######## block 1 ########
Figure 1. Signal wires on met2 (block 1).
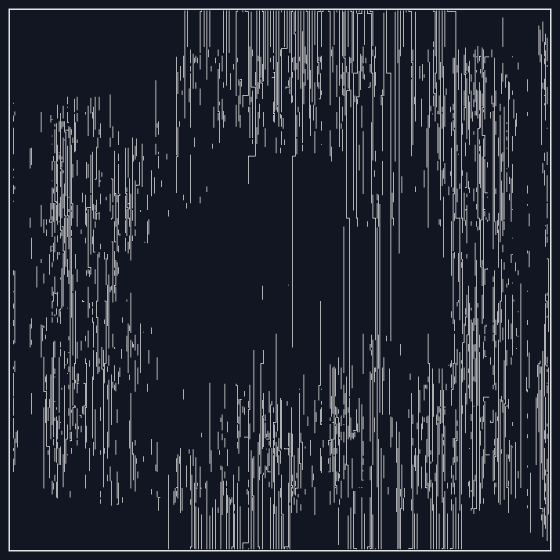

$ cat config.mk
export PLATFORM = sky130hd
export DESIGN_NAME = soc_dbus
export DESIGN_NICKNAME = d
export VERILOG_FILES = /design/src/rtl/soc_dbus.sv
export SDC_FILE = /design/constraint.sdc
export NUM_CORES = 1
export LEC_CHECK = 0
export CAP_MARGIN = 20
export CORE_MARGIN = 10
export CORE_UTILIZATION = 25
export CTS_CLUSTER_DIAMETER = 150
export DETAILED_ROUTE_END_ITERATION = 6
export PLACE_DENSITY = 0.67
export SLEW_MARGIN = 20
export SYNTH_ARGS = -nofsm -noshare
export SYNTH_HDL_FRONTEND = slang
export SYNTH_SLANG_ARGS = --single-unit
$ cat constraint.sdc
create_clock -name clock -period 3.5 [get_ports clock]
set_input_delay 0.525 -clock clock [delete_from_list [all_inputs] [get_ports clock]]
set_output_delay 0.525 -clock clock [all_outputs]
set_load 0.02 [all_outputs]
$ cat src/rtl/soc_dbus.sv
// soc_dbus: data-bus interconnect between the CPU data port and NSLV
// memory-mapped slaves. A request is address-decoded to one slave, held for
// that slave's programmed number of wait states, then acknowledged to the CPU
// with a one-cycle ready pulse. Accesses that decode to no slave complete
// immediately with an error flag, and their address and a saturating count
// are kept for debug.
//
// Parameters:
//   DW, AW        data / address width
//   NSLV          number of slaves (1..2^SLV_BITS)
//   SLV_BITS      width of the slave index field in the address
//   REGION_SHIFT  LSB position of the slave index field
//   WAITS         packed 4-bit wait-state counts, slave i at [4i+3:4i]
//
// Ports:
//   clock, nreset          clock (rising edge), async active-low reset
//   cpu_req/write/addr/wval  CPU request, held stable until cpu_ready
//   cpu_rval/ready/err     CPU completion: read data, ready pulse, error
//   s_sel/we/addr/wval     slave select (one-hot), write strobe, latched
//                          address and write data
//   s_rval                 slave read data, slave i at [DW*i+DW-1:DW*i]
//   err_addr, err_count    last unmapped address, saturating error count
module soc_dbus #(
  parameter int                DW           = 32,
  parameter int                AW           = 32,
  parameter int                NSLV         = 4,
  parameter int                SLV_BITS     = 2,
  parameter int                REGION_SHIFT = 28,
  parameter logic [NSLV*4-1:0] WAITS        = '0
) (
  input  logic                 clock,
  input  logic                 nreset,
  input  logic                 cpu_req,
  input  logic                 cpu_write,
  input  logic [AW-1:0]        cpu_addr,
  input  logic [DW-1:0]        cpu_wval,
  output logic [DW-1:0]        cpu_rval,
  output logic                 cpu_ready,
  output logic                 cpu_err,
  output logic [NSLV-1:0]      s_sel,
  output logic                 s_we,
  output logic [AW-1:0]        s_addr,
  output logic [DW-1:0]        s_wval,
  input  logic [NSLV*DW-1:0]   s_rval,
  output logic [AW-1:0]        err_addr,
  output logic [7:0]           err_count
);

  localparam int TOP = REGION_SHIFT + SLV_BITS;

  typedef enum logic [1:0] {IDLE, ACCESS, RESP} state_t;

  state_t                state_q, state_d;
  logic [SLV_BITS-1:0]   idx_q, idx_d;
  logic [3:0]            cnt_q, cnt_d;
  logic                  we_q, we_d;
  logic                  err_q, err_d;
  logic [AW-1:0]         addr_q, addr_d;
  logic [DW-1:0]         wval_q, wval_d;
  logic [DW-1:0]         rdata_q, rdata_d;
  logic [AW-1:0]         err_addr_q, err_addr_d;
  logic [7:0]            err_count_q, err_count_d;

  logic [SLV_BITS-1:0]   req_idx;
  logic                  req_mapped;
  logic [DW-1:0]         sel_rval;

  function automatic logic [7:0] sat_inc8(input logic [7:0] c);
    return (c == 8'hFF) ? c : c + 8'd1;
  endfunction

  // Loop lookup keeps every part-select in range even for indices >= NSLV.
  function automatic logic [3:0] wait_of(input logic [SLV_BITS-1:0] i);
    logic [3:0] w;
    w = '0;
    for (int k = 0; k < NSLV; k++)
      if (int'(i) == k) w = WAITS[4*k +: 4];
    return w;
  endfunction

  assign req_idx = cpu_addr[TOP-1:REGION_SHIFT];
  // Everything above the index field must be zero for a mapped access.
  assign req_mapped = (int'(req_idx) < NSLV) && ((cpu_addr >> TOP) == '0);

  always_comb begin
    sel_rval = '0;
    for (int k = 0; k < NSLV; k++)
      if (int'(idx_q) == k) sel_rval = s_rval[DW*k +: DW];
  end

  always_comb begin
    state_d     = state_q;
    idx_d       = idx_q;
    cnt_d       = cnt_q;
    we_d        = we_q;
    err_d       = err_q;
    addr_d      = addr_q;
    wval_d      = wval_q;
    rdata_d     = rdata_q;
    err_addr_d  = err_addr_q;
    err_count_d = err_count_q;
    case (state_q)
      IDLE: begin
        if (cpu_req) begin
          addr_d  = cpu_addr;
          we_d    = cpu_write;
          wval_d  = cpu_wval;
          idx_d   = req_idx;
          rdata_d = '0;
          if (req_mapped) begin
            cnt_d   = wait_of(req_idx);
            err_d   = 1'b0;
            state_d = ACCESS;
          end else begin
            err_d       = 1'b1;
            err_addr_d  = cpu_addr;
            err_count_d = sat_inc8(err_count_q);
            state_d     = RESP;
          end
        end
      end
      ACCESS: begin
        if (cnt_q == 4'd0) begin
          if (!we_q) rdata_d = sel_rval;
          state_d = RESP;
        end else begin
          cnt_d = cnt_q - 4'd1;
        end
      end
      RESP:    state_d = IDLE;
      default: state_d = IDLE;
    endcase
  end

  always_ff @(posedge clock or negedge nreset) begin
    if (!nreset) begin
      state_q     <= IDLE;
      idx_q       <= '0;
      cnt_q       <= '0;
      we_q        <= 1'b0;
      err_q       <= 1'b0;
      addr_q      <= '0;
      wval_q      <= '0;
      rdata_q     <= '0;
      err_addr_q  <= '0;
      err_count_q <= '0;
    end else begin
      state_q     <= state_d;
      idx_q       <= idx_d;
      cnt_q       <= cnt_d;
      we_q        <= we_d;
      err_q       <= err_d;
      addr_q      <= addr_d;
      wval_q      <= wval_d;
      rdata_q     <= rdata_d;
      err_addr_q  <= err_addr_d;
      err_count_q <= err_count_d;
    end
  end

  // Outputs decode from registered state, so an async reset clears them at once.
  always_comb begin
    s_sel = '0;
    if (state_q == ACCESS)
      for (int k = 0; k < NSLV; k++)
        s_sel[k] = (int'(idx_q) == k);
  end

  assign s_we      = (state_q == ACCESS) && (cnt_q == 4'd0) && we_q;
  assign cpu_ready = (state_q == RESP);
  assign cpu_err   = (state_q == RESP) && err_q;
  // Cleared on every accept, so it reads 0 for writes and errors.
  assign cpu_rval  = rdata_q;
  assign s_addr    = addr_q;
  assign s_wval    = wval_q;
  assign err_addr  = err_addr_q;
  assign err_count = err_count_q;

endmodule

######## block 2 ########
`src/rtl/wb_write_queue.sv`:
```
// wb_write_queue: in-order writeback buffer in front of the dual-write-port
// register file. Accepts one register write per cycle, drains up to two per
// cycle, and offers a lookup port so decode can forward pending writes.
//
// Ports:
//   clk, rst_n                       clock, async active-low reset
//   in_valid/in_ready/in_reg/in_data push handshake (writes to reg 0 dropped)
//   wb_en                            drain permitted this cycle
//   rf_we1/rf_waddr1/rf_wdata1       register file port 1 (oldest entry)
//   rf_we2/rf_waddr2/rf_wdata2       register file port 2 (second oldest)
//   chk_reg/chk_hit/chk_data         pending-write lookup (newest match wins)
//   count, empty                     occupancy
module wb_write_queue #(
  parameter int unsigned DEPTH  = 4,
  parameter int unsigned DATA_W = 32,
  parameter int unsigned ADDR_W = 5,
  parameter int unsigned CNT_W  = $clog2(DEPTH) + 1
) (
  input  logic              clk,
  input  logic              rst_n,
  input  logic              in_valid,
  output logic              in_ready,
  input  logic [ADDR_W-1:0] in_reg,
  input  logic [DATA_W-1:0] in_data,
  input  logic              wb_en,
  output logic              rf_we1,
  output logic [ADDR_W-1:0] rf_waddr1,
  output logic [DATA_W-1:0] rf_wdata1,
  output logic              rf_we2,
  output logic [ADDR_W-1:0] rf_waddr2,
  output logic [DATA_W-1:0] rf_wdata2,
  input  logic [ADDR_W-1:0] chk_reg,
  output logic              chk_hit,
  output logic [DATA_W-1:0] chk_data,
  output logic [CNT_W-1:0]  count,
  output logic              empty
);

  localparam int unsigned PTR_W = $clog2(DEPTH);

  logic [ADDR_W-1:0] regMem  [DEPTH];
  logic [DATA_W-1:0] dataMem [DEPTH];
  logic [PTR_W-1:0]  rdPtr;
  logic [PTR_W-1:0]  wrPtr;
  logic [PTR_W-1:0]  e1Idx;
  logic              pushEn;
  logic [1:0]        popCnt;

  // Readiness looks at current occupancy only; a same-cycle drain does not help.
  assign in_ready = (count < CNT_W'(DEPTH));
  assign empty    = (count == '0);
  assign pushEn   = in_valid & in_ready & (in_reg != '0);
  assign e1Idx    = PTR_W'(rdPtr + PTR_W'(1));

  // Drain ports: port 2 yields when E1 targets the same register as E0 so the
  // older value can never overwrite the newer one in the register file.
  always_comb begin
    rf_we1    = 1'b0;
    rf_waddr1 = '0;
    rf_wdata1 = '0;
    rf_we2    = 1'b0;
    rf_waddr2 = '0;
    rf_wdata2 = '0;
    if (wb_en && (count >= CNT_W'(1))) begin
      rf_we1    = 1'b1;
      rf_waddr1 = regMem[rdPtr];
      rf_wdata1 = dataMem[rdPtr];
      if ((count >= CNT_W'(2)) && (regMem[e1Idx] != regMem[rdPtr])) begin
        rf_we2    = 1'b1;
        rf_waddr2 = regMem[e1Idx];
        rf_wdata2 = dataMem[e1Idx];
      end
    end
  end

  assign popCnt = {1'b0, rf_we1} + {1'b0, rf_we2};

  // Lookup walks oldest to newest so the last match left standing is the newest.
  always_comb begin
    logic [PTR_W-1:0] lkIdx;
    lkIdx    = '0;
    chk_hit  = 1'b0;
    chk_data = '0;
    for (int unsigned i = 0; i < DEPTH; i++) begin
      lkIdx = PTR_W'(rdPtr + PTR_W'(i));
      if ((CNT_W'(i) < count) && (chk_reg != '0) && (regMem[lkIdx] == chk_reg)) begin
        chk_hit  = 1'b1;
        chk_data = dataMem[lkIdx];
      end
    end
  end

  // Storage, pointers and occupancy; pointers wrap naturally (DEPTH is 2^n).
  always_ff @(posedge clk or negedge rst_n) begin
    if (!rst_n) begin
      rdPtr <= '0;
      wrPtr <= '0;
      count <= '0;
      for (int unsigned i = 0; i < DEPTH; i++) begin
        regMem[i]  <= '0;
        dataMem[i] <= '0;
      end
    end else begin
      if (pushEn) begin
        regMem[wrPtr]  <= in_reg;
        dataMem[wrPtr] <= in_data;
        wrPtr          <= PTR_W'(wrPtr + PTR_W'(1));
      end
      rdPtr <= PTR_W'(rdPtr + PTR_W'(popCnt));
      count <= CNT_W'(count - CNT_W'(popCnt) + CNT_W'(pushEn));
    end
  end

endmodule

```
`config.mk`:
```
export PLATFORM = sky130hd
export DESIGN_NAME = wb_write_queue
export DESIGN_NICKNAME = d
export VERILOG_FILES = /design/src/rtl/wb_write_queue.sv
export SDC_FILE = /design/constraint.sdc
export NUM_CORES = 1
export LEC_CHECK = 0
export CORE_UTILIZATION = 61
export CTS_BUF_LIST = sky130_fd_sc_hd__clkbuf_16
export DETAILED_ROUTE_END_ITERATION = 10
export PLACE_DENSITY = 0.84
export SYNTH_ARGS = -nofsm -noshare
export SYNTH_HDL_FRONTEND = slang
export SYNTH_SLANG_ARGS = --single-unit
```
`constraint.sdc`:
```
create_clock -name clk -period 5.25 [get_ports clk]
set_clock_uncertainty 0.1 [all_clocks]
set_input_delay 0.7875 -clock clk [delete_from_list [all_inputs] [get_ports clk]]
set_output_delay 0.7875 -clock clk [all_outputs]
set_load 0.01 [all_outputs]
```
Figure 2. Signal wires on met2 (block 2).
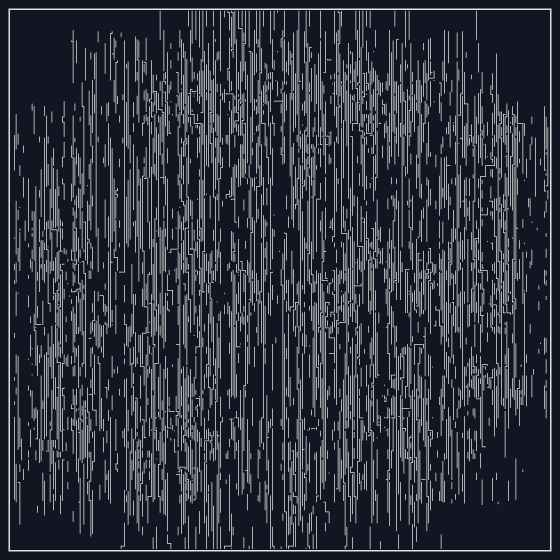
- share of all routed wire: 48%
- longest straight run: 69.7 µm
- main direction: vertical

Figure 3. M1 wires (block 2).
The bar under the picture is 50 µm long.
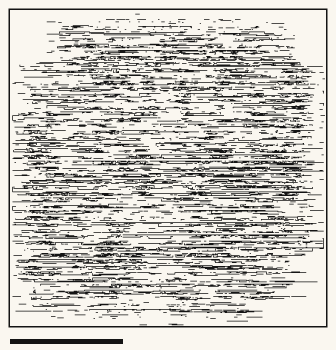
- main direction: horizontal
- longest straight run: 82.3 µm
- share of all routed wire: 41%
- nets with wire on the layer: 1,159
- wire length on this layer: 12,700 µm

==> Slide: Implementation Results, block 2 <==
Flow Results at a Glance

Critical path
  – CP Data Arrival Time: 4130 ps
  – CP startpoint: rdPtr[1]$_DFF_PN0_

Flow run
  – Tool warnings: 31

Logic synthesis
  – Yosys chip area: 11,600 µm²
  – Synthesized instance count: 1,136
  – Top cells, area: dfrtp_1 34%, mux2_2 16%, mux2i_1 11%
  – Number of enable flip-flop cells: 0
  – Top-area cell share: 33.5%
  – Nets at Floorplan: 1,191
  – Syn Area/Cell: 10.2 µm²

Placed design
  – DP Area: 13,300 µm²
  – IO buf count: 159
  – RD Place Congestion: 0.883

Layout
  – Top cell excl fill/tap: mux2_2
  – Logic inverters: 13
  – Fillers: 1,242
  – Layout Cells excl Fill: 1,479
  – Registers: 155
  – Ant diodes: 0
  – Most frequent cells in the layout: 165 x mux2_2, 158 x clkdlybuf4s50_1, 153 x dfrtp_1, 130 x nand2_1, 124 x mux2i_1
  – Layout area overhead: 20.1%

Power
  – Pint: 5.85 mW
  – Net Switching: 4.38 mW
  – Sw Share: 42.8%
  – Flop pwr share: 24.3%
  – Seq group: 2.48 mW

GRT
  – GR met3 Demand/Resource: 5.54%
  – Antenna violations before repair: 0
  – Routing usage on met2: 53.7%
  – Number of global-route vias before repair: 9,526

CTS
  – Post-CTS setup buffer count: 0

Die
  – Chip Area: 19,500 µm²
  – Io pins: 160

Status
  – Status: completed
[block 2: metal layers]
metal,routed length [µm],vias up
li1,-,4346
met1,12700,4747
met5,0,-
met2,14900,448
met3,2550,68
met4,739,0
[block 2: stage by stage]
step | setup WS (ps) | util, % | power, mW
floorplan | 1770 | - | 6.81
global placement | 563 | 72.7 | 8.63
detailed placement | 546 | 72.7 | 8.85
CTS | 142 | 76.0 | 10.2
global route | 61.4 | 76.0 | 10.9
finish | 234 | 76.0 | 10.2
[block 2: state kept, by name, indices dropped and copies added (netlist names)]
register and cells:
count 3, dataMem 128, rdPtr 2, regMem 20
wrPtr 2
[block 2: worst max-delay path: stages (launching register included)]
cell and delay (ps):
dfrtp_4 590, mux4_1 640, xnor2_1 160, nand4_1 100, or4b_2 630, buf_4 360
mux2_2 370, o221ai_1 210, clkdlybuf4s50_1 610
[block 2: kinds of logic (layout without fill, tap and decap cells)]
family | after synthesis | count (layout) | synth area share, %
flops | 155 | 155 | 33.5
fa+ha+maj | 9 | 9 | 1.04
compound gates | 139 | 139 | 8.38
mux | 337 | 337 | 35.6
buf+inv | 117 | 231 | 4.29
xor+xnor | 34 | 34 | 2.57
simple gates | 345 | 345 | 14.6
Figure 4. M1 wires (block 1).
The bar under the picture is 50 µm long.
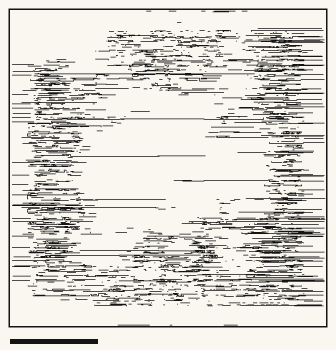
- longest straight run: 66.2 µm
- wire length on this layer: 10,900 µm
Vias: 5,798
GR Util met1: 19.1%

Notes on Figure 1 above:
- main direction: vertical
- wire length on this layer: 12,500 µm
- share of all routed wire: 48%
- nets with wire on the layer: 966
- longest straight run: 101 µm

==> Slide: Implementation Results, block 1 <==
Flow Results at a Glance

Status
  – Status: completed

Critical path
  – Startpoint Class: register
  – Worst reg2reg startpoint: idx_q[0]$_DFFE_PN0P_
  – Setup crit end kind: primary output

STA
  – Fmax: 316 MHz
  – Slew margin rel.: 46.5%

Layout
  – Gate Area: 2600 µm²
  – Layout area overhead: 67.7%
  – Top cell excl fill/tap: clkdlybuf4s50_1

CTS
  – Total CTS buffers: 17
  – Max Buffers Root-to-Sink: 2

Routing
  – Number of remaining DRC errors: 0

Flow run
  – Tool warnings: 26

Logic synthesis
  – Ys async rst share: 100%
  – Syn Area/Cell: 10.4 µm²
  – Post-synth top flop: dfrtp_1

GRT
  – Antenna violations before repair: 1

Power
  – Flop pwr share: 32.2%
  – Sw Share: 40.3%
  – Peak VDD IR: 0.000386 V
[block 1: stage by stage]
step                      area [µm²]  worst slack (ps)  total power [mW]  utilization [%]  cells
after global routing           10700               180              9.73             42.6   1289
after CTS                      10700               259              9.31             42.6   1289
after global placement         10100               737              7.42             40.3   1257
after detailed placement       10100               725              7.47             40.3   1257
final                          10700               332              9.14             42.6   1290
after floorplan                 6370              1520              5.18                -    615
[block 1: synth_stat cells, types with 3 or more instances]
cell type and instances:
nor3_1 6, nor2_1 8, nand2_1 302, dfrtp_1 144, clkbuf_1 10, o21ai_0 6
a22o_1 32, buf_2 15, a21oi_1 6, inv_1 6, nand3_1 3, buf_1 9
buf_6 3, mux2_1 3, mux4_2 32
[block 1: kinds of logic after synthesis]
group                    synth area share [%]
flip-flops                               56.5
AND-OR/OR-AND                            6.08
AND/OR/NAND/NOR                          21.2
multiplexers                             12.2
XOR/XNOR                                0.412
buffers and inverters                    3.18
adder cells (fa/ha/maj)                 0.392
[block 1: per-layer routing]
layer / share of wire (%) / up-vias / global-route usage [%]
li1: - / 2709 / -
met1: 42 / 2813 / 19.1
met2: 48 / 267 / 26.6
met3: 10 / 9 / 7.21
met4: 0.62 / 0 / 2.58
met5: 0 / - / 0

######## block 3 ########
### src/rtl/wb_daq_arb_pkg.sv
// Shared state encoding, default parameters and helpers for the DAQ SRAM arbiter.
package wb_daq_arb_pkg;

    localparam int DEF_NUM_CHANNELS   = 4;
    localparam int DEF_DW             = 32;
    localparam int DEF_AW             = 16;
    localparam int DEF_TIMEOUT_CYCLES = 1024;

    typedef enum logic [2:0] {
        ST_IDLE    = 3'd0,
        ST_GRANT   = 3'd1,
        ST_START   = 3'd2,
        ST_WAIT    = 3'd3,
        ST_RELEASE = 3'd4
    } arb_state_e;

    function automatic int idx_width(input int n);
        return (n > 1) ? $clog2(n) : 1;
    endfunction

endpackage

### src/rtl/wb_daq_rr_picker.sv
// Combinational round-robin picker: first eligible channel strictly after last_grant,
// wrapping around, returned as a one-hot vector plus a valid flag.
module wb_daq_rr_picker
    import wb_daq_arb_pkg::*;
#(
    parameter int NUM_CHANNELS = DEF_NUM_CHANNELS,
    parameter int IW           = idx_width(DEF_NUM_CHANNELS)
) (
    input  logic [NUM_CHANNELS-1:0] eligible,
    input  logic [IW-1:0]           last_grant,
    output logic [NUM_CHANNELS-1:0] pick,
    output logic                    valid
);

    // Two passes: channels above last_grant first, then the wrapped-around lower half.
    always_comb begin
        pick  = '0;
        valid = 1'b0;
        for (int i = 0; i < NUM_CHANNELS; i++) begin
            if (!valid && eligible[i] && (i > int'(last_grant))) begin
                pick[i] = 1'b1;
                valid   = 1'b1;
            end
        end
        for (int i = 0; i < NUM_CHANNELS; i++) begin
            if (!valid && eligible[i] && (i <= int'(last_grant))) begin
                pick[i] = 1'b1;
                valid   = 1'b1;
            end
        end
    end

endmodule

### src/rtl/wb_daq_sram_arbiter.sv
// Round-robin arbiter sharing one SRAM write port between DAQ channels, with per-channel
// circular addressing. Optional WAIT watchdog enabled by WB_DAQ_ARB_TIMEOUT_EN.
module wb_daq_sram_arbiter
    import wb_daq_arb_pkg::*;
#(
    parameter int NUM_CHANNELS   = DEF_NUM_CHANNELS,
    parameter int dw             = DEF_DW,
    parameter int aw             = DEF_AW,
    parameter int TIMEOUT_CYCLES = DEF_TIMEOUT_CYCLES
) (
    input  logic                       wb_clk,
    input  logic                       wb_rst,
    input  logic                       master_enable,
    input  logic [NUM_CHANNELS-1:0]    channel_enable,
    input  logic [NUM_CHANNELS-1:0]    request,
    input  logic [NUM_CHANNELS*dw-1:0] channel_data,
    input  logic [NUM_CHANNELS*aw-1:0] channel_base,
    input  logic [NUM_CHANNELS*aw-1:0] channel_length,
    input  logic                       sram_done,
    output logic [NUM_CHANNELS-1:0]    grant,
    output logic [NUM_CHANNELS-1:0]    data_done,
    output logic                       sram_start,
    output logic [dw-1:0]              sram_data,
    output logic [aw-1:0]              sram_address,
    output logic [NUM_CHANNELS-1:0]    wrapped,
    output logic                       busy
`ifdef WB_DAQ_ARB_TIMEOUT_EN
    ,
    output logic                       timeout_err
`endif
);

    localparam int IW = idx_width(NUM_CHANNELS);

    arb_state_e              state_q, state_d;
    logic [NUM_CHANNELS-1:0] grant_q, grant_d;
    logic [NUM_CHANNELS-1:0] data_done_q, data_done_d;
    logic [NUM_CHANNELS-1:0] wrapped_q, wrapped_d;
    logic [IW-1:0]           last_grant_q, last_grant_d;
    logic                    sram_start_q, sram_start_d;
    logic [dw-1:0]           sram_data_q, sram_data_d;
    logic [aw-1:0]           sram_address_q, sram_address_d;
    logic [aw-1:0]           offset_q [NUM_CHANNELS];
    logic [aw-1:0]           offset_d [NUM_CHANNELS];

    logic [dw-1:0]           data_arr [NUM_CHANNELS];
    logic [aw-1:0]           base_arr [NUM_CHANNELS];
    logic [aw-1:0]           len_arr  [NUM_CHANNELS];
    logic [NUM_CHANNELS-1:0] eligible;
    logic [NUM_CHANNELS-1:0] pick;
    logic                    pick_valid;
    logic [IW-1:0]           pick_idx;
    logic [aw-1:0]           last_offset;

`ifdef WB_DAQ_ARB_TIMEOUT_EN
    localparam int TW = (TIMEOUT_CYCLES > 1) ? $clog2(TIMEOUT_CYCLES + 1) : 1;
    logic [TW-1:0] tmo_cnt_q, tmo_cnt_d;
    logic          timeout_err_q, timeout_err_d;
    assign timeout_err = timeout_err_q;
`endif

    assign eligible = request & channel_enable & {NUM_CHANNELS{master_enable}};

    always_comb begin
        pick_idx = '0;
        for (int i = 0; i < NUM_CHANNELS; i++) begin
            data_arr[i] = channel_data[i*dw +: dw];
            base_arr[i] = channel_base[i*aw +: aw];
            len_arr[i]  = channel_length[i*aw +: aw];
            if (pick[i]) pick_idx = IW'(i);
        end
    end

    wb_daq_rr_picker #(
        .NUM_CHANNELS (NUM_CHANNELS),
        .IW           (IW)
    ) u_picker (
        .eligible   (eligible),
        .last_grant (last_grant_q),
        .pick       (pick),
        .valid      (pick_valid)
    );

    // A zero length is treated as one, so that channel's offset stays pinned at 0.
    assign last_offset = (len_arr[last_grant_q] == '0) ? '0 : len_arr[last_grant_q] - 1'b1;

    always_comb begin
        state_d        = state_q;
        grant_d        = grant_q;
        last_grant_d   = last_grant_q;
        data_done_d    = '0;
        wrapped_d      = wrapped_q;
        sram_start_d   = 1'b0;
        sram_data_d    = sram_data_q;
        sram_address_d = sram_address_q;
        offset_d       = offset_q;
`ifdef WB_DAQ_ARB_TIMEOUT_EN
        tmo_cnt_d      = tmo_cnt_q;
        timeout_err_d  = timeout_err_q;
`endif
        case (state_q)
            ST_IDLE: begin
                if (pick_valid) begin
                    grant_d      = pick;
                    last_grant_d = pick_idx;
                    state_d      = ST_GRANT;
                end
            end
            ST_GRANT: state_d = ST_START;
            ST_START: begin
                sram_start_d   = 1'b1;
                sram_data_d    = data_arr[last_grant_q];
                sram_address_d = base_arr[last_grant_q] + offset_q[last_grant_q];
                state_d        = ST_WAIT;
`ifdef WB_DAQ_ARB_TIMEOUT_EN
                tmo_cnt_d      = '0;
`endif
            end
            ST_WAIT: begin
                if (sram_done) begin
                    data_done_d = grant_q;
                    if (offset_q[last_grant_q] >= last_offset) begin
                        offset_d[last_grant_q]  = '0;
                        wrapped_d[last_grant_q] = 1'b1;
                    end else begin
                        offset_d[last_grant_q] = offset_q[last_grant_q] + 1'b1;
                    end
                    state_d = ST_RELEASE;
                end
`ifdef WB_DAQ_ARB_TIMEOUT_EN
                else if (tmo_cnt_q == TW'(TIMEOUT_CYCLES - 1)) begin
                    timeout_err_d = 1'b1;
                    state_d       = ST_RELEASE;
                end else begin
                    tmo_cnt_d = tmo_cnt_q + 1'b1;
                end
`endif
            end
            ST_RELEASE: begin
                grant_d = '0;
                state_d = ST_IDLE;
            end
            default: begin
                grant_d = '0;
                state_d = ST_IDLE;
            end
        endcase
    end

    always_ff @(posedge wb_clk or posedge wb_rst) begin
        if (wb_rst) begin
            state_q        <= ST_IDLE;
            grant_q        <= '0;
            last_grant_q   <= IW'(NUM_CHANNELS - 1);
            data_done_q    <= '0;
            wrapped_q      <= '0;
            sram_start_q   <= 1'b0;
            sram_data_q    <= '0;
            sram_address_q <= '0;
            for (int i = 0; i < NUM_CHANNELS; i++) offset_q[i] <= '0;
`ifdef WB_DAQ_ARB_TIMEOUT_EN
            tmo_cnt_q      <= '0;
            timeout_err_q  <= 1'b0;
`endif
        end else begin
            state_q        <= state_d;
            grant_q        <= grant_d;
            last_grant_q   <= last_grant_d;
            data_done_q    <= data_done_d;
            wrapped_q      <= wrapped_d;
            sram_start_q   <= sram_start_d;
            sram_data_q    <= sram_data_d;
            sram_address_q <= sram_address_d;
            offset_q       <= offset_d;
`ifdef WB_DAQ_ARB_TIMEOUT_EN
            tmo_cnt_q      <= tmo_cnt_d;
            timeout_err_q  <= timeout_err_d;
`endif
        end
    end

    assign grant        = grant_q;
    assign data_done    = data_done_q;
    assign wrapped      = wrapped_q;
    assign sram_start   = sram_start_q;
    assign sram_data    = sram_data_q;
    assign sram_address = sram_address_q;
    assign busy         = (state_q != ST_IDLE);

endmodule

### config.mk
export PLATFORM = sky130hd
export DESIGN_NAME = wb_daq_sram_arbiter
export DESIGN_NICKNAME = d
export VERILOG_FILES = /design/src/rtl/wb_daq_arb_pkg.sv /design/src/rtl/wb_daq_rr_picker.sv /design/src/rtl/wb_daq_sram_arbiter.sv
export SDC_FILE = /design/constraint.sdc
export NUM_CORES = 1
export LEC_CHECK = 0
export CAP_MARGIN = 20
export CORE_MARGIN = 4
export CORE_UTILIZATION = 45
export CTS_CLUSTER_DIAMETER = 200
export DETAILED_ROUTE_END_ITERATION = 6
export PLACE_DENSITY_LB_ADDON = 0.3
export SYNTH_ARGS = -nofsm -noshare
export SYNTH_HDL_FRONTEND = slang
export SYNTH_SLANG_ARGS = --single-unit
### constraint.sdc
create_clock -name wb_clk -period 5.6 [get_ports wb_clk]
set_input_delay 0.84 -clock wb_clk [delete_from_list [all_inputs] [get_ports wb_clk]]
set_output_delay 0.84 -clock wb_clk [all_outputs]
set_load 0.05 [all_outputs]
######## block 4 ########
**config.mk**
```make
export PLATFORM = sky130hd
export DESIGN_NAME = eb_skp_scheduler
export DESIGN_NICKNAME = d
export VERILOG_FILES = /design/src/rtl/eb_skp_scheduler.sv
export SDC_FILE = /design/constraint.sdc
export NUM_CORES = 1
export LEC_CHECK = 0
export CORE_UTILIZATION = 34
export CTS_BUF_LIST = sky130_fd_sc_hd__clkbuf_8
export CTS_CLUSTER_DIAMETER = 30
export DETAILED_ROUTE_END_ITERATION = 7
export HOLD_SLACK_MARGIN = 0.12
export SYNTH_ARGS = -nofsm -noshare
export SYNTH_HDL_FRONTEND = slang
export SYNTH_SLANG_ARGS = --single-unit
```
**constraint.sdc**
```tcl
create_clock -name i_read_clk -period 2.95 [get_ports i_read_clk]
set_clock_uncertainty 0.05 [all_clocks]
set_input_delay 0.59 -clock i_read_clk [delete_from_list [all_inputs] [get_ports i_read_clk]]
set_output_delay 0.59 -clock i_read_clk [all_outputs]
set_load 0.01 [all_outputs]
```
**src/rtl/eb_skp_scheduler.sv**
```systemverilog
// -----------------------------------------------------------------------------
// eb_skp_scheduler
//
// Read-side controller for the RX elastic buffer. It lives in the local (read)
// clock domain, between the buffer storage read port and the 8b/10b decoder.
// It pops symbols from the buffer head and forwards them downstream with one
// cycle of latency. Inside a SKP ordered set (COM followed by SKPs) it may
// delete one SKP or insert one SKP, which pulls the buffer occupancy back
// toward the target band of the selected mode. It makes at most one adjustment
// per ordered set.
//
// Ports:
//   i_read_clk        sole clock
//   i_rst             synchronous, active-high reset
//   i_buffer_mode     0 = nominal half-full, 1 = nominal empty (sampled every cycle)
//   i_fill_level      buffer occupancy 0..BUFFER_DEPTH, before this cycle's read
//   i_head_valid      buffer head entry is valid
//   i_head_data       symbol at the buffer head
//   o_rd_en           combinational: pop the head this cycle
//   o_data_out        registered symbol to the decoder
//   o_data_out_valid  registered: o_data_out is valid
//   o_skp_added       registered one-cycle pulse: SKP inserted
//   o_skp_removed     registered one-cycle pulse: SKP deleted
//   o_underflow       registered: a symbol was needed but the buffer was empty
//   o_overflow        registered: fill level reached BUFFER_DEPTH
// -----------------------------------------------------------------------------
module eb_skp_scheduler #(
    parameter int DATA_WIDTH    = 10,
    parameter int BUFFER_DEPTH  = 16,
    parameter int HIGH_WM_HALF  = 12,
    parameter int LOW_WM_HALF   = 4,
    parameter int HIGH_WM_EMPTY = 4,
    parameter int LOW_WM_EMPTY  = 1,
    localparam int ADDR_W       = $clog2(BUFFER_DEPTH)
) (
    input  logic                  i_read_clk,
    input  logic                  i_rst,
    input  logic                  i_buffer_mode,
    input  logic [ADDR_W:0]       i_fill_level,
    input  logic                  i_head_valid,
    input  logic [DATA_WIDTH-1:0] i_head_data,
    output logic                  o_rd_en,
    output logic [DATA_WIDTH-1:0] o_data_out,
    output logic                  o_data_out_valid,
    output logic                  o_skp_added,
    output logic                  o_skp_removed,
    output logic                  o_underflow,
    output logic                  o_overflow
);

    localparam int FILL_W = ADDR_W + 1;

    // Both running-disparity encodings of the K28.5 (COM) and K28.0 (SKP) codes.
    localparam logic [9:0] COM_NEG = 10'b0011111010;
    localparam logic [9:0] COM_POS = 10'b1100000101;
    localparam logic [9:0] SKP_NEG = 10'b0011110100;
    localparam logic [9:0] SKP_POS = 10'b1100001011;

    localparam logic [FILL_W-1:0] HI_HALF  = FILL_W'(HIGH_WM_HALF);
    localparam logic [FILL_W-1:0] LO_HALF  = FILL_W'(LOW_WM_HALF);
    localparam logic [FILL_W-1:0] HI_EMPTY = FILL_W'(HIGH_WM_EMPTY);
    localparam logic [FILL_W-1:0] LO_EMPTY = FILL_W'(LOW_WM_EMPTY);
    localparam logic [FILL_W-1:0] FULL     = FILL_W'(BUFFER_DEPTH);

    typedef enum logic [1:0] {
        PASS     = 2'd0,
        COM_SEEN = 2'd1,
        SKP_SEEN = 2'd2,  // one SKP of the set already forwarded: adjustment legal
        SKP_DONE = 2'd3   // adjustment made: wait for the next COM
    } state_t;

    state_t                r_state;
    state_t                w_next_state;
    logic [DATA_WIDTH-1:0] r_last_skp;

    logic                  w_is_com;
    logic                  w_is_skp;
    logic [FILL_W-1:0]     w_hi;
    logic [FILL_W-1:0]     w_lo;
    logic                  w_insert;
    logic                  w_remove;
    state_t                w_default_next;

    // Symbol classification on the 10b code group at the head.
    assign w_is_com = (i_head_data[9:0] == COM_NEG) || (i_head_data[9:0] == COM_POS);
    assign w_is_skp = (i_head_data[9:0] == SKP_NEG) || (i_head_data[9:0] == SKP_POS);

    // Mode switches the thresholds within the same cycle's compare.
    assign w_hi = i_buffer_mode ? HI_EMPTY : HI_HALF;
    assign w_lo = i_buffer_mode ? LO_EMPTY : LO_HALF;

    // Insertion is checked first and does not need a head symbol: it fills
    // the output slot from r_last_skp, so it also covers an empty buffer.
    assign w_insert = !i_rst && (r_state == SKP_SEEN) && (i_fill_level < w_lo);

    // Removal only ever targets a SKP that follows an already-forwarded SKP.
    assign w_remove = !i_rst && (r_state == SKP_SEEN) && !w_insert &&
                      i_head_valid && w_is_skp && (i_fill_level > w_hi);

    // The head is popped whenever it is forwarded or deleted; only an
    // insertion (or reset) leaves a valid head in place.
    assign o_rd_en = !i_rst && i_head_valid && !w_insert;

    // NOTE: every signal assigned in an always_comb gets a default at the top,
    // so no path through the block leaves it unassigned and no latch is inferred.
    always_comb begin
        w_default_next = PASS;
        if (w_is_com) begin
            w_default_next = COM_SEEN;
        end else if (w_is_skp && (r_state != PASS)) begin
            // From COM_SEEN a SKP opens the window; in SKP_SEEN/SKP_DONE it
            // keeps the state. In PASS a lone SKP carries no meaning.
            w_default_next = (r_state == SKP_DONE) ? SKP_DONE : SKP_SEEN;
        end
    end

    always_comb begin
        w_next_state = r_state;
        if (w_insert || w_remove) begin
            w_next_state = SKP_DONE;
        end else if (i_head_valid) begin
            w_next_state = w_default_next;
        end
    end

    // NOTE: state and outputs use non-blocking assignments so every register
    // samples the pre-edge values, independent of statement order.
    always_ff @(posedge i_read_clk) begin
        if (i_rst) begin
            r_state          <= PASS;
            r_last_skp       <= DATA_WIDTH'(SKP_NEG);
            o_data_out       <= '0;
            o_data_out_valid <= 1'b0;
            o_skp_added      <= 1'b0;
            o_skp_removed    <= 1'b0;
            o_underflow      <= 1'b0;
            o_overflow       <= 1'b0;
        end else begin
            r_state       <= w_next_state;
            o_overflow    <= (i_fill_level == FULL);
            o_skp_added   <= w_insert;
            o_skp_removed <= w_remove;

            if (w_insert) begin
                // Reusing the last forwarded SKP encoding keeps running
                // disparity consistent, since SKP is disparity-neutral.
                o_data_out       <= r_last_skp;
                o_data_out_valid <= 1'b1;
                o_underflow      <= 1'b0;
            end else if (w_remove) begin
                o_data_out_valid <= 1'b0;
                o_underflow      <= 1'b0;
            end else if (i_head_valid) begin
                o_data_out       <= i_head_data;
                o_data_out_valid <= 1'b1;
                o_underflow      <= 1'b0;
                if (w_is_skp) begin
                    r_last_skp <= i_head_data;
                end
            end else begin
                o_data_out_valid <= 1'b0;
                o_underflow      <= 1'b1;
            end
        end
    end

endmodule
```
######## block 5 ########
**config.mk**
```make
export PLATFORM = sky130hd
export DESIGN_NAME = if_fetch_unit_flat
export DESIGN_NICKNAME = d
export VERILOG_FILES = /design/src/rtl/if_fetch_unit_pkg.sv /design/src/rtl/if_fetch_unit_if.sv /design/src/rtl/if_fetch_unit_hold_buf.sv /design/src/rtl/if_fetch_unit.sv /design/src/flat_wrapper.sv
export SDC_FILE = /design/constraint.sdc
export NUM_CORES = 1
export LEC_CHECK = 0
export CORE_ASPECT_RATIO = 0.5
export CORE_MARGIN = 4
export CORE_UTILIZATION = 45
export CTS_CLUSTER_DIAMETER = 40
export DETAILED_ROUTE_END_ITERATION = 8
export HOLD_SLACK_MARGIN = 0.06
export PLACE_DENSITY_LB_ADDON = 0.25
export SLEW_MARGIN = 30
export SYNTH_ARGS = -nofsm -noshare
export SYNTH_HDL_FRONTEND = slang
export SYNTH_SLANG_ARGS = --single-unit
```
**constraint.sdc**
```tcl
create_clock -name clk -period 2.8 [get_ports clk]
set_input_delay 0.56 -clock clk [delete_from_list [all_inputs] [get_ports clk]]
set_output_delay 0.56 -clock clk [all_outputs]
set_load 0.005 [all_outputs]
```
**src/rtl/if_fetch_unit_pkg.sv**
```systemverilog
// Shared definitions for the instruction-fetch stage: state encodings,
// bubble word, PC step and the default reset vector.
package if_fetch_unit_pkg;

  // Fetch sequencer states.
  typedef enum logic [1:0] {
    FETCH = 2'd0,  // request outstanding at req_addr
    HOLD  = 2'd1,  // stall caught a completed fetch; result parked in the buffer
    DRAIN = 2'd2   // redirect made the outstanding request stale; wait and discard
  } fetch_state_e;

  // Bubble inserted into the IF/ID register when no instruction is ready.
  localparam logic [31:0] ZEROWORD          = 32'h0000_0000;
  // Distance between sequential instructions.
  localparam logic [31:0] INSTR_STEP        = 32'd4;
  // Fetch PC after reset.
  localparam logic [31:0] DEFAULT_RESET_VEC = 32'h0000_0000;

  // Sequential successor of a PC (32-bit modulo, wraps at the top).
  function automatic logic [31:0] next_pc(input logic [31:0] pc);
    return pc + INSTR_STEP;
  endfunction

  // Force an address onto a word boundary.
  function automatic logic [31:0] align_word(input logic [31:0] addr);
    return {addr[31:2], 2'b00};
  endfunction

endpackage

```
**src/rtl/if_fetch_unit_if.sv**
```systemverilog
// Instruction-memory request/acknowledge bus between the fetch stage
// (master) and the instruction memory (slave).
interface if_fetch_unit_if;

  logic        imem_req_o;    // request valid
  logic [31:0] imem_addr_o;   // request address, stable while imem_req_o=1
  logic        imem_ack_i;    // request complete this cycle
  logic [31:0] imem_rdata_i;  // fetched instruction, valid with imem_ack_i

  modport master (
    output imem_req_o,
    output imem_addr_o,
    input  imem_ack_i,
    input  imem_rdata_i
  );

  modport slave (
    input  imem_req_o,
    input  imem_addr_o,
    output imem_ack_i,
    output imem_rdata_i
  );

endinterface

```
**src/rtl/if_fetch_unit_hold_buf.sv**
```systemverilog
// One-entry instruction/PC buffer. Parks an instruction that completed
// while the pipeline was stalled so it can be presented on release.
module if_hold_buf
  import if_fetch_unit_pkg::*;
(
  input  logic        clk,
  input  logic        rst,
  input  logic        load_i,
  input  logic        clear_i,
  input  logic [31:0] instr_i,
  input  logic [31:0] pc_i,
  output logic [31:0] instr_o,
  output logic [31:0] pc_o,
  output logic        valid_o
);

  logic [31:0] instr_q;
  logic [31:0] instr_d;
  logic [31:0] pc_q;
  logic [31:0] pc_d;
  logic        valid_q;
  logic        valid_d;

  // Next contents: a load wins over a clear issued in the same cycle.
  always_comb begin
    instr_d = instr_q;
    pc_d    = pc_q;
    valid_d = valid_q;
    if (load_i) begin
      instr_d = instr_i;
      pc_d    = pc_i;
      valid_d = 1'b1;
    end else if (clear_i) begin
      instr_d = ZEROWORD;
      pc_d    = 32'h0000_0000;
      valid_d = 1'b0;
    end else begin
      valid_d = valid_q;
    end
  end

  // Buffer storage with synchronous reset to empty.
  always_ff @(posedge clk) begin
    if (rst) begin
      instr_q <= ZEROWORD;
      pc_q    <= 32'h0000_0000;
      valid_q <= 1'b0;
    end else begin
      instr_q <= instr_d;
      pc_q    <= pc_d;
      valid_q <= valid_d;
    end
  end

  assign instr_o = instr_q;
  assign pc_o    = pc_q;
  assign valid_o = valid_q;

endmodule

```
**src/rtl/if_fetch_unit.sv**
```systemverilog
// Instruction-fetch stage: owns the fetch PC, runs the req/ack handshake
// with instruction memory and presents a (PC, instruction) pair or a bubble
// to the IF/ID register, honouring redirect (jump_flag) and stall
// (load_use_flag). Optional feature macro: FETCH_ALIGN_CHECK_EN (word-align
// redirect targets and flag misaligned ones on misalign_o).
module if_fetch_unit
  import if_fetch_unit_pkg::*;
#(
  parameter logic [31:0] RESET_VEC = DEFAULT_RESET_VEC
) (
  input  logic                   clk,
  input  logic                   rst,
  input  logic                   jump_flag,
  input  logic [31:0]            jump_addr_i,
  input  logic                   load_use_flag,
  if_fetch_unit_if.master        imem,
  output logic [31:0]            pc_if_o,
  output logic [31:0]            instr_if_o,
  output logic                   misalign_o
);

  fetch_state_e state_q;
  fetch_state_e state_d;
  logic [31:0]  fetch_pc_q;
  logic [31:0]  fetch_pc_d;
  logic [31:0]  req_addr_q;
  logic [31:0]  req_addr_d;
  logic [31:0]  pc_if_q;
  logic [31:0]  pc_if_d;
  logic [31:0]  instr_if_q;
  logic [31:0]  instr_if_d;

  logic         ack_s;
  logic [31:0]  rdata_s;
  logic [31:0]  jump_tgt_s;
  logic         buf_load_s;
  logic         buf_clear_s;
  logic [31:0]  buf_instr_s;
  logic [31:0]  buf_pc_s;
  logic         buf_valid_s;

  assign ack_s   = imem.imem_ack_i;
  assign rdata_s = imem.imem_rdata_i;

`ifdef FETCH_ALIGN_CHECK_EN
  logic misalign_q;
  logic misalign_d;

  assign jump_tgt_s = align_word(jump_addr_i);

  // Flag a redirect whose target was not word aligned.
  always_comb begin
    if (jump_flag) begin
      misalign_d = (jump_addr_i[1:0] != 2'b00);
    end else begin
      misalign_d = 1'b0;
    end
  end

  // One-cycle registered misalignment pulse.
  always_ff @(posedge clk) begin
    if (rst) begin
      misalign_q <= 1'b0;
    end else begin
      misalign_q <= misalign_d;
    end
  end

  assign misalign_o = misalign_q;
`else
  assign jump_tgt_s = jump_addr_i;
  assign misalign_o = 1'b0;
`endif

  // Holding buffer for a fetch that completes during a stall.
  if_hold_buf u_hold_buf (
    .clk     (clk),
    .rst     (rst),
    .load_i  (buf_load_s),
    .clear_i (buf_clear_s),
    .instr_i (rdata_s),
    .pc_i    (req_addr_q),
    .instr_o (buf_instr_s),
    .pc_o    (buf_pc_s),
    .valid_o (buf_valid_s)
  );

  // State register.
  always_ff @(posedge clk) begin
    if (rst) begin
      state_q <= FETCH;
    end else begin
      state_q <= state_d;
    end
  end

  // Next-state logic; priority jump_flag > load_use_flag > normal.
  always_comb begin
    state_d = state_q;
    if (jump_flag) begin
      case (state_q)
        FETCH:   state_d = ack_s ? FETCH : DRAIN;
        HOLD:    state_d = FETCH;
        DRAIN:   state_d = ack_s ? FETCH : DRAIN;
        default: state_d = FETCH;
      endcase
    end else if (load_use_flag) begin
      case (state_q)
        FETCH:   state_d = ack_s ? HOLD : FETCH;
        HOLD:    state_d = HOLD;
        DRAIN:   state_d = ack_s ? FETCH : DRAIN;
        default: state_d = FETCH;
      endcase
    end else begin
      case (state_q)
        FETCH:   state_d = FETCH;
        HOLD:    state_d = FETCH;
        DRAIN:   state_d = ack_s ? FETCH : DRAIN;
        default: state_d = FETCH;
      endcase
    end
  end

  // Datapath / output next values. A redirect never rewrites the address
  // of a request still in flight: while one is outstanding the target is
  // parked in fetch_pc and copied into req_addr when the stale ack drains.
  always_comb begin
    fetch_pc_d  = fetch_pc_q;
    req_addr_d  = req_addr_q;
    pc_if_d     = pc_if_q;
    instr_if_d  = instr_if_q;
    buf_load_s  = 1'b0;
    buf_clear_s = 1'b0;
    if (jump_flag) begin
      fetch_pc_d  = jump_tgt_s;
      instr_if_d  = ZEROWORD;
      buf_clear_s = 1'b1;
      case (state_q)
        FETCH: begin
          if (ack_s) req_addr_d = jump_tgt_s;
          else       req_addr_d = req_addr_q;
        end
        HOLD:  req_addr_d = jump_tgt_s;
        DRAIN: begin
          if (ack_s) req_addr_d = jump_tgt_s;
          else       req_addr_d = req_addr_q;
        end
        default: req_addr_d = jump_tgt_s;
      endcase
    end else if (load_use_flag) begin
      case (state_q)
        FETCH: begin
          if (ack_s) begin
            buf_load_s = 1'b1;
            fetch_pc_d = next_pc(req_addr_q);
          end else begin
            fetch_pc_d = fetch_pc_q;
          end
        end
        HOLD: fetch_pc_d = fetch_pc_q;
        DRAIN: begin
          instr_if_d = ZEROWORD;
          if (ack_s) req_addr_d = fetch_pc_q;
          else       req_addr_d = req_addr_q;
        end
        default: fetch_pc_d = fetch_pc_q;
      endcase
    end else begin
      case (state_q)
        FETCH: begin
          if (ack_s) begin
            pc_if_d    = req_addr_q;
            instr_if_d = rdata_s;
            fetch_pc_d = next_pc(req_addr_q);
            req_addr_d = next_pc(req_addr_q);
          end else begin
            instr_if_d = ZEROWORD;
          end
        end
        HOLD: begin
          if (buf_valid_s) begin
            pc_if_d    = buf_pc_s;
            instr_if_d = buf_instr_s;
          end else begin
            instr_if_d = ZEROWORD;
          end
          req_addr_d  = fetch_pc_q;
          buf_clear_s = 1'b1;
        end
        DRAIN: begin
          instr_if_d = ZEROWORD;
          if (ack_s) req_addr_d = fetch_pc_q;
          else       req_addr_d = req_addr_q;
        end
        default: instr_if_d = ZEROWORD;
      endcase
    end
  end

  // Fetch PC, request address and presented pair.
  always_ff @(posedge clk) begin
    if (rst) begin
      fetch_pc_q <= RESET_VEC;
      req_addr_q <= RESET_VEC;
      pc_if_q    <= 32'h0000_0000;
      instr_if_q <= ZEROWORD;
    end else begin
      fetch_pc_q <= fetch_pc_d;
      req_addr_q <= req_addr_d;
      pc_if_q    <= pc_if_d;
      instr_if_q <= instr_if_d;
    end
  end

  assign imem.imem_req_o  = ((state_q == FETCH) || (state_q == DRAIN)) && !rst;
  assign imem.imem_addr_o = req_addr_q;
  assign pc_if_o          = pc_if_q;
  assign instr_if_o       = instr_if_q;

endmodule

```
**src/flat_wrapper.sv**
```systemverilog
// flat-port wrapper written by rule: the top's interface ports become plain ports
module if_fetch_unit_flat import if_fetch_unit_pkg::*;
#(
  parameter logic [31:0] RESET_VEC = DEFAULT_RESET_VEC
)
  (clk, rst, jump_flag, jump_addr_i, load_use_flag, pc_if_o, instr_if_o, misalign_o, imem_imem_req_o, imem_imem_addr_o, imem_imem_ack_i, imem_imem_rdata_i);
  if_fetch_unit_if imem_i ();
  input  logic clk;
  input  logic rst;
  input  logic jump_flag;
  input  logic [31:0] jump_addr_i;
  input  logic load_use_flag;
  output logic [31:0] pc_if_o;
  output logic [31:0] instr_if_o;
  output logic misalign_o;
  output wire logic [$bits(imem_i.imem_req_o)-1:0] imem_imem_req_o;
  output wire logic [$bits(imem_i.imem_addr_o)-1:0] imem_imem_addr_o;
  input wire logic [$bits(imem_i.imem_ack_i)-1:0] imem_imem_ack_i;
  input wire logic [$bits(imem_i.imem_rdata_i)-1:0] imem_imem_rdata_i;
  assign imem_imem_req_o = imem_i.imem_req_o;
  assign imem_imem_addr_o = imem_i.imem_addr_o;
  assign imem_i.imem_ack_i = imem_imem_ack_i;
  assign imem_i.imem_rdata_i = imem_imem_rdata_i;
  if_fetch_unit #(.RESET_VEC(RESET_VEC)) u_core (.clk(clk), .rst(rst), .jump_flag(jump_flag), .jump_addr_i(jump_addr_i), .load_use_flag(load_use_flag), .imem(imem_i), .pc_if_o(pc_if_o), .instr_if_o(instr_if_o), .misalign_o(misalign_o));
endmodule
```
######## block 6 ########
**src/rtl/hazard_pkg.sv**
```systemverilog
// Shared types for the load-use hazard unit: per-stage destination info,
// the bubble encoding and the stall FSM states.
package hazard_pkg;

  localparam int REG_ADDR_W = 5;

  typedef struct packed {
    logic [REG_ADDR_W-1:0] rd;
    logic                  reg_write;
    logic                  mem_read;
  } stage_info_t;

  localparam stage_info_t BUBBLE = '{rd: '0, reg_write: 1'b0, mem_read: 1'b0};

  typedef enum logic {RUN, STALL} state_t;

endpackage

```
**src/rtl/pipe_stage_reg.sv**
```systemverilog
// One pipeline stage of destination-register tracking; bubble wins over load.
module pipe_stage_reg
  import hazard_pkg::*;
(
  input  logic        clk,
  input  logic        rst_n,
  input  logic        load,
  input  logic        bubble,
  input  stage_info_t d,
  output stage_info_t q
);

  always_ff @(posedge clk) begin
    if (!rst_n)      q <= BUBBLE;
    else if (bubble) q <= BUBBLE;
    else if (load)   q <= d;
  end

endmodule

```
**src/rtl/load_use_hazard_unit.sv**
```systemverilog
// Load-use hazard detection with ID/EX -> EX/MEM -> MEM/WB destination tracking.
// Optional stall-cycle counter enabled by defining HAZARD_STALL_CNT_EN.
module load_use_hazard_unit
  import hazard_pkg::*;
#(
  parameter int REG_ADDR_W        = hazard_pkg::REG_ADDR_W,
  parameter int LOAD_STALL_CYCLES = 1
`ifdef HAZARD_STALL_CNT_EN
  , parameter int CNT_W           = 16
`endif
) (
  input  logic                  clk,
  input  logic                  rst_n,
  input  logic                  id_valid,
  input  logic [REG_ADDR_W-1:0] IF_ID_rsA,
  input  logic [REG_ADDR_W-1:0] IF_ID_rsB,
  input  logic [REG_ADDR_W-1:0] id_rd,
  input  logic                  id_reg_write,
  input  logic                  id_mem_read,
  input  logic                  flush,
  output logic [REG_ADDR_W-1:0] ID_EX_Rd,
  output logic [REG_ADDR_W-1:0] EX_MEM_Rd,
  output logic                  EX_MEM_RegWrite,
  output logic [REG_ADDR_W-1:0] MEM_WB_Rd,
  output logic                  MEM_WB_RegWrite,
  output logic                  stall,
  output logic                  pc_write,
  output logic                  IF_ID_write
`ifdef HAZARD_STALL_CNT_EN
  , output logic [CNT_W-1:0]    stall_count
`endif
);

  localparam int STAGES = 3;

  if (REG_ADDR_W != hazard_pkg::REG_ADDR_W) begin : g_bad_w
    $error("REG_ADDR_W must match hazard_pkg::REG_ADDR_W");
  end
  if (LOAD_STALL_CYCLES < 1 || LOAD_STALL_CYCLES > 7) begin : g_bad_n
    $error("LOAD_STALL_CYCLES must be in 1..7");
  end

  stage_info_t [STAGES-1:0] st_in, st_q;
  stage_info_t dec_info;
  state_t      state;
  logic [2:0]  cnt;
  logic        hazard, id_bubble;

  // r0 is never a real destination, so its write/load flags are dropped on capture
  always_comb begin
    dec_info.rd        = id_rd;
    dec_info.reg_write = id_reg_write & (id_rd != '0);
    dec_info.mem_read  = id_mem_read  & (id_rd != '0);
  end

  assign hazard = id_valid & st_q[0].mem_read & (st_q[0].rd != '0) &
                  ((st_q[0].rd == IF_ID_rsA) | (st_q[0].rd == IF_ID_rsB));

  assign stall       = ~flush & ((state == STALL) | hazard);
  assign pc_write    = ~stall;
  assign IF_ID_write = ~stall;
  assign id_bubble   = stall | flush | ~id_valid;

  for (genvar i = 0; i < STAGES; i++) begin : g_stage
    if (i == 0) begin : g_src
      assign st_in[i] = dec_info;
    end else begin : g_src
      assign st_in[i] = st_q[i-1];
    end
    pipe_stage_reg u_reg (
      .clk    (clk),
      .rst_n  (rst_n),
      .load   (1'b1),
      .bubble ((i == 0) ? id_bubble : 1'b0),
      .d      (st_in[i]),
      .q      (st_q[i])
    );
  end

  // cnt holds the stall cycles still owed after the current one
  always_ff @(posedge clk) begin
    if (!rst_n || flush) begin
      state <= RUN;
      cnt   <= '0;
    end else begin
      case (state)
        RUN: if (hazard) begin
          cnt   <= 3'(LOAD_STALL_CYCLES - 1);
          state <= (LOAD_STALL_CYCLES == 1) ? RUN : STALL;
        end
        STALL: if (cnt <= 3'd1) begin
          cnt   <= '0;
          state <= RUN;
        end else begin
          cnt   <= cnt - 3'd1;
        end
        default: state <= RUN;
      endcase
    end
  end

`ifdef HAZARD_STALL_CNT_EN
  always_ff @(posedge clk) begin
    if (!rst_n)                       stall_count <= '0;
    else if (stall && !(&stall_count)) stall_count <= stall_count + 1'b1;
  end
`endif

  assign ID_EX_Rd        = st_q[0].rd;
  assign EX_MEM_Rd       = st_q[1].rd;
  assign EX_MEM_RegWrite = st_q[1].reg_write;
  assign MEM_WB_Rd       = st_q[2].rd;
  assign MEM_WB_RegWrite = st_q[2].reg_write;

  logic unused_mem_read;
  assign unused_mem_read = st_q[1].mem_read | st_q[2].mem_read;

endmodule

```
**config.mk**
```make
export PLATFORM = sky130hd
export DESIGN_NAME = load_use_hazard_unit
export DESIGN_NICKNAME = d
export VERILOG_FILES = /design/src/rtl/hazard_pkg.sv /design/src/rtl/pipe_stage_reg.sv /design/src/rtl/load_use_hazard_unit.sv
export SDC_FILE = /design/constraint.sdc
export NUM_CORES = 1
export LEC_CHECK = 0
export ABC_AREA = 1
export ABC_CLOCK_PERIOD_IN_PS = 1800
export CORE_AREA = 4 4 65 49
export DETAILED_ROUTE_END_ITERATION = 12
export DIE_AREA = 0 0 69 53
export PLACE_DENSITY_LB_ADDON = 0.12
export SETUP_SLACK_MARGIN = 0.05
export SYNTH_ARGS = -nofsm -noshare
export SYNTH_HDL_FRONTEND = slang
export SYNTH_SLANG_ARGS = --single-unit
```
**constraint.sdc**
```tcl
create_clock -name clk -period 1.8 [get_ports clk]
set_input_delay 0.45 -clock clk [delete_from_list [all_inputs] [get_ports clk]]
set_output_delay 0.45 -clock clk [all_outputs]
set_load 0.02 [all_outputs]
```
Figure 5. M1 wires (block 6).
The bar under the picture is 20 µm long.
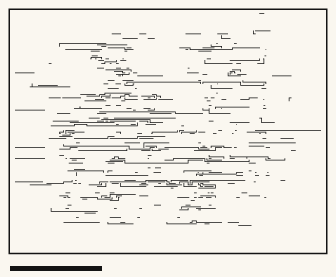
- nets with wire on the layer: 196
- longest straight run: 16.6 µm
- main direction: horizontal
- share of all routed wire: 46%
final WL: 2.15 mm
Vias: 988

==> Slide: Implementation Results, block 6 <==
Flow Results at a Glance

Placed design
  – DP Wirelength: 1.75 mm

STA
  – Worst Slack Setup Final: -100 ps
  – Final setup viols: 3
  – Fmax: 526 MHz
  – Tcrit/Tclk final: 106%
  – Setup TNS Final: -299 ps
  – Least-Margin Pin Slew: 231 ps

Logic synthesis
  – Synthesized instance count: 148
  – Synth Cell Area: 1030 µm²
  – Post-Synth Simple-Gate Area: 29.1%
  – Complex Gates by Area: 2.92%
  – Yosys chip area: 1030 µm²
  – Area fraction in mux cells: 0%
  – Sequential share of the synthesized area: 44.8%

Die
  – Io pins: 41
  – Starting Density: 38.9%
  – Core Region: 2640 µm²
  – Rows: 16

Layout
  – Final-layout clock-cell area share: 2.94%
  – Layout area overhead: 53.5%
  – Fin area: 1580 µm²
  – # clk buffers: 3

Critical path
  – R2R setup slack: 500 ps
  – Critical R2R Capture: g_stage[0].u_reg.q[2]$_SDFF_PP0_

GRT
  – Number of global-route vias before repair: 936
  – Global routing's busiest layer: met2
  – Total gr overflow: 0

CTS
  – Max Buffers Root-to-Sink: 2
  – CTS tree: done
  – Clock sink count: 23

Status
  – Failing checks: setup timing
  – Status: complete, but fails checks

Min path
  – Hold EP: g_stage[1].u_reg.q[1]$_SDFF_PN0_
  – Worst hold start: g_stage[0].u_reg.q[1]$_SDFF_PP0_

Power
  – Peak VDD IR: 0.000361 V
  – Sw Share: 23.7%

Flow run
  – Tool warnings: 29
  – Max Cap Viol: 0
==> block 6: registers in the layout (all words and copies together) (netlist names) <==
register / cells
cnt: 3
g_stage.u_reg.q: 19
state: 1
==> block 6: power by group through the flow <==
stage / combinational [mW] / sequential (mW) / clock [mW]
2_1_floorplan: 0.0488 / 0.538 / 0
3_5_place_dp: 0.129 / 0.535 / 0
3_3_place_gp: 0.127 / 0.534 / 0
5_1_grt: 0.134 / 0.522 / 0.350
6_report: 0.121 / 0.520 / 0.323
4_1_cts: 0.120 / 0.521 / 0.331
==> block 6: worst max-delay path, delay by kind of cell <==
| family | cells | cell delay (ps) |
|---|---|---|
| simple gates | 8 | 600 |
| buf+inv | 2 | 390 |
==> block 6: repair_timing <==
action	in CTS	in global routing
hold buffers	0	0
endpoints found under the setup margin	8	4
resized	44	9
pin swaps	13	9
==> block 6: through the flow <==
step	hold slack (ps)	power (mW)	worst slack [ps]
finish	422	0.964	-100
detailed placement	409	0.664	-854
global placement	402	0.662	-825
floorplan	390	0.586	120
global route	455	1.01	-198
CTS	424	0.972	-128
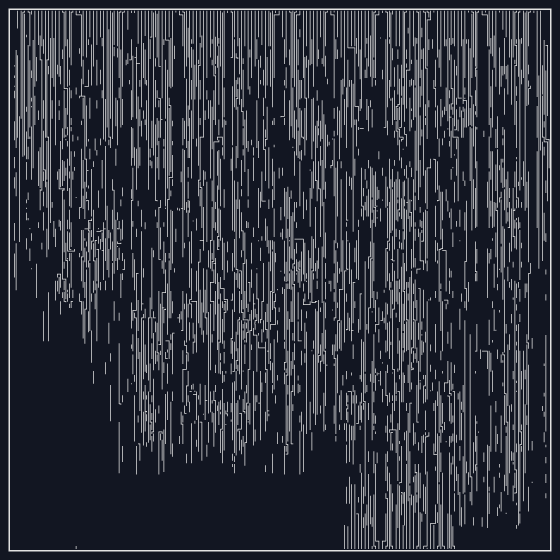
Figure 6: block 3, signal wires on met2.
- longest straight run: 53.7 µm
- share of all routed wire: 51%

==> Slide: Implementation Results, block 3 <==
Flow Results at a Glance

Layout
  – Final-layout clock-cell area share: 4.84%
  – Logic inverters: 17
  – Final #Nets: 1,425
  – Comb area share: 38.7%
  – Most frequent cells in the layout: 329 x clkdlybuf4s50_1, 210 x nand2_1, 128 x dfrtp_1, 79 x mux4_2, 75 x o21ai_1
  – Fraction of layout cells with a size suffix above 1: 12.3%
  – Largest cell class: combinational gates

Die
  – Chip Area: 20,900 µm²
  – Io pins: 330
  – Well-tap cell count: 229

CTS
  – Root buffer cell: clkbuf_16
  – Post-CTS setup buffer count: 0
  – Clock sink count: 130

STA
  – Tcrit/Tclk final: 91.9%
  – Min Tclk post-route: 5150 ps
  – Final setup viols: 0
  – Worst Skew: 11.0 ps

Logic synthesis
  – Sequential share of the synthesized area: 38.9%
  – Complex Gates by Area: 10.7%
  – Ys Warns: 0
  – Synth flops: 130

Power
  – Leakage power: 5.32 nW
  – Seq group: 1.37 mW
  – PD cells: 467 nW/µm²
  – Design Power: 5.84 mW

Critical path
  – Critical R2R Capture: offset_q[49]$_DFFE_PP0P_
  – Max incr delay on CP: 580 ps
  – CP startpoint: channel_length[57]

Placed design
  – RD Place Congestion: 0.875

Routing
  – Final WL: 28.1 mm
  – Drt pass-1 iters: 5
  – Vias: 7,668
  – Via density: 5.62
  – First DRT Iteration DRCs: 445

Status
  – Status: completed

GRT
  – Largest net degree at the start of global routing: 87
  – Number of global-route vias before repair: 7,726

Flow run
  – Max Cap Viol: 0
[block 3: worst register-to-register path: stages, from the launching register on]
cell	delay (ps)
dfstp_4	710
mux4_2	580
or3_4	410
or4_4	580
nor4_4	290
a21oi_1	100
ha_1	270
nand2b_1	140
a211oi_1	260
o21ai_1	100
a2111oi_0	420
o31ai_1	120
a311o_1	400
buf_12	180
or2_1	270
o21ai_1	150
[block 3: flip-flops by register name, summed over array words and instances, names as in the netlist]
register,count
state_q,3
data_done,4
sram_data,32
grant,4
sram_start,1
sram_address,16
last_grant_q,2
offset_q,64
wrapped,4
[block 3: metrics by stage]
step | instances | utilization [%] | setup slack, ps | area [µm²]
5_1_grt | 1364 | 68.9 | 253 | 12500
4_1_cts | 1363 | 68.7 | 474 | 12500
2_1_floorplan | 807 | - | 668 | 8370
3_3_place_gp | 1331 | 65.4 | 118 | 11900
3_5_place_dp | 1331 | 65.4 | 77.7 | 11900
6_report | 1364 | 68.9 | 453 | 12500
[block 3: metal layers]
metal | part of all wire, % | vias to the layer above | wire length [µm]
met5 | 0 | - | 0
met2 | 51 | 331 | 14300
met3 | 8.8 | 38 | 2480
met1 | 38 | 3754 | 10800
met4 | 2.0 | 0 | 551
li1 | - | 3545 | -
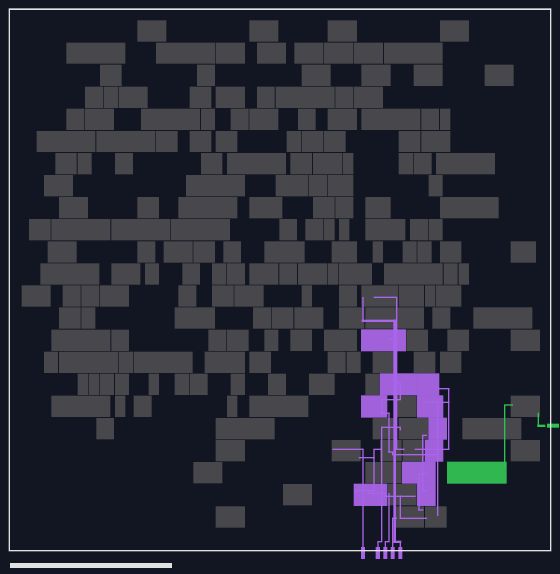
Figure 7: block 4, port wiring.
The bar under the picture is 20 µm long.
- `i_fill_level`: purple (bits 5; direction input; edge bottom; end cells 10; wire 188 µm)
- `o_skp_removed`: green (bits 1; direction output; edge right; end cells 1; wire 10.6 µm)

==> Slide: Implementation Results, block 4 <==
Flow Results at a Glance

Status
  – Status: completed

Critical path
  – R2R setup slack: 950 ps
  – Max incr delay on CP: 460 ps
  – Critical Path, Cell by Cell: clkdlybuf4s50_1, or3b_1, a211oi_4, or2_4, nor2_1, dlygate4sd2_1
  – Setup CP Type: primary input to primary output
  – Critical R2R Capture: o_data_out[3]$_SDFFE_PP0P_
  – CP startpoint: i_rst
  – Setup crit end kind: primary output

Logic synthesis
  – Synth Cell Area: 1420 µm²
  – Complex Gates by Area: 21.3%
  – XOR Share, Synth: 0%
  – Post-synth top flop: dfxtp_1
  – Number of enable flip-flop cells: 0
  – Yosys cell types: 38
  – Ys Warns: 0

CTS
  – Clock slew at reported path FFs: 100 ps
  – Clock H-tree levels: 1

STA
  – RSZ-0062 raised after global routing: no
  – Tcrit/Tclk final: 95.9%
  – Setup TNS Final: 0 ps

Power
  – Comb pwr share: 17.6%
  – Leakage power: 0.799 nW
  – Seq group: 0.380 mW
  – Design Power: 0.736 mW

Routing
  – Drt pass-1 iters: 4
  – Post-route ant nets: 0
  – Number of remaining DRC errors: 0
  – Top sig layer: met4

Layout
  – Fillers: 394
  – Final #Nets: 222
  – Ant diodes: 0
  – Fraction of layout cells with a size suffix above 1: 14.5%

GRT
  – GR met3 Demand/Resource: 4.11%
  – Number of global-route vias before repair: 1,302

Die
  – Chip Area: 4420 µm²

Flow run
  – Max Cap Viol: 0

Placed design
  – DP Area: 1880 µm²
==> block 4: kinds of logic (layout without fill, tap and decap cells) <==
logic type      count (synthesis)  after routing
simple gates                   59             59
compound gates                 47             47
flops                          27             27
buf+inv                        12             55
mux                            10             10
fa+ha+maj                       2              2
==> block 4: final cells by class <==
type / count / area (µm²) / share of cell area [%]
multi-input combinational: 118 / 835 / 42.8
sequential: 27 / 541 / 27.7
timing repair buffer: 49 / 457 / 23.4
tap: 50 / 62.6 / 3.21
clock buffer: 3 / 41.3 / 2.12
clock inverter: 1 / 8.76 / 0.449
inverter: 2 / 7.51 / 0.385
==> block 4: timing repair <==
item / 4_1_cts / 5_1_grt
setup buffers: 0 / 0
pin swaps: 1 / 0
gates resized: 5 / 3
endpoints found under the setup margin: 1 / 1
hold buffers: 0 / 0
==> block 4: through the flow <==
| stage | util [%] | std cells | setup slack [ps] | hold slack [ps] |
|---|---|---|---|---|
| finish | 48.8 | 250 | 121 | 410 |
| global route | 48.8 | 250 | 62.4 | 427 |
| CTS | 48.5 | 250 | 15.9 | 418 |
| detailed placement | 47.0 | 246 | -262 | 392 |
| global placement | 47.0 | 246 | -214 | 384 |
| floorplan | - | 157 | 237 | 377 |
Figure 8. Routing congestion map (block 5).
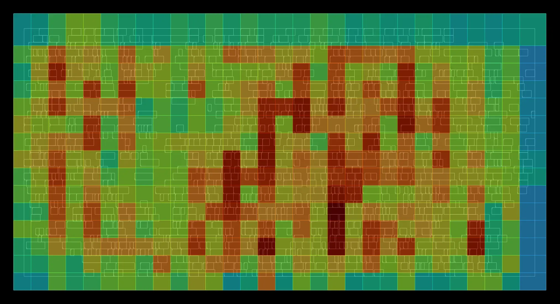
GR met3 Demand/Resource: 6.84%
Wirelength per Cell: 19.6 µm
GRT Util Overall: 25.5%
final core occ: 59.8%
GR Util met1: 34.9%

==> Slide: Implementation Results, block 5 <==
Flow Results at a Glance

Status
  – Status: completed

Layout
  – # clk buffers: 23
  – Fin area: 11,800 µm²
  – Registers: 195

Logic synthesis
  – Number of enable flip-flop cells: 0
  – Synth flops: 195
  – Top cells, area: dfxtp_1 42%, nor2_1 8.8%, a22oi_1 8.3%
  – Yosys top cell by area: dfxtp_1
  – Yosys cell count: 1,123

Critical path
  – CP Data Arrival Time: 1990 ps

Power
  – Seq group: 3.01 mW
  – Comb pwr share: 16.9%
  – Leakage power: 4.01 nW

Flow run
  – Max Cap Viol: 0

Placed design
  – DP Worst Slack: 12.1 ps

Die
  – Chip Area: 23,000 µm²
  – DIE WIDTH: 211 µm
[block 5: worst max-delay path by stage]
stage	from	to	slack, ps	cells after the start
2_1_floorplan	u_core.state_q[0]$_SDFF_PP0_	u_core.imem.imem_addr_o[14]$_SDFFE_PP0P_	520	9
3_3_place_gp	load_use_flag	u_core.imem.imem_addr_o[20]$_SDFFE_PP0P_	60	5
3_5_place_dp	load_use_flag	u_core.imem.imem_addr_o[27]$_SDFFE_PP0P_	10	6
4_1_cts	u_core.state_q[0]$_SDFF_PP0_	imem_imem_req_o	190	5
5_1_grt	u_core.state_q[0]$_SDFF_PP0_	imem_imem_req_o	110	5
6_report	u_core.state_q[0]$_SDFF_PP0_	imem_imem_req_o	250	5
[block 5: per-layer routing]
| layer | wire length (µm) | vias to the layer above |
|---|---|---|
| li1 | - | 4353 |
| met1 | 13500 | 4449 |
| met2 | 13200 | 438 |
| met3 | 2710 | 49 |
| met4 | 529 | 0 |
| met5 | 0 | - |
[block 5: logic make-up after synthesis]
kind of cell,after synthesis,synth area share [%]
compound gates,361,27.3
fa+ha+maj,5,0.678
flops,195,42.3
other cells,1,0.0406
xor+xnor,19,1.80
simple gates,371,18.1
mux,37,4.04
buf+inv,134,5.65

######## block 7 ########
Figure 9. Routing congestion map (block 7).
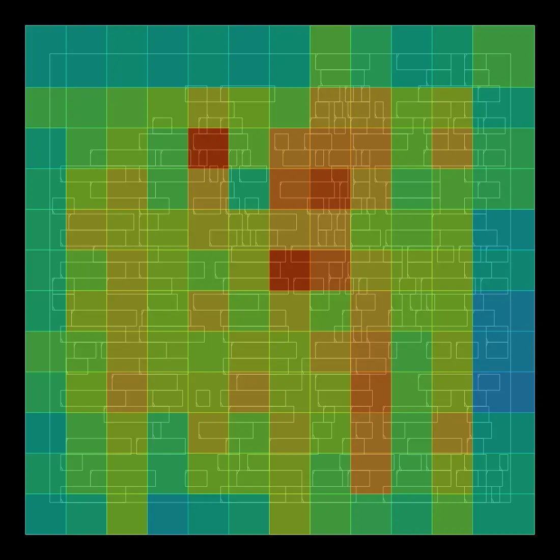

$ cat config.mk
export PLATFORM = sky130hd
export DESIGN_NAME = ps2_bus_ctrl
export DESIGN_NICKNAME = d
export VERILOG_FILES = /design/src/rtl/ps2_bus_ctrl.sv
export SDC_FILE = /design/constraint.sdc
export NUM_CORES = 1
export LEC_CHECK = 0
export CELL_PAD_IN_SITES_DETAIL_PLACEMENT = 1
export CELL_PAD_IN_SITES_GLOBAL_PLACEMENT = 1
export CORE_MARGIN = 4
export CORE_UTILIZATION = 40
export CTS_CLUSTER_DIAMETER = 30
export DETAILED_ROUTE_END_ITERATION = 7
export PLACE_DENSITY_LB_ADDON = 0.15
export SETUP_SLACK_MARGIN = 0.5
export SYNTH_ARGS = -nofsm -noshare
export SYNTH_HDL_FRONTEND = slang
export SYNTH_SLANG_ARGS = --single-unit
$ cat constraint.sdc
create_clock -name clk -period 3.4 [get_ports clk]
set_input_delay 0.68 -clock clk [delete_from_list [all_inputs] [get_ports clk]]
set_output_delay 0.68 -clock clk [all_outputs]
set_load 0.01 [all_outputs]
$ cat src/rtl/ps2_bus_ctrl.sv
// Bus-side register/buffer controller for the PS/2 engines: RX FIFO, TX holding byte,
// sticky status flags and IRQ. Optional IRQ_EN register and interrupt under `PS2_BUS_CTRL_IRQ_EN.
module ps2_bus_ctrl #(
    parameter int FIFO_DEPTH = 4
) (
    input  logic       clk,
    input  logic       rst_n,
    input  logic       addr,
    input  logic       rd_strobe,
    input  logic       wr_strobe,
    input  logic [7:0] wr_data,
    output logic [7:0] read_reg,
    input  logic       rx_valid,
    input  logic [7:0] rx_data,
    input  logic       rx_err,
    output logic       tx_valid,
    output logic [7:0] tx_data,
    input  logic       tx_ready,
    output logic       irq_n
);
    localparam int AW = $clog2(FIFO_DEPTH);
    localparam logic [AW:0] FULL_CNT = (AW+1)'(FIFO_DEPTH);

    logic [7:0]    mem [FIFO_DEPTH];
    logic [AW-1:0] wptr, rptr;
    logic [AW:0]   count;
    logic          rd_prev, wr_prev;
    logic          rx_ovr, rx_err_f, tx_ovr, irq_en;

    logic rd_ev, wr_ev, full, empty, pop, push, ovf, flush, stat_clr, data_wr, tx_done;
    logic [7:0] status, head;

    always_comb begin
        rd_ev    = rd_strobe & ~rd_prev;
        wr_ev    = wr_strobe & ~wr_prev;
        full     = (count == FULL_CNT);
        empty    = (count == '0);
        pop      = rd_ev & ~addr & ~empty;
        flush    = wr_ev & addr & wr_data[7];
        // A same-cycle pop makes room, so a push into a full FIFO is not an overflow.
        push     = rx_valid & ~flush & (~full | pop);
        ovf      = rx_valid & ~flush & full & ~pop;
        stat_clr = rd_ev & addr;
        data_wr  = wr_ev & ~addr;
        tx_done  = tx_valid & tx_ready;
        head     = empty ? 8'h00 : mem[rptr];
        status   = {1'b0, irq_en, tx_ovr, tx_valid, rx_err_f, rx_ovr, full, ~empty};
    end

    always_ff @(posedge clk) begin
        if (push)
            mem[wptr] <= rx_data;
    end

    always_ff @(posedge clk or negedge rst_n) begin
        if (!rst_n) begin
            rd_prev  <= 1'b0;
            wr_prev  <= 1'b0;
            wptr     <= '0;
            rptr     <= '0;
            count    <= '0;
            rx_ovr   <= 1'b0;
            rx_err_f <= 1'b0;
            tx_ovr   <= 1'b0;
            tx_valid <= 1'b0;
            tx_data  <= 8'h00;
            read_reg <= 8'h00;
        end else begin
            rd_prev  <= rd_strobe;
            wr_prev  <= wr_strobe;
            read_reg <= addr ? status : head;
            if (flush) begin
                wptr  <= '0;
                rptr  <= '0;
                count <= '0;
            end else begin
                if (push) wptr <= wptr + 1'b1;
                if (pop)  rptr <= rptr + 1'b1;
                count <= count + (AW+1)'(push) - (AW+1)'(pop);
            end
            // Sticky flags: a set in the same cycle as a status-read clear wins.
            if (ovf)           rx_ovr <= 1'b1;
            else if (stat_clr) rx_ovr <= 1'b0;
            if (rx_err)        rx_err_f <= 1'b1;
            else if (stat_clr) rx_err_f <= 1'b0;
            if (data_wr && tx_valid) tx_ovr <= 1'b1;
            else if (stat_clr)       tx_ovr <= 1'b0;
            // Write acceptance looks at pre-edge tx_valid, so a write racing the handshake drops.
            if (data_wr && !tx_valid) begin
                tx_valid <= 1'b1;
                tx_data  <= wr_data;
            end else if (tx_done) begin
                tx_valid <= 1'b0;
            end
        end
    end

`ifdef PS2_BUS_CTRL_IRQ_EN
    always_ff @(posedge clk or negedge rst_n) begin
        if (!rst_n) begin
            irq_en <= 1'b0;
            irq_n  <= 1'b1;
        end else begin
            if (wr_ev && addr) irq_en <= wr_data[0];
            irq_n <= ~(irq_en & (~empty | rx_ovr | rx_err_f));
        end
    end
`else
    assign irq_en = 1'b0;
    assign irq_n  = 1'b1;
`endif

endmodule
######## block 8 ########
<file path="config.mk">
export PLATFORM = sky130hd
export DESIGN_NAME = touch_i2c_slave
export DESIGN_NICKNAME = d
export VERILOG_FILES = /design/src/rtl/touch_i2c_slave.sv
export SDC_FILE = /design/constraint.sdc
export NUM_CORES = 1
export LEC_CHECK = 0
export CAP_MARGIN = 20
export CORE_MARGIN = 3
export CORE_UTILIZATION = 65
export CTS_CLUSTER_SIZE = 24
export DETAILED_ROUTE_END_ITERATION = 10
export DONT_BUFFER_PORTS = 1
export PLACE_DENSITY = 0.91
export REMOVE_ABC_BUFFERS = 1
export SLEW_MARGIN = 10
export SYNTH_ARGS = -nofsm -noshare
export SYNTH_HDL_FRONTEND = slang
export SYNTH_SLANG_ARGS = --single-unit
export TNS_END_PERCENT = 100
</file>
<file path="constraint.sdc">
create_clock -name clk -period 3.21 [get_ports clk]
set_input_delay 0.963 -clock clk [delete_from_list [all_inputs] [get_ports clk]]
set_output_delay 0.963 -clock clk [all_outputs]
set_load 0.03 [all_outputs]
</file>
<file path="src/rtl/touch_i2c_slave.sv">
// I2C target emulating a touch-panel controller: START/STOP decode, 7-bit address match,
// 16/8-bit auto-incrementing register pointer, burst access to an external 8-bit register file.
`timescale 1ns/1ps

module touch_i2c_slave #(
   parameter logic [6:0] SLAVE_ADDR = 7'h14,
   parameter bit         ADDR_16B   = 1'b1,
   parameter int         FLT_LEN    = 3
) (
   input  logic        clk,
   input  logic        rst_n,
   input  logic        scl,
   input  logic        sda_in,
   output logic        sda_out,
   output logic        sda_dir,
   output logic [15:0] reg_addr,
   output logic        reg_wr_en,
   output logic [7:0]  reg_wdata,
   output logic        reg_rd_en,
   input  logic [7:0]  reg_rdata,
   output logic        busy,
   output logic        selected
);

   typedef enum logic [3:0] {
      ST_IDLE,
      ST_DEV_ADDR,
      ST_DEV_ACK,
      ST_PTR_H,
      ST_PTR_ACK_H,
      ST_PTR_L,
      ST_PTR_ACK_L,
      ST_WR_DATA,
      ST_WR_ACK,
      ST_RD_DATA,
      ST_RD_MACK
   } state_t;

   localparam logic [2:0] CNT_MAX = 3'(FLT_LEN - 1);

   // Index 0 carries SCL, index 1 carries SDA through synchronizer and filter.
   logic [1:0]      sync1_q, sync2_q, flt_q, flt_d, prev_q;
   logic [1:0][2:0] cnt_q, cnt_d;

   state_t      state_q;
   logic [3:0]  bit_cnt_q;
   logic [7:0]  shift_q;
   logic        ack_on_q;
   logic        rw_q;
   logic        rd_lat_q;
   logic        sda_dir_q;
   logic [15:0] reg_addr_q;
   logic        wr_en_q;
   logic [7:0]  wdata_q;
   logic        rd_en_q;
   logic        busy_q;
   logic        selected_q;

   logic        scl_f, sda_f, scl_p, sda_p;
   logic        scl_rise, scl_fall, start_det, stop_det;
   logic [7:0]  byte_d;
   logic [15:0] ptr_inc_d;

   // NOTE: every variable written here gets a value before any branch so no latch is inferred.
   always_comb begin
      for (int i = 0; i < 2; i++) begin
         flt_d[i] = flt_q[i];
         cnt_d[i] = 3'd0;
         if (sync2_q[i] != flt_q[i]) begin
            if (cnt_q[i] == CNT_MAX) flt_d[i] = sync2_q[i];
            else                     cnt_d[i] = cnt_q[i] + 3'd1;
         end
      end
   end

   // NOTE: sequential state uses non-blocking assignments so every flop samples pre-edge values.
   always_ff @(posedge clk) begin
      if (!rst_n) begin
         sync1_q <= 2'b11;
         sync2_q <= 2'b11;
         flt_q   <= 2'b11;
         prev_q  <= 2'b11;
         cnt_q   <= '0;
      end else begin
         sync1_q <= {sda_in, scl};
         sync2_q <= sync1_q;
         flt_q   <= flt_d;
         prev_q  <= flt_q;
         cnt_q   <= cnt_d;
      end
   end

   assign scl_f     = flt_q[0];
   assign sda_f     = flt_q[1];
   assign scl_p     = prev_q[0];
   assign sda_p     = prev_q[1];
   assign scl_rise  = scl_f & ~scl_p;
   assign scl_fall  = ~scl_f & scl_p;
   assign start_det = scl_f & scl_p & sda_p & ~sda_f;
   assign stop_det  = scl_f & scl_p & ~sda_p & sda_f;
   assign byte_d    = {shift_q[6:0], sda_f};
   assign ptr_inc_d = ADDR_16B ? reg_addr_q + 16'd1 : {8'h00, reg_addr_q[7:0] + 8'd1};

   always_ff @(posedge clk) begin
      if (!rst_n) begin
         state_q    <= ST_IDLE;
         bit_cnt_q  <= '0;
         shift_q    <= '0;
         ack_on_q   <= 1'b0;
         rw_q       <= 1'b0;
         rd_lat_q   <= 1'b0;
         sda_dir_q  <= 1'b0;
         reg_addr_q <= '0;
         wr_en_q    <= 1'b0;
         wdata_q    <= '0;
         rd_en_q    <= 1'b0;
         busy_q     <= 1'b0;
         selected_q <= 1'b0;
      end else begin
         wr_en_q  <= 1'b0;
         rd_en_q  <= 1'b0;
         rd_lat_q <= rd_en_q;
         // Register file answers one cycle after the request; capture it the cycle after that.
         if (rd_lat_q) shift_q <= reg_rdata;

         if (start_det) begin
            state_q    <= ST_DEV_ADDR;
            bit_cnt_q  <= '0;
            ack_on_q   <= 1'b0;
            sda_dir_q  <= 1'b0;
            selected_q <= 1'b0;
            busy_q     <= 1'b1;
         end else if (stop_det) begin
            state_q    <= ST_IDLE;
            ack_on_q   <= 1'b0;
            sda_dir_q  <= 1'b0;
            selected_q <= 1'b0;
            busy_q     <= 1'b0;
         end else begin
            case (state_q)
               ST_IDLE: ;

               ST_DEV_ADDR, ST_PTR_H, ST_PTR_L, ST_WR_DATA: begin
                  if (scl_rise) begin
                     shift_q   <= byte_d;
                     bit_cnt_q <= bit_cnt_q + 4'd1;
                     ack_on_q  <= 1'b0;
                     if (bit_cnt_q == 4'd7) begin
                        case (state_q)
                           ST_DEV_ADDR: state_q <= ST_DEV_ACK;
                           ST_PTR_H: begin
                              reg_addr_q[15:8] <= byte_d;
                              state_q          <= ST_PTR_ACK_H;
                           end
                           ST_PTR_L: begin
                              reg_addr_q <= ADDR_16B ? {reg_addr_q[15:8], byte_d} : {8'h00, byte_d};
                              state_q    <= ST_PTR_ACK_L;
                           end
                           default: begin
                              wr_en_q <= 1'b1;
                              wdata_q <= byte_d;
                              state_q <= ST_WR_ACK;
                           end
                        endcase
                     end
                  end
               end

               ST_DEV_ACK: begin
                  if (scl_fall) begin
                     if (!ack_on_q) begin
                        if (shift_q[7:1] == SLAVE_ADDR) begin
                           ack_on_q   <= 1'b1;
                           sda_dir_q  <= 1'b1;
                           selected_q <= 1'b1;
                           rw_q       <= shift_q[0];
                        end else begin
                           state_q <= ST_IDLE;
                        end
                     end else begin
                        ack_on_q  <= 1'b0;
                        bit_cnt_q <= '0;
                        if (rw_q) begin
                           sda_dir_q <= ~shift_q[7];
                           state_q   <= ST_RD_DATA;
                        end else begin
                           sda_dir_q <= 1'b0;
                           state_q   <= ADDR_16B ? ST_PTR_H : ST_PTR_L;
                        end
                     end
                  end else if (scl_rise && ack_on_q && rw_q) begin
                     rd_en_q <= 1'b1;
                  end
               end

               ST_PTR_ACK_H, ST_PTR_ACK_L, ST_WR_ACK: begin
                  if (scl_fall) begin
                     if (!ack_on_q) begin
                        ack_on_q  <= 1'b1;
                        sda_dir_q <= 1'b1;
                     end else begin
                        ack_on_q  <= 1'b0;
                        sda_dir_q <= 1'b0;
                        bit_cnt_q <= '0;
                        case (state_q)
                           ST_PTR_ACK_H: state_q <= ST_PTR_L;
                           ST_PTR_ACK_L: state_q <= ST_WR_DATA;
                           default: begin
                              reg_addr_q <= ptr_inc_d;
                              state_q    <= ST_WR_DATA;
                           end
                        endcase
                     end
                  end
               end

               ST_RD_DATA: begin
                  if (scl_rise) begin
                     bit_cnt_q <= bit_cnt_q + 4'd1;
                  end else if (scl_fall) begin
                     if (bit_cnt_q == 4'd8) begin
                        sda_dir_q  <= 1'b0;
                        reg_addr_q <= ptr_inc_d;
                        state_q    <= ST_RD_MACK;
                     end else begin
                        shift_q   <= {shift_q[6:0], 1'b1};
                        sda_dir_q <= ~shift_q[6];
                     end
                  end
               end

               ST_RD_MACK: begin
                  if (scl_rise) begin
                     if (sda_f) state_q <= ST_IDLE;
                     else       rd_en_q <= 1'b1;
                  end else if (scl_fall) begin
                     sda_dir_q <= ~shift_q[7];
                     bit_cnt_q <= '0;
                     state_q   <= ST_RD_DATA;
                  end
               end

               default: state_q <= ST_IDLE;
            endcase
         end
      end
   end

   assign sda_out   = 1'b0;
   assign sda_dir   = sda_dir_q;
   assign reg_addr  = reg_addr_q;
   assign reg_wr_en = wr_en_q;
   assign reg_wdata = wdata_q;
   assign reg_rd_en = rd_en_q;
   assign busy      = busy_q;
   assign selected  = selected_q;

endmodule
</file>
######## block 9 ########
## config.mk

```make
export PLATFORM = sky130hd
export DESIGN_NAME = stack_arbiter
export DESIGN_NICKNAME = d
export VERILOG_FILES = /design/src/rtl/stack_arbiter_pkg.sv /design/src/rtl/stack_arbiter_rr_arbiter2.sv /design/src/rtl/stack_arbiter.sv
export SDC_FILE = /design/constraint.sdc
export NUM_CORES = 1
export LEC_CHECK = 0
export CAP_MARGIN = 10
export CORE_ASPECT_RATIO = 0.75
export CORE_MARGIN = 2
export CORE_UTILIZATION = 25
export DETAILED_ROUTE_END_ITERATION = 6
export HOLD_SLACK_MARGIN = 0.1
export PLACE_DENSITY = 0.48
export SLEW_MARGIN = 20
export SYNTH_ARGS = -nofsm -noshare
export SYNTH_HDL_FRONTEND = slang
export SYNTH_HIERARCHICAL = 1
export SYNTH_SLANG_ARGS = --single-unit
export TNS_END_PERCENT = 100
```

## constraint.sdc

```tcl
create_clock -name clk -period 7.03 [get_ports clk]
set_input_delay 0.703 -clock clk [delete_from_list [all_inputs] [get_ports clk]]
set_output_delay 0.703 -clock clk [all_outputs]
set_load 0.01 [all_outputs]
```

## src/rtl/stack_arbiter_pkg.sv

```systemverilog
// Shared encodings for the stack arbiter: stack ops, stack status,
// requester IDs and arbiter FSM states, plus the empty/full guard rule.
package stack_arbiter_pkg;

  localparam logic [1:0] OP_NONE    = 2'd0;
  localparam logic [1:0] OP_PUSH    = 2'd1;
  localparam logic [1:0] OP_POP     = 2'd2;
  localparam logic [1:0] OP_REPLACE = 2'd3;

  localparam logic [1:0] ST_OK    = 2'd0;
  localparam logic [1:0] ST_EMPTY = 2'd1;
  localparam logic [1:0] ST_FULL  = 2'd2;
  localparam logic [1:0] ST_ERROR = 2'd3;

  localparam logic REQ_CORE = 1'b0;
  localparam logic REQ_HOST = 1'b1;

  typedef enum logic [1:0] {
    S_IDLE  = 2'd0,
    S_ISSUE = 2'd1,
    S_RESP  = 2'd2
  } arb_state_t;

  // An op that the stack cannot perform in its current state is answered
  // with an error instead of being issued.
  function automatic logic guard_reject(input logic [1:0] op, input logic [1:0] status);
    return (((op == OP_POP) || (op == OP_REPLACE)) && (status == ST_EMPTY)) ||
           ((op == OP_PUSH) && (status == ST_FULL));
  endfunction

endpackage

```

## src/rtl/stack_arbiter_rr_arbiter2.sv

```systemverilog
// Two-way round-robin grant with a last-grant register and a lock mask.
// Latency: combinational grant; last-grant updates on the accepting edge.
// Backpressure: a masked or idle requester never receives a grant.
module rr_arbiter2
  import stack_arbiter_pkg::*;
(
  input  logic       clk,
  input  logic       reset,
  input  logic [1:0] req,
  input  logic [1:0] mask,
  input  logic       accept,
  output logic [1:0] grant
);

  logic       last_grant;
  logic [1:0] eligible;

  assign eligible = req & ~mask;

  // On a tie the requester that did not win last time is chosen.
  always_comb begin
    grant = eligible;
    if (eligible == 2'b11) begin
      grant = (last_grant == REQ_HOST) ? 2'b01 : 2'b10;
    end
  end

  // Remember who was served; reset favours the core on the first tie.
  always_ff @(posedge clk or posedge reset) begin
    if (reset) begin
      last_grant <= REQ_HOST;
    end else if (accept && (grant != 2'b00)) begin
      last_grant <= grant[1];
    end
  end

endmodule

```

## src/rtl/stack_arbiter.sv

```systemverilog
// Arbitrates core/host stack ops onto one stack port; optional owner lock via STACK_ARB_LOCK_EN.
// Latency: response 2 cycles after handshake when issued, 1 cycle when guarded or NONE.
// Backpressure: one op outstanding; ready only in IDLE for the granted requester.
module stack_arbiter
  import stack_arbiter_pkg::*;
#(
  parameter int WIDTH = 66
) (
  input  logic             clk,
  input  logic             reset,
  input  logic             req0_valid,
  input  logic [1:0]       req0_op,
  input  logic [WIDTH-1:0] req0_data,
  input  logic             req0_lock,
  output logic             req0_ready,
  input  logic             req1_valid,
  input  logic [1:0]       req1_op,
  input  logic [WIDTH-1:0] req1_data,
  input  logic             req1_lock,
  output logic             req1_ready,
  output logic             rsp0_valid,
  output logic [WIDTH-1:0] rsp0_tos,
  output logic [1:0]       rsp0_status,
  output logic             rsp0_err,
  output logic             rsp1_valid,
  output logic [WIDTH-1:0] rsp1_tos,
  output logic [1:0]       rsp1_status,
  output logic             rsp1_err,
  output logic [1:0]       stack_op,
  output logic [WIDTH-1:0] stack_data,
  input  logic [WIDTH-1:0] stack_tos,
  input  logic [1:0]       stack_status
);

  arb_state_t       state;
  logic             owner;
  logic [1:0]       grant;
  logic [1:0]       lock_mask;
  logic             in_idle;
  logic             hs;
  logic             sel;
  logic [1:0]       sel_op;
  logic [WIDTH-1:0] sel_data;
  logic             reject;
  logic [WIDTH-1:0] tos_hold0, tos_hold1;
  logic [1:0]       status_hold0, status_hold1;

  assign in_idle = (state == S_IDLE) && !reset;

  rr_arbiter2 u_rr (
    .clk    (clk),
    .reset  (reset),
    .req    ({req1_valid, req0_valid}),
    .mask   (lock_mask),
    .accept (in_idle),
    .grant  (grant)
  );

  assign req0_ready = in_idle && grant[0];
  assign req1_ready = in_idle && grant[1];
  assign hs         = req0_ready || req1_ready;
  assign sel        = grant[1];
  assign sel_op     = sel ? req1_op : req0_op;
  assign sel_data   = sel ? req1_data : req0_data;
  assign reject     = guard_reject(sel_op, stack_status);

`ifdef STACK_ARB_LOCK_EN
  logic lock_active;
  logic lock_owner;

  // The requester holding the lock masks out the other one.
  assign lock_mask = lock_active ? (lock_owner ? 2'b01 : 2'b10) : 2'b00;

  // Every accepted request, guarded or not, sets or releases ownership.
  always_ff @(posedge clk or posedge reset) begin
    if (reset) begin
      lock_active <= 1'b0;
      lock_owner  <= REQ_CORE;
    end else if (hs) begin
      lock_active <= sel ? req1_lock : req0_lock;
      lock_owner  <= sel;
    end
  end
`else
  // Lock inputs are part of the port list but have no effect here.
  logic unused_lock;
  assign unused_lock = req0_lock ^ req1_lock;
  assign lock_mask   = 2'b00;
`endif

  // The live stack view is forwarded during the response pulse, then held.
  assign rsp0_tos    = rsp0_valid ? stack_tos : tos_hold0;
  assign rsp1_tos    = rsp1_valid ? stack_tos : tos_hold1;
  assign rsp0_status = rsp0_valid ? stack_status : status_hold0;
  assign rsp1_status = rsp1_valid ? stack_status : status_hold1;

  // IDLE -> ISSUE -> RESP, or IDLE -> RESP for guarded/NONE ops.
  always_ff @(posedge clk or posedge reset) begin
    if (reset) begin
      state        <= S_IDLE;
      owner        <= REQ_CORE;
      stack_op     <= OP_NONE;
      stack_data   <= '0;
      rsp0_valid   <= 1'b0;
      rsp1_valid   <= 1'b0;
      rsp0_err     <= 1'b0;
      rsp1_err     <= 1'b0;
      tos_hold0    <= '0;
      tos_hold1    <= '0;
      status_hold0 <= '0;
      status_hold1 <= '0;
    end else begin
      case (state)
        S_IDLE: begin
          if (hs) begin
            owner <= sel;
            if (reject || (sel_op == OP_NONE)) begin
              state      <= S_RESP;
              rsp0_valid <= !sel;
              rsp1_valid <= sel;
              if (sel) rsp1_err <= reject;
              else     rsp0_err <= reject;
            end else begin
              state      <= S_ISSUE;
              stack_op   <= sel_op;
              stack_data <= sel_data;
            end
          end
        end
        S_ISSUE: begin
          state      <= S_RESP;
          stack_op   <= OP_NONE;
          rsp0_valid <= !owner;
          rsp1_valid <= owner;
          if (owner) rsp1_err <= 1'b0;
          else       rsp0_err <= 1'b0;
        end
        S_RESP: begin
          state      <= S_IDLE;
          rsp0_valid <= 1'b0;
          rsp1_valid <= 1'b0;
          if (owner) begin
            tos_hold1    <= stack_tos;
            status_hold1 <= stack_status;
          end else begin
            tos_hold0    <= stack_tos;
            status_hold0 <= stack_status;
          end
        end
        default: state <= S_IDLE;
      endcase
    end
  end

endmodule

```

######## block 10 ########
[src/rtl/uart_pkg.sv]
// rtl/uart_pkg.sv - shared frame layout and receiver state encoding
// Optional parity support is selected by UART_PARITY_EN.
package uart_pkg;

  localparam int FRAME_BITS = 8;
  localparam int BIT_CNT_W  = $clog2(FRAME_BITS);
  localparam int NIBBLE_W   = 4;
  localparam int REG_W      = 2 * NIBBLE_W;
  localparam int ADDR_MSB   = 7;
  localparam int ADDR_LSB   = 4;

  typedef enum logic [2:0] {
    ST_IDLE   = 3'd0,
    ST_START  = 3'd1,
    ST_DATA   = 3'd2,
`ifdef UART_PARITY_EN
    ST_PARITY = 3'd4,
`endif
    ST_STOP   = 3'd3
  } rx_state_t;

  // Register index carried by a frame: the address field without its odd/even bit.
  function automatic logic [2:0] frame_reg_index(input logic [FRAME_BITS-1:0] frame);
    return frame[ADDR_MSB:ADDR_LSB+1];
  endfunction

endpackage

[src/rtl/uart_rx_frame.sv]
// rtl/uart_rx_frame.sv - oversampling serial receiver: synchroniser, phase counter, frame FSM
// With UART_PARITY_EN an even-parity bit is checked before the stop bit.
module uart_rx_frame
  import uart_pkg::*;
#(
  parameter int OSR = 5
) (
  input  logic                  clk,
  input  logic                  rst_n,
  input  logic                  i_rx,
  output logic                  o_byte_vld,
  output logic [FRAME_BITS-1:0] o_byte,
  output logic                  o_frame_err,
  output logic                  o_idle,
  output logic                  o_start
);

  localparam int PW = $clog2(OSR);

  logic                  r_rx_m, r_rx_s, r_rx_d;
  rx_state_t             r_state, w_next;
  logic [PW-1:0]         r_phase;
  logic [BIT_CNT_W-1:0]  r_bit_cnt;
  logic [FRAME_BITS-1:0] r_shift;
  logic                  w_sample, w_par_ok;

  // Synchroniser flops reset to the idle level so reset release never looks like a start.
  always_ff @(posedge clk or negedge rst_n) begin
    if (!rst_n) begin
      r_rx_m <= 1'b1;
      r_rx_s <= 1'b1;
      r_rx_d <= 1'b1;
    end else begin
      r_rx_m <= i_rx;
      r_rx_s <= r_rx_m;
      r_rx_d <= r_rx_s;
    end
  end

  assign o_idle   = (r_state == ST_IDLE);
  assign o_start  = o_idle && r_rx_d && !r_rx_s;
  assign w_sample = (r_phase == PW'(OSR / 2));
  assign o_byte   = r_shift;

`ifdef UART_PARITY_EN
  logic r_par_bit;

  always_ff @(posedge clk or negedge rst_n) begin
    if (!rst_n) begin
      r_par_bit <= 1'b0;
    end else if (r_state == ST_PARITY && w_sample) begin
      r_par_bit <= r_rx_s;
    end
  end

  assign w_par_ok = (r_par_bit == ^r_shift);
`else
  assign w_par_ok = 1'b1;
`endif

  always_ff @(posedge clk or negedge rst_n) begin
    if (!rst_n) begin
      r_state <= ST_IDLE;
    end else begin
      r_state <= w_next;
    end
  end

  always_comb begin
    w_next      = r_state;
    o_byte_vld  = 1'b0;
    o_frame_err = 1'b0;
    case (r_state)
      ST_IDLE: begin
        if (o_start) w_next = ST_START;
      end
      ST_START: begin
        if (w_sample) w_next = r_rx_s ? ST_IDLE : ST_DATA;
      end
      ST_DATA: begin
        if (w_sample && r_bit_cnt == BIT_CNT_W'(FRAME_BITS - 1)) begin
`ifdef UART_PARITY_EN
          w_next = ST_PARITY;
`else
          w_next = ST_STOP;
`endif
        end
      end
`ifdef UART_PARITY_EN
      ST_PARITY: begin
        if (w_sample) w_next = ST_STOP;
      end
`endif
      ST_STOP: begin
        if (w_sample) begin
          w_next = ST_IDLE;
          if (r_rx_s && w_par_ok) o_byte_vld  = 1'b1;
          else                    o_frame_err = 1'b1;
        end
      end
      default: w_next = ST_IDLE;
    endcase
  end

  // Phase is held at zero in IDLE so the first START cycle is count 0.
  always_ff @(posedge clk or negedge rst_n) begin
    if (!rst_n) begin
      r_phase   <= '0;
      r_bit_cnt <= '0;
      r_shift   <= '0;
    end else begin
      if (r_state == ST_IDLE || r_phase == PW'(OSR - 1)) r_phase <= '0;
      else                                              r_phase <= r_phase + 1'b1;

      if (r_state == ST_IDLE) begin
        r_bit_cnt <= '0;
      end else if (r_state == ST_DATA && w_sample) begin
        r_shift   <= {r_rx_s, r_shift[FRAME_BITS-1:1]};
        r_bit_cnt <= r_bit_cnt + 1'b1;
      end
    end
  end

endmodule

[src/rtl/uart_reg_decoder.sv]
// rtl/uart_reg_decoder.sv - nibble-pair frame decoder, hold/timeout logic and register file
// Build option UART_PARITY_EN enables the even-parity frame format in the receiver.
module uart_reg_decoder
  import uart_pkg::*;
#(
  parameter int OSR          = 5,
  parameter int NUM_REGS     = 8,
  parameter int TIMEOUT_BITS = 20
) (
  input  logic                      clk,
  input  logic                      rst_n,
  input  logic                      rx,
  output logic [REG_W*NUM_REGS-1:0] regs,
  output logic [NUM_REGS-1:0]       wr_stb,
  output logic                      reg_change,
  output logic                      frame_err,
  output logic                      seq_err
);

  localparam int PW    = $clog2(OSR);
  localparam bit TO_EN = (TIMEOUT_BITS > 0);
  localparam int IW    = TO_EN ? $clog2(TIMEOUT_BITS + 1) : 1;

  logic                  w_byte_vld, w_frame_err, w_idle, w_start, w_timeout;
  logic [FRAME_BITS-1:0] w_byte;
  logic [3:0]            w_addr;
  logic [NIBBLE_W-1:0]   w_data;
  logic [2:0]            w_k;
  logic                  w_k_ok;

  logic [REG_W-1:0]      r_regs [NUM_REGS];
  logic [NUM_REGS-1:0]   r_wr_stb;
  logic                  r_reg_change, r_frame_err, r_seq_err;
  logic                  r_hold_vld;
  logic [NIBBLE_W-1:0]   r_hold;
  logic [2:0]            r_hold_k;

  uart_rx_frame #(.OSR(OSR)) u_rx (
    .clk        (clk),
    .rst_n      (rst_n),
    .i_rx       (rx),
    .o_byte_vld (w_byte_vld),
    .o_byte     (w_byte),
    .o_frame_err(w_frame_err),
    .o_idle     (w_idle),
    .o_start    (w_start)
  );

  assign w_addr = w_byte[ADDR_MSB:ADDR_LSB];
  assign w_data = w_byte[NIBBLE_W-1:0];
  assign w_k    = frame_reg_index(w_byte);
  assign w_k_ok = (int'(w_k) < NUM_REGS);

  // Idle bit-period counter; a start edge in the expiry cycle wins and keeps the hold.
  generate
    if (TO_EN) begin : g_timeout
      logic [PW-1:0] r_pre;
      logic [IW-1:0] r_idle_cnt;

      always_ff @(posedge clk or negedge rst_n) begin
        if (!rst_n) begin
          r_pre      <= '0;
          r_idle_cnt <= '0;
        end else if (w_start || !w_idle || !r_hold_vld) begin
          r_pre      <= '0;
          r_idle_cnt <= '0;
        end else if (r_pre == PW'(OSR - 1)) begin
          r_pre      <= '0;
          r_idle_cnt <= r_idle_cnt + 1'b1;
        end else begin
          r_pre <= r_pre + 1'b1;
        end
      end

      assign w_timeout = w_idle && r_hold_vld && !w_start &&
                         (r_pre == PW'(OSR - 1)) &&
                         (r_idle_cnt == IW'(TIMEOUT_BITS - 1));
    end else begin : g_no_timeout
      assign w_timeout = 1'b0;
    end
  endgenerate

  always_ff @(posedge clk or negedge rst_n) begin
    if (!rst_n) begin
      for (int i = 0; i < NUM_REGS; i++) r_regs[i] <= '0;
      r_wr_stb     <= '0;
      r_reg_change <= 1'b0;
      r_frame_err  <= 1'b0;
      r_seq_err    <= 1'b0;
      r_hold_vld   <= 1'b0;
      r_hold       <= '0;
      r_hold_k     <= '0;
    end else begin
      r_wr_stb    <= '0;
      r_seq_err   <= 1'b0;
      r_frame_err <= w_frame_err;
      if (w_byte_vld && w_k_ok) begin
        if (!w_addr[0]) begin
          r_hold     <= w_data;
          r_hold_k   <= w_k;
          r_hold_vld <= 1'b1;
        end else begin
          r_hold_vld <= 1'b0;
          if (r_hold_vld && r_hold_k == w_k) begin
            r_regs[w_k]  <= {w_data, r_hold};
            r_wr_stb     <= NUM_REGS'(1) << w_k;
            r_reg_change <= ~r_reg_change;
          end else begin
            r_seq_err <= 1'b1;
          end
        end
      end else if (w_timeout) begin
        r_hold_vld <= 1'b0;
      end
    end
  end

  generate
    for (genvar g = 0; g < NUM_REGS; g++) begin : g_flat
      assign regs[REG_W*g +: REG_W] = r_regs[g];
    end
  endgenerate

  assign wr_stb     = r_wr_stb;
  assign reg_change = r_reg_change;
  assign frame_err  = r_frame_err;
  assign seq_err    = r_seq_err;

endmodule
[config.mk]
export PLATFORM = sky130hd
export DESIGN_NAME = uart_reg_decoder
export DESIGN_NICKNAME = d
export VERILOG_FILES = /design/src/rtl/uart_pkg.sv /design/src/rtl/uart_rx_frame.sv /design/src/rtl/uart_reg_decoder.sv
export SDC_FILE = /design/constraint.sdc
export NUM_CORES = 1
export LEC_CHECK = 0
export ABC_AREA = 1
export CELL_PAD_IN_SITES_DETAIL_PLACEMENT = 1
export CELL_PAD_IN_SITES_GLOBAL_PLACEMENT = 2
export CORE_MARGIN = 2
export CORE_UTILIZATION = 33
export CTS_CLUSTER_DIAMETER = 50
export DETAILED_ROUTE_END_ITERATION = 8
export GPL_TIMING_DRIVEN = 0
export PLACE_DENSITY = 0.81
export SLEW_MARGIN = 20
export SYNTH_ARGS = -nofsm -noshare
export SYNTH_HDL_FRONTEND = slang
export SYNTH_SLANG_ARGS = --single-unit
[constraint.sdc]
create_clock -name clk -period 1.88 [get_ports clk]
set_input_delay 0.564 -clock clk [delete_from_list [all_inputs] [get_ports clk]]
set_output_delay 0.564 -clock clk [all_outputs]
set_load 0.005 [all_outputs]
Figure 10. Routing congestion map (block 9).
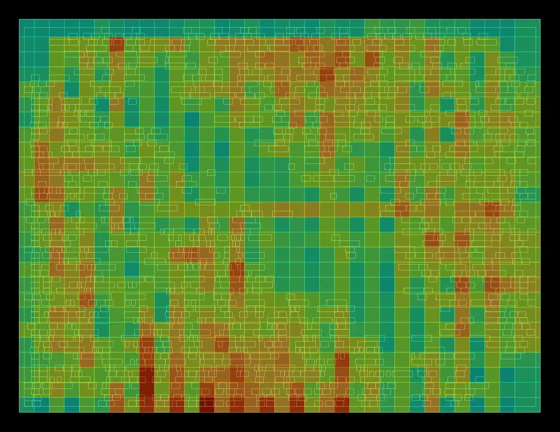
global routing's busiest layer: met2
GR Util met1: 19.5%
GRT Util Overall: 15.5%
GR met3 Demand/Resource: 5.90%

Figure 11. M1 wires (block 9).
The bar under the picture is 50 µm long.
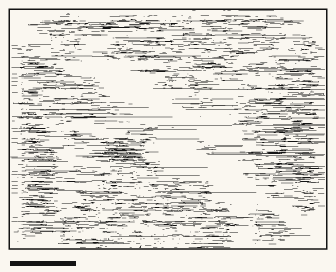
- longest straight run: 76.4 µm
- main direction: horizontal
- wire length on this layer: 14,500 µm
- nets with wire on the layer: 1,248

==> Slide: Implementation Results, block 9 <==
Flow Results at a Glance

STA
  – Tcrit/Tclk final: 58.7%
  – Min Tclk post-route: 4130 ps
  – Slew margin rel.: 41.6%

Logic synthesis
  – Complex Gates by Area: 7.68%
  – Fa+ha+maj area frac: 0.482%
  – Synthesized instance count: 808
  – Yosys cell count: 808

CTS
  – CTS tree: done

Routing
  – M1 WL: 14.5 mm

Layout
  – Fin area: 16,000 µm²
  – Ant diodes: 1
  – Gate Area: 4850 µm²
  – Layout area overhead: 53.8%

Power
  – Flop pwr share: 29.9%
  – Leakage power: 6.29 nW

Status
  – Status: completed

GRT
  – Antenna violations before repair: 4
  – Largest net degree at the start of global routing: 76

Critical path
  – Worst reg2reg startpoint: u_rr/last_grant$_DFFE_PP1P_
  – CP Capture Point: stack_data[41]$_DFFE_PP0P_
  – Data required, critical path: 7430 ps
  – Startpoint Class: primary input
block 9: metrics by stage:
| stage | hold WS [ps] | worst slack [ps] | power [mW] |
|---|---|---|---|
| 2_1_floorplan | 475 | 561 | 4.09 |
| 3_3_place_gp | 482 | 2250 | 6.09 |
| 3_5_place_dp | 489 | 2200 | 6.10 |
| 4_1_cts | 503 | 2780 | 7.46 |
| 5_1_grt | 512 | 2540 | 7.81 |
| 6_report | 499 | 2900 | 7.31 |
block 9: cells in the final DEF (no fill, tap or decap), types with 5 or more instances in the layout:
master,netlist,final
o21ai_0,125,125
clkbuf_8,0,5
clkdlybuf4s50_1,0,417
o21ai_1,14,14
buf_4,1,9
mux2_2,276,276
clkbuf_16,0,27
mux2i_1,69,69
dfrtp_1,211,209
inv_1,8,7
clkbuf_1,34,10
block 9: cell usage after synthesis (6+ instances only):
| cell type | instances | share of area [%] |
|---|---|---|
| inv_1 | 8 | 0.29 |
| clkbuf_1 | 34 | 1.2 |
| o21ai_1 | 14 | 0.67 |
| mux2_2 | 276 | 30 |
| buf_1 | 19 | 0.69 |
| mux2i_1 | 69 | 6.6 |
| buf_2 | 6 | 0.29 |
| dfrtp_1 | 211 | 51 |
| o21ai_0 | 125 | 6.0 |
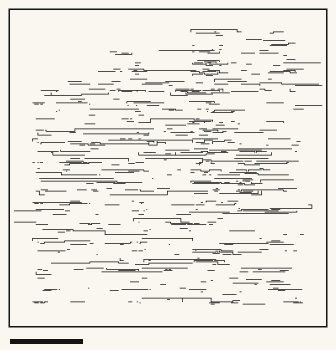
Figure 12: block 7, M1 wires.
The bar under the picture is 20 µm long.
- wire length on this layer: 2,050 µm
- main direction: horizontal
- share of all routed wire: 41%
- nets with wire on the layer: 201
- longest straight run: 23.0 µm

Notes on Figure 9 above:
GR Util met1: 17.7%
GR met3 Demand/Resource: 4.47%
global routing's busiest layer: met2
GRT Util Overall: 15.0%
final core occ: 53.4%

==> Slide: Implementation Results, block 7 <==
Flow Results at a Glance

STA
  – Final hold vios: 0
  – Max Transition Viols Final: 0
  – Min Tclk post-route: 2740 ps

Power
  – Net Switching: 0.705 mW
  – Clk power: 0.646 mW
  – Sw Share: 29.8%
  – Comb pwr share: 26.4%
  – Biggest consumer: sequential cells

GRT
  – Number of global-route vias before repair: 1,532
  – Routing usage on met2: 24.7%

Routing
  – Top sig layer: met4
  – Drt pass-1 iters: 4
  – Post-route ant nets: 0
  – Met3 wire length: 408 µm
  – Vias: 1,424

CTS
  – Clock Latency Late Sink: 350 ps
  – CTS resizes: 2
  – Clock H-tree levels: 3
  – Clock sink count: 61
  – Total CTS buffers: 9

Logic synthesis
  – Post-synth top flop: edfxtp_1
  – Most frequent cell after synthesis: edfxtp_1
  – Yosys cell count: 151
  – Yosys top cell by area: edfxtp_1
  – Synth Cell Area: 2460 µm²
  – Fa+ha+maj area frac: 3.87%
  – Top-area cell share: 39.1%

Layout
  – Final #Nets: 234
  – Storage cell area: 1690 µm²

Placed design
  – RD Place Congestion: 0.746

Critical path
  – Setup CP Type: primary input to register
  – Cell count along the critical path: 12
  – Worst path top cell family by delay: adder cells
  – CP Capture Point: count[2]$_DFF_PN0_

Die
  – Rows: 28
  – Chip Area: 7460 µm²

Status
  – Status: completed

Flow run
  – Tool warnings: 29
[block 7: through the flow]
| stage | worst slack [ps] | power (mW) | hold WS [ps] | std cells |
|---|---|---|---|---|
| finish | 657 | 2.37 | 489 | 283 |
| CTS | 506 | 2.40 | 495 | 282 |
| floorplan | 548 | 1.45 | 384 | 151 |
| global route | 544 | 2.53 | 517 | 283 |
| detailed placement | 8.11 | 1.75 | 479 | 265 |
| global placement | 99.7 | 1.70 | 460 | 265 |
[block 7: layout by cell type, fill, tap and decap left out, types with 2 or more instances in the layout]
cell / n
clkbuf_8: 9
a21oi_1: 2
dlymetal6s2s_1: 2
ha_1: 6
mux4_2: 8
a21o_1: 2
a22o_1: 4
edfxtp_1: 32
o21ai_0: 3
mux2_2: 8
nor2_1: 8
inv_1: 9
nor3b_1: 2
mux2i_1: 3
clkdlybuf4s50_1: 37
dfrtp_1: 29
inv_6: 2
clkinv_4: 2
nand2_1: 7
buf_4: 6
and2_1: 8
[block 7: cell type report]
class,instances,area share (%)
clock inverter,7,2.32
inverter,9,1.06
tap,75,2.95
multi-input combinational,76,22.7
clock buffer,9,3.89
timing repair buffer,46,14.1
sequential,61,53.0
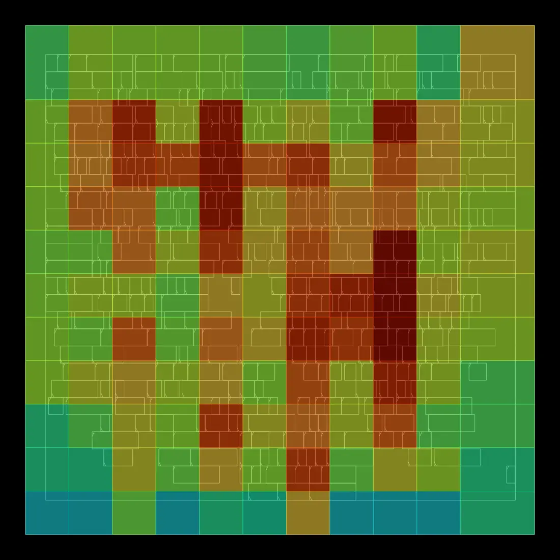
Figure 13: block 8, routing congestion map.
GRT Util Overall: 29.5%
routing usage on met2: 44.0%
global routing's busiest layer: met2
GR Util met1: 39.7%

==> Slide: Implementation Results, block 8 <==
Flow Results at a Glance

CTS
  – Max Buffers Root-to-Sink: 2
  – Hold buffers post-CTS: 0
  – CTS resizes: 0

Layout
  – Final core occ: 71.9%
  – Layout Cells excl Fill: 482
  – # clk buffers: 13
  – Fin area: 3790 µm²

Critical path
  – Setup crit end kind: register
  – Critical Path, Cell by Cell: nor3b_2, nor2_2, nand2_1, a211oi_1, o221a_1
  – CP Buf/Inv Count: 0

GRT
  – GR met3 Demand/Resource: 10.2%
  – Number of global-route vias before repair: 2,991

Die
  – Starting Density: 69.0%
  – Chip Area: 6530 µm²

Logic synthesis
  – Yosys cell types: 74

Placed design
  – DP Worst Slack: 804 ps

Power
  – Design Power: 1.69 mW

Status
  – Status: completed

STA
  – Min Tclk post-route: 2560 ps
  – Tcrit/Tclk final: 79.7%

Routing
  – Post-route ant nets: 0
[block 8: metal layers]
layer / routed length [µm] / part of all wire (%) / up-vias
li1: - / - / 1540
met1: 3740 / 41 / 1546
met5: 0 / 0 / -
met3: 952 / 11 / 28
met2: 4120 / 46 / 198
met4: 232 / 2.6 / 0
[block 8: state kept, by name (all words and copies together), names as in the netlist, 4 cells and up]
| signal | count |
|---|---|
| shift_q | 8 |
| reg_wdata | 8 |
| cnt_q | 6 |
| reg_addr | 16 |
| state_q | 4 |
| bit_cnt_q | 4 |
[block 8: final timing paths]
check                                from                       end  slack, ps  cells after the start
setup / recovery  state_q[2]$_SDFFE_PP0P_  reg_addr[7]$_SDFFE_PN0P_        650                      5
hold / removal      sync1_q[0]$_SDFF_PN1_     sync2_q[0]$_SDFF_PN1_        410                      1
setup reg to reg  state_q[2]$_SDFFE_PP0P_  reg_addr[7]$_SDFFE_PN0P_        650                      5
hold reg to reg     sync1_q[0]$_SDFF_PN1_     sync2_q[0]$_SDFF_PN1_        410                      1
[block 8: report_power, final]
| part | switching (mW) | internal, mW |
|---|---|---|
| Clock | 0.305 | 0.341 |
| Combinational | 0.149 | 0.0735 |
| Sequential | 0.0356 | 0.781 |
Figure 14. M1 wires (block 10).
The bar under the picture is 50 µm long.
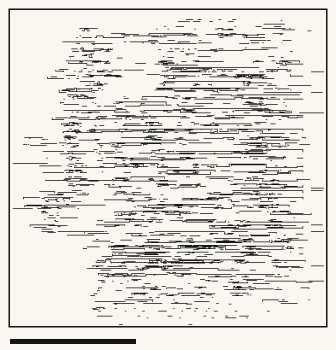
- main direction: horizontal
- longest straight run: 40.5 µm
- share of all routed wire: 45%

Figure 15. Met3 routing (block 10).
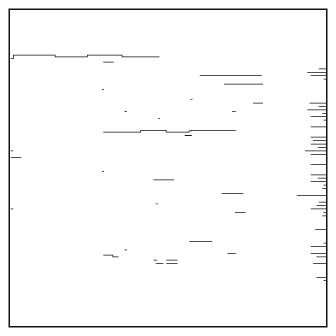
- nets with wire on the layer: 52
- longest straight run: 24.4 µm

==> Slide: Implementation Results, block 10 <==
Flow Results at a Glance

GRT
  – GR met3 Demand/Resource: 2.25%
  – First-pass GRT wire length: 20.8 mm

Critical path
  – Critical Path, Cell by Cell: clkdlybuf4s50_1
  – Cell count along the critical path: 1
  – Slowest CP cell: clkdlybuf4s50_1
  – Data required, critical path: 1320 ps
  – Setup crit end kind: primary output
  – Reg2Reg Depth: 10

Die
  – Io pins: 78
  – Chip Area: 15,800 µm²
  – Core Region: 14,500 µm²

Logic synthesis
  – Synth Cell Area: 4890 µm²
  – Yosys top cell by area: dfrtp_1
  – Post-Synth Simple-Gate Area: 29.2%
  – Nets at Floorplan: 509
  – Complex Gates by Area: 3.30%

Routing
  – Vias: 3,818
  – Via density: 4.89
  – Number of remaining DRC errors: 0

Layout
  – Top cell excl fill/tap: nand2_1
  – Most frequent cells in the layout: 168 x nand2_1, 107 x dfrtp_1, 76 x clkdlybuf4s50_1, 64 x nand4_1, 35 x inv_1
  – Fillers: 1,656
  – Fraction of area in registers: 43.6%
  – Plain + repair buffers: 112
  – Gate Area: 1730 µm²

Flow run
  – Max Cap Viol: 0
  – Tool warnings: 30

CTS
  – Hold buffers post-CTS: 0
  – CTS tree: done
  – Clock H-tree levels: 3
  – Clock sink count: 110
  – Total CTS buffers: 9
  – Root buffer cell: clkbuf_16

Placed design
  – IO buf count: 77

STA
  – Min Hold Slack: 106 ps
  – Min Tclk post-route: 1820 ps
  – Final hold vios: 0
  – Setup TNS Final: 0 ps
  – Final setup viols: 0

Status
  – Status: completed

Min path
  – Hold Path Class: primary input to asynchronous set/reset pin
-- block 10: registers in the layout (all words and copies together) (netlist names), 3 cells and up --
register,cells
u_rx.r_phase,3
g_timeout.r_pre,3
g_timeout.r_idle_cnt,5
regs,64
u_rx.r_bit_cnt,3
u_rx.o_byte,8
r_hold,4
r_hold_k,3
wr_stb,8
-- block 10: power by group --
| group | leakage, nW | internal [mW] | switching [mW] | total [mW] |
|---|---|---|---|---|
| combinational | 1.41 | 0.604 | 1.11 | 1.72 |
| sequential | 1.52 | 2.50 | 0.105 | 2.61 |
| clock | 0.146 | 1.11 | 0.851 | 1.96 |
| total | 3.07 | 4.21 | 2.07 | 6.28 |
-- block 10: repair_timing --
item	4_1_cts	5_1_grt
resized	0	21
buffers inserted	0	4
setup endpoints to repair	0	88
hold endpoints to repair	0	0
-- block 10: synth_stat cells, drive strengths merged --
cell / n
clkbuf: 1
nand3: 17
nor3: 15
o21ai: 16
inv: 39
o21bai: 1
nand2: 170
o22ai: 1
a31oi: 1
dfrtp: 107
nand3b: 1
dfstp: 3
xnor2: 2
a21oi: 5
o21a: 1
nand4: 64
a22o: 2
ha: 8
nor2: 16
buf: 28


## Gallery

Signal wires on met2.
Plate I
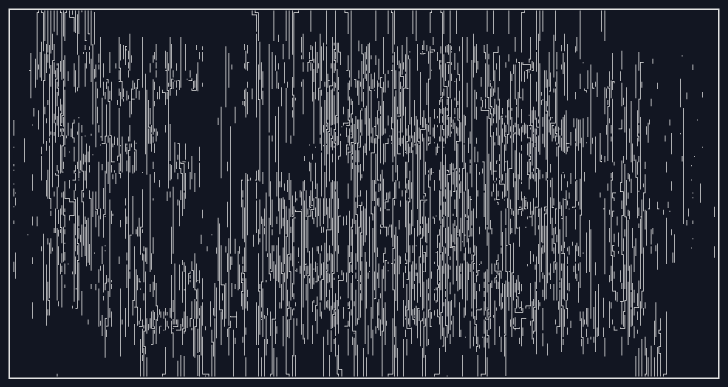
Plate II
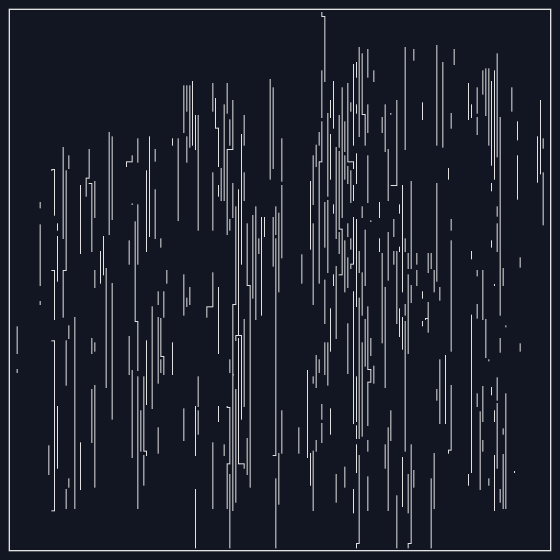
Plate III
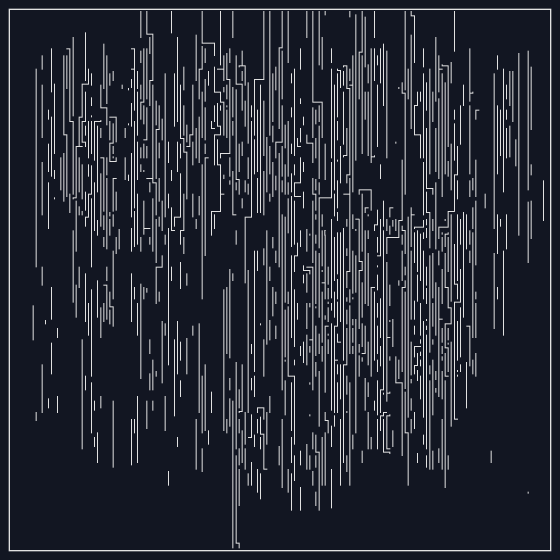
Plate IV
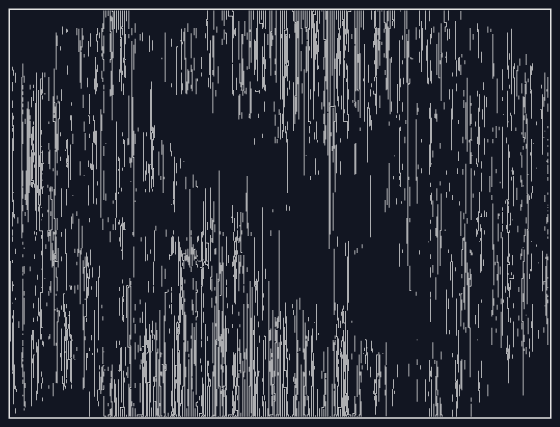
Plate V
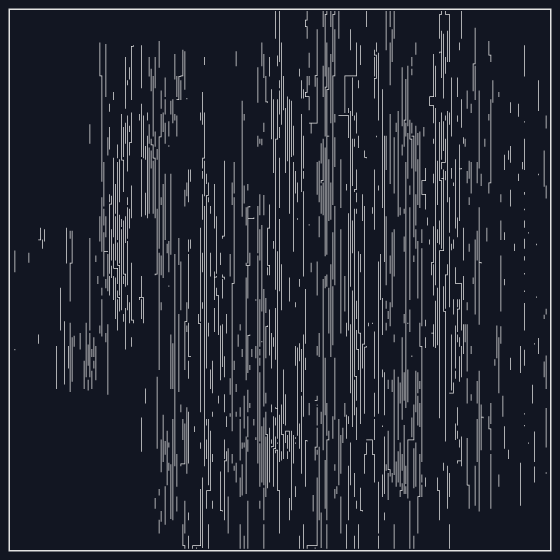
Plate VI
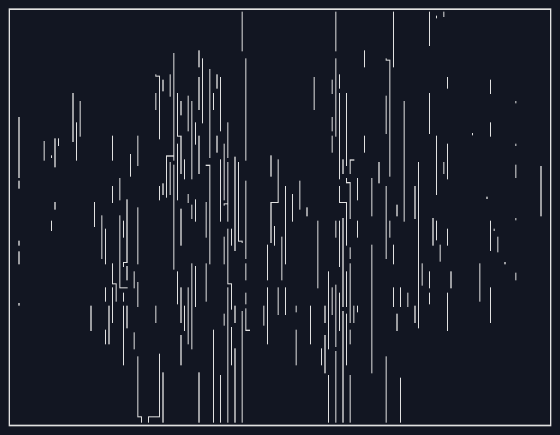
- Plate V = block 10
- Plate III = block 8
- Plate IV = block 9
- Plate VI = block 6
- Plate I = block 5
- Plate II = block 7


==> notes/layouts.md <==
Pictures saved along the way, in no particular order.

Metal 4.
(a)
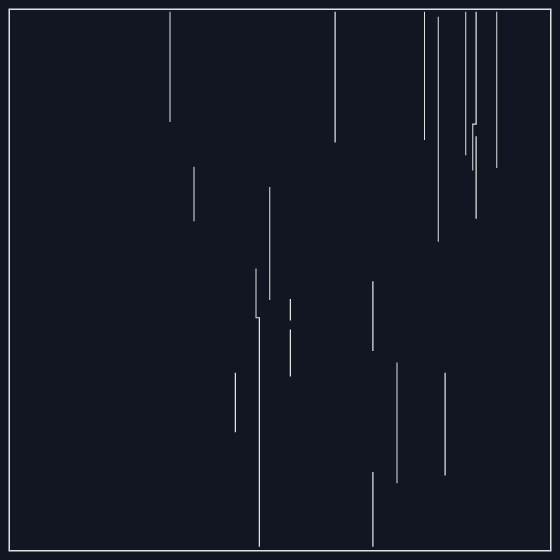
(b)
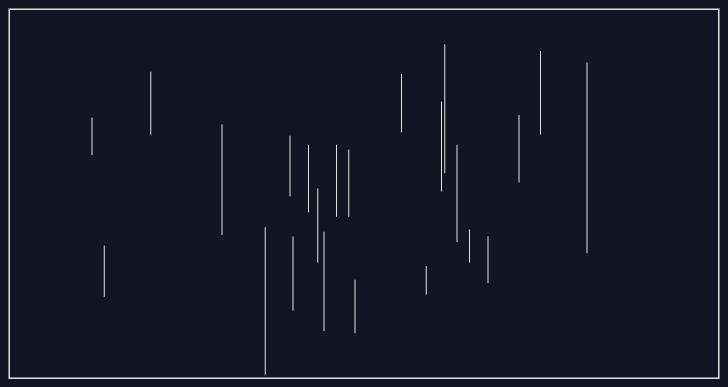
(c)
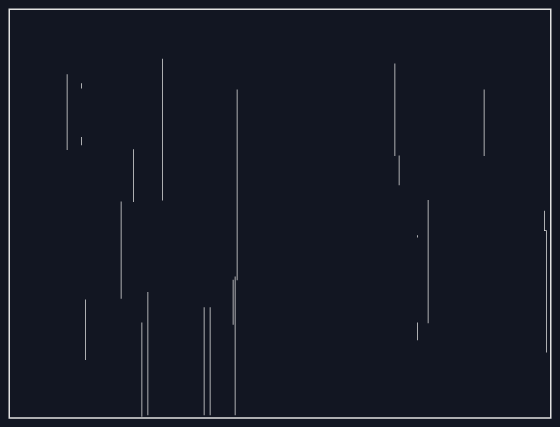
(d)
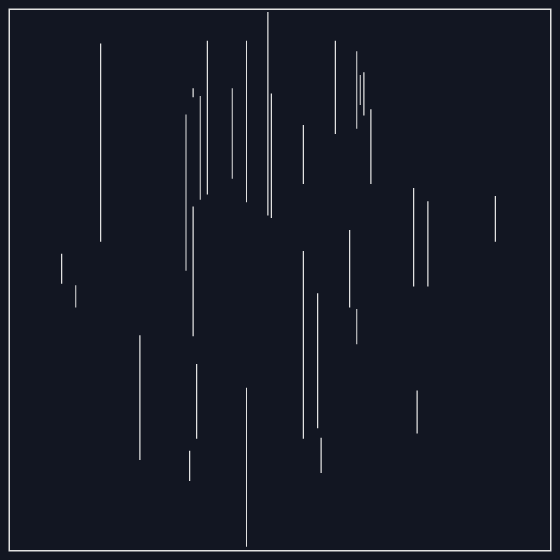
(e)
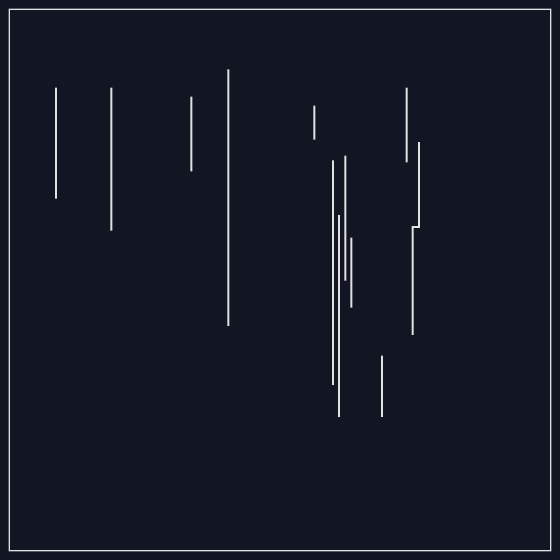
For block 3, see (a).
For block 2, see (d).
For block 8, see (e).
For block 5, see (b).
For block 9, see (c).

Key to (d):
- nets with wire on the layer: 23
- main direction: vertical
- longest straight run: 52.4 µm
- wire length on this layer: 739 µm

Power figures rest on the tool's default switching activity, not on a simulated workload.
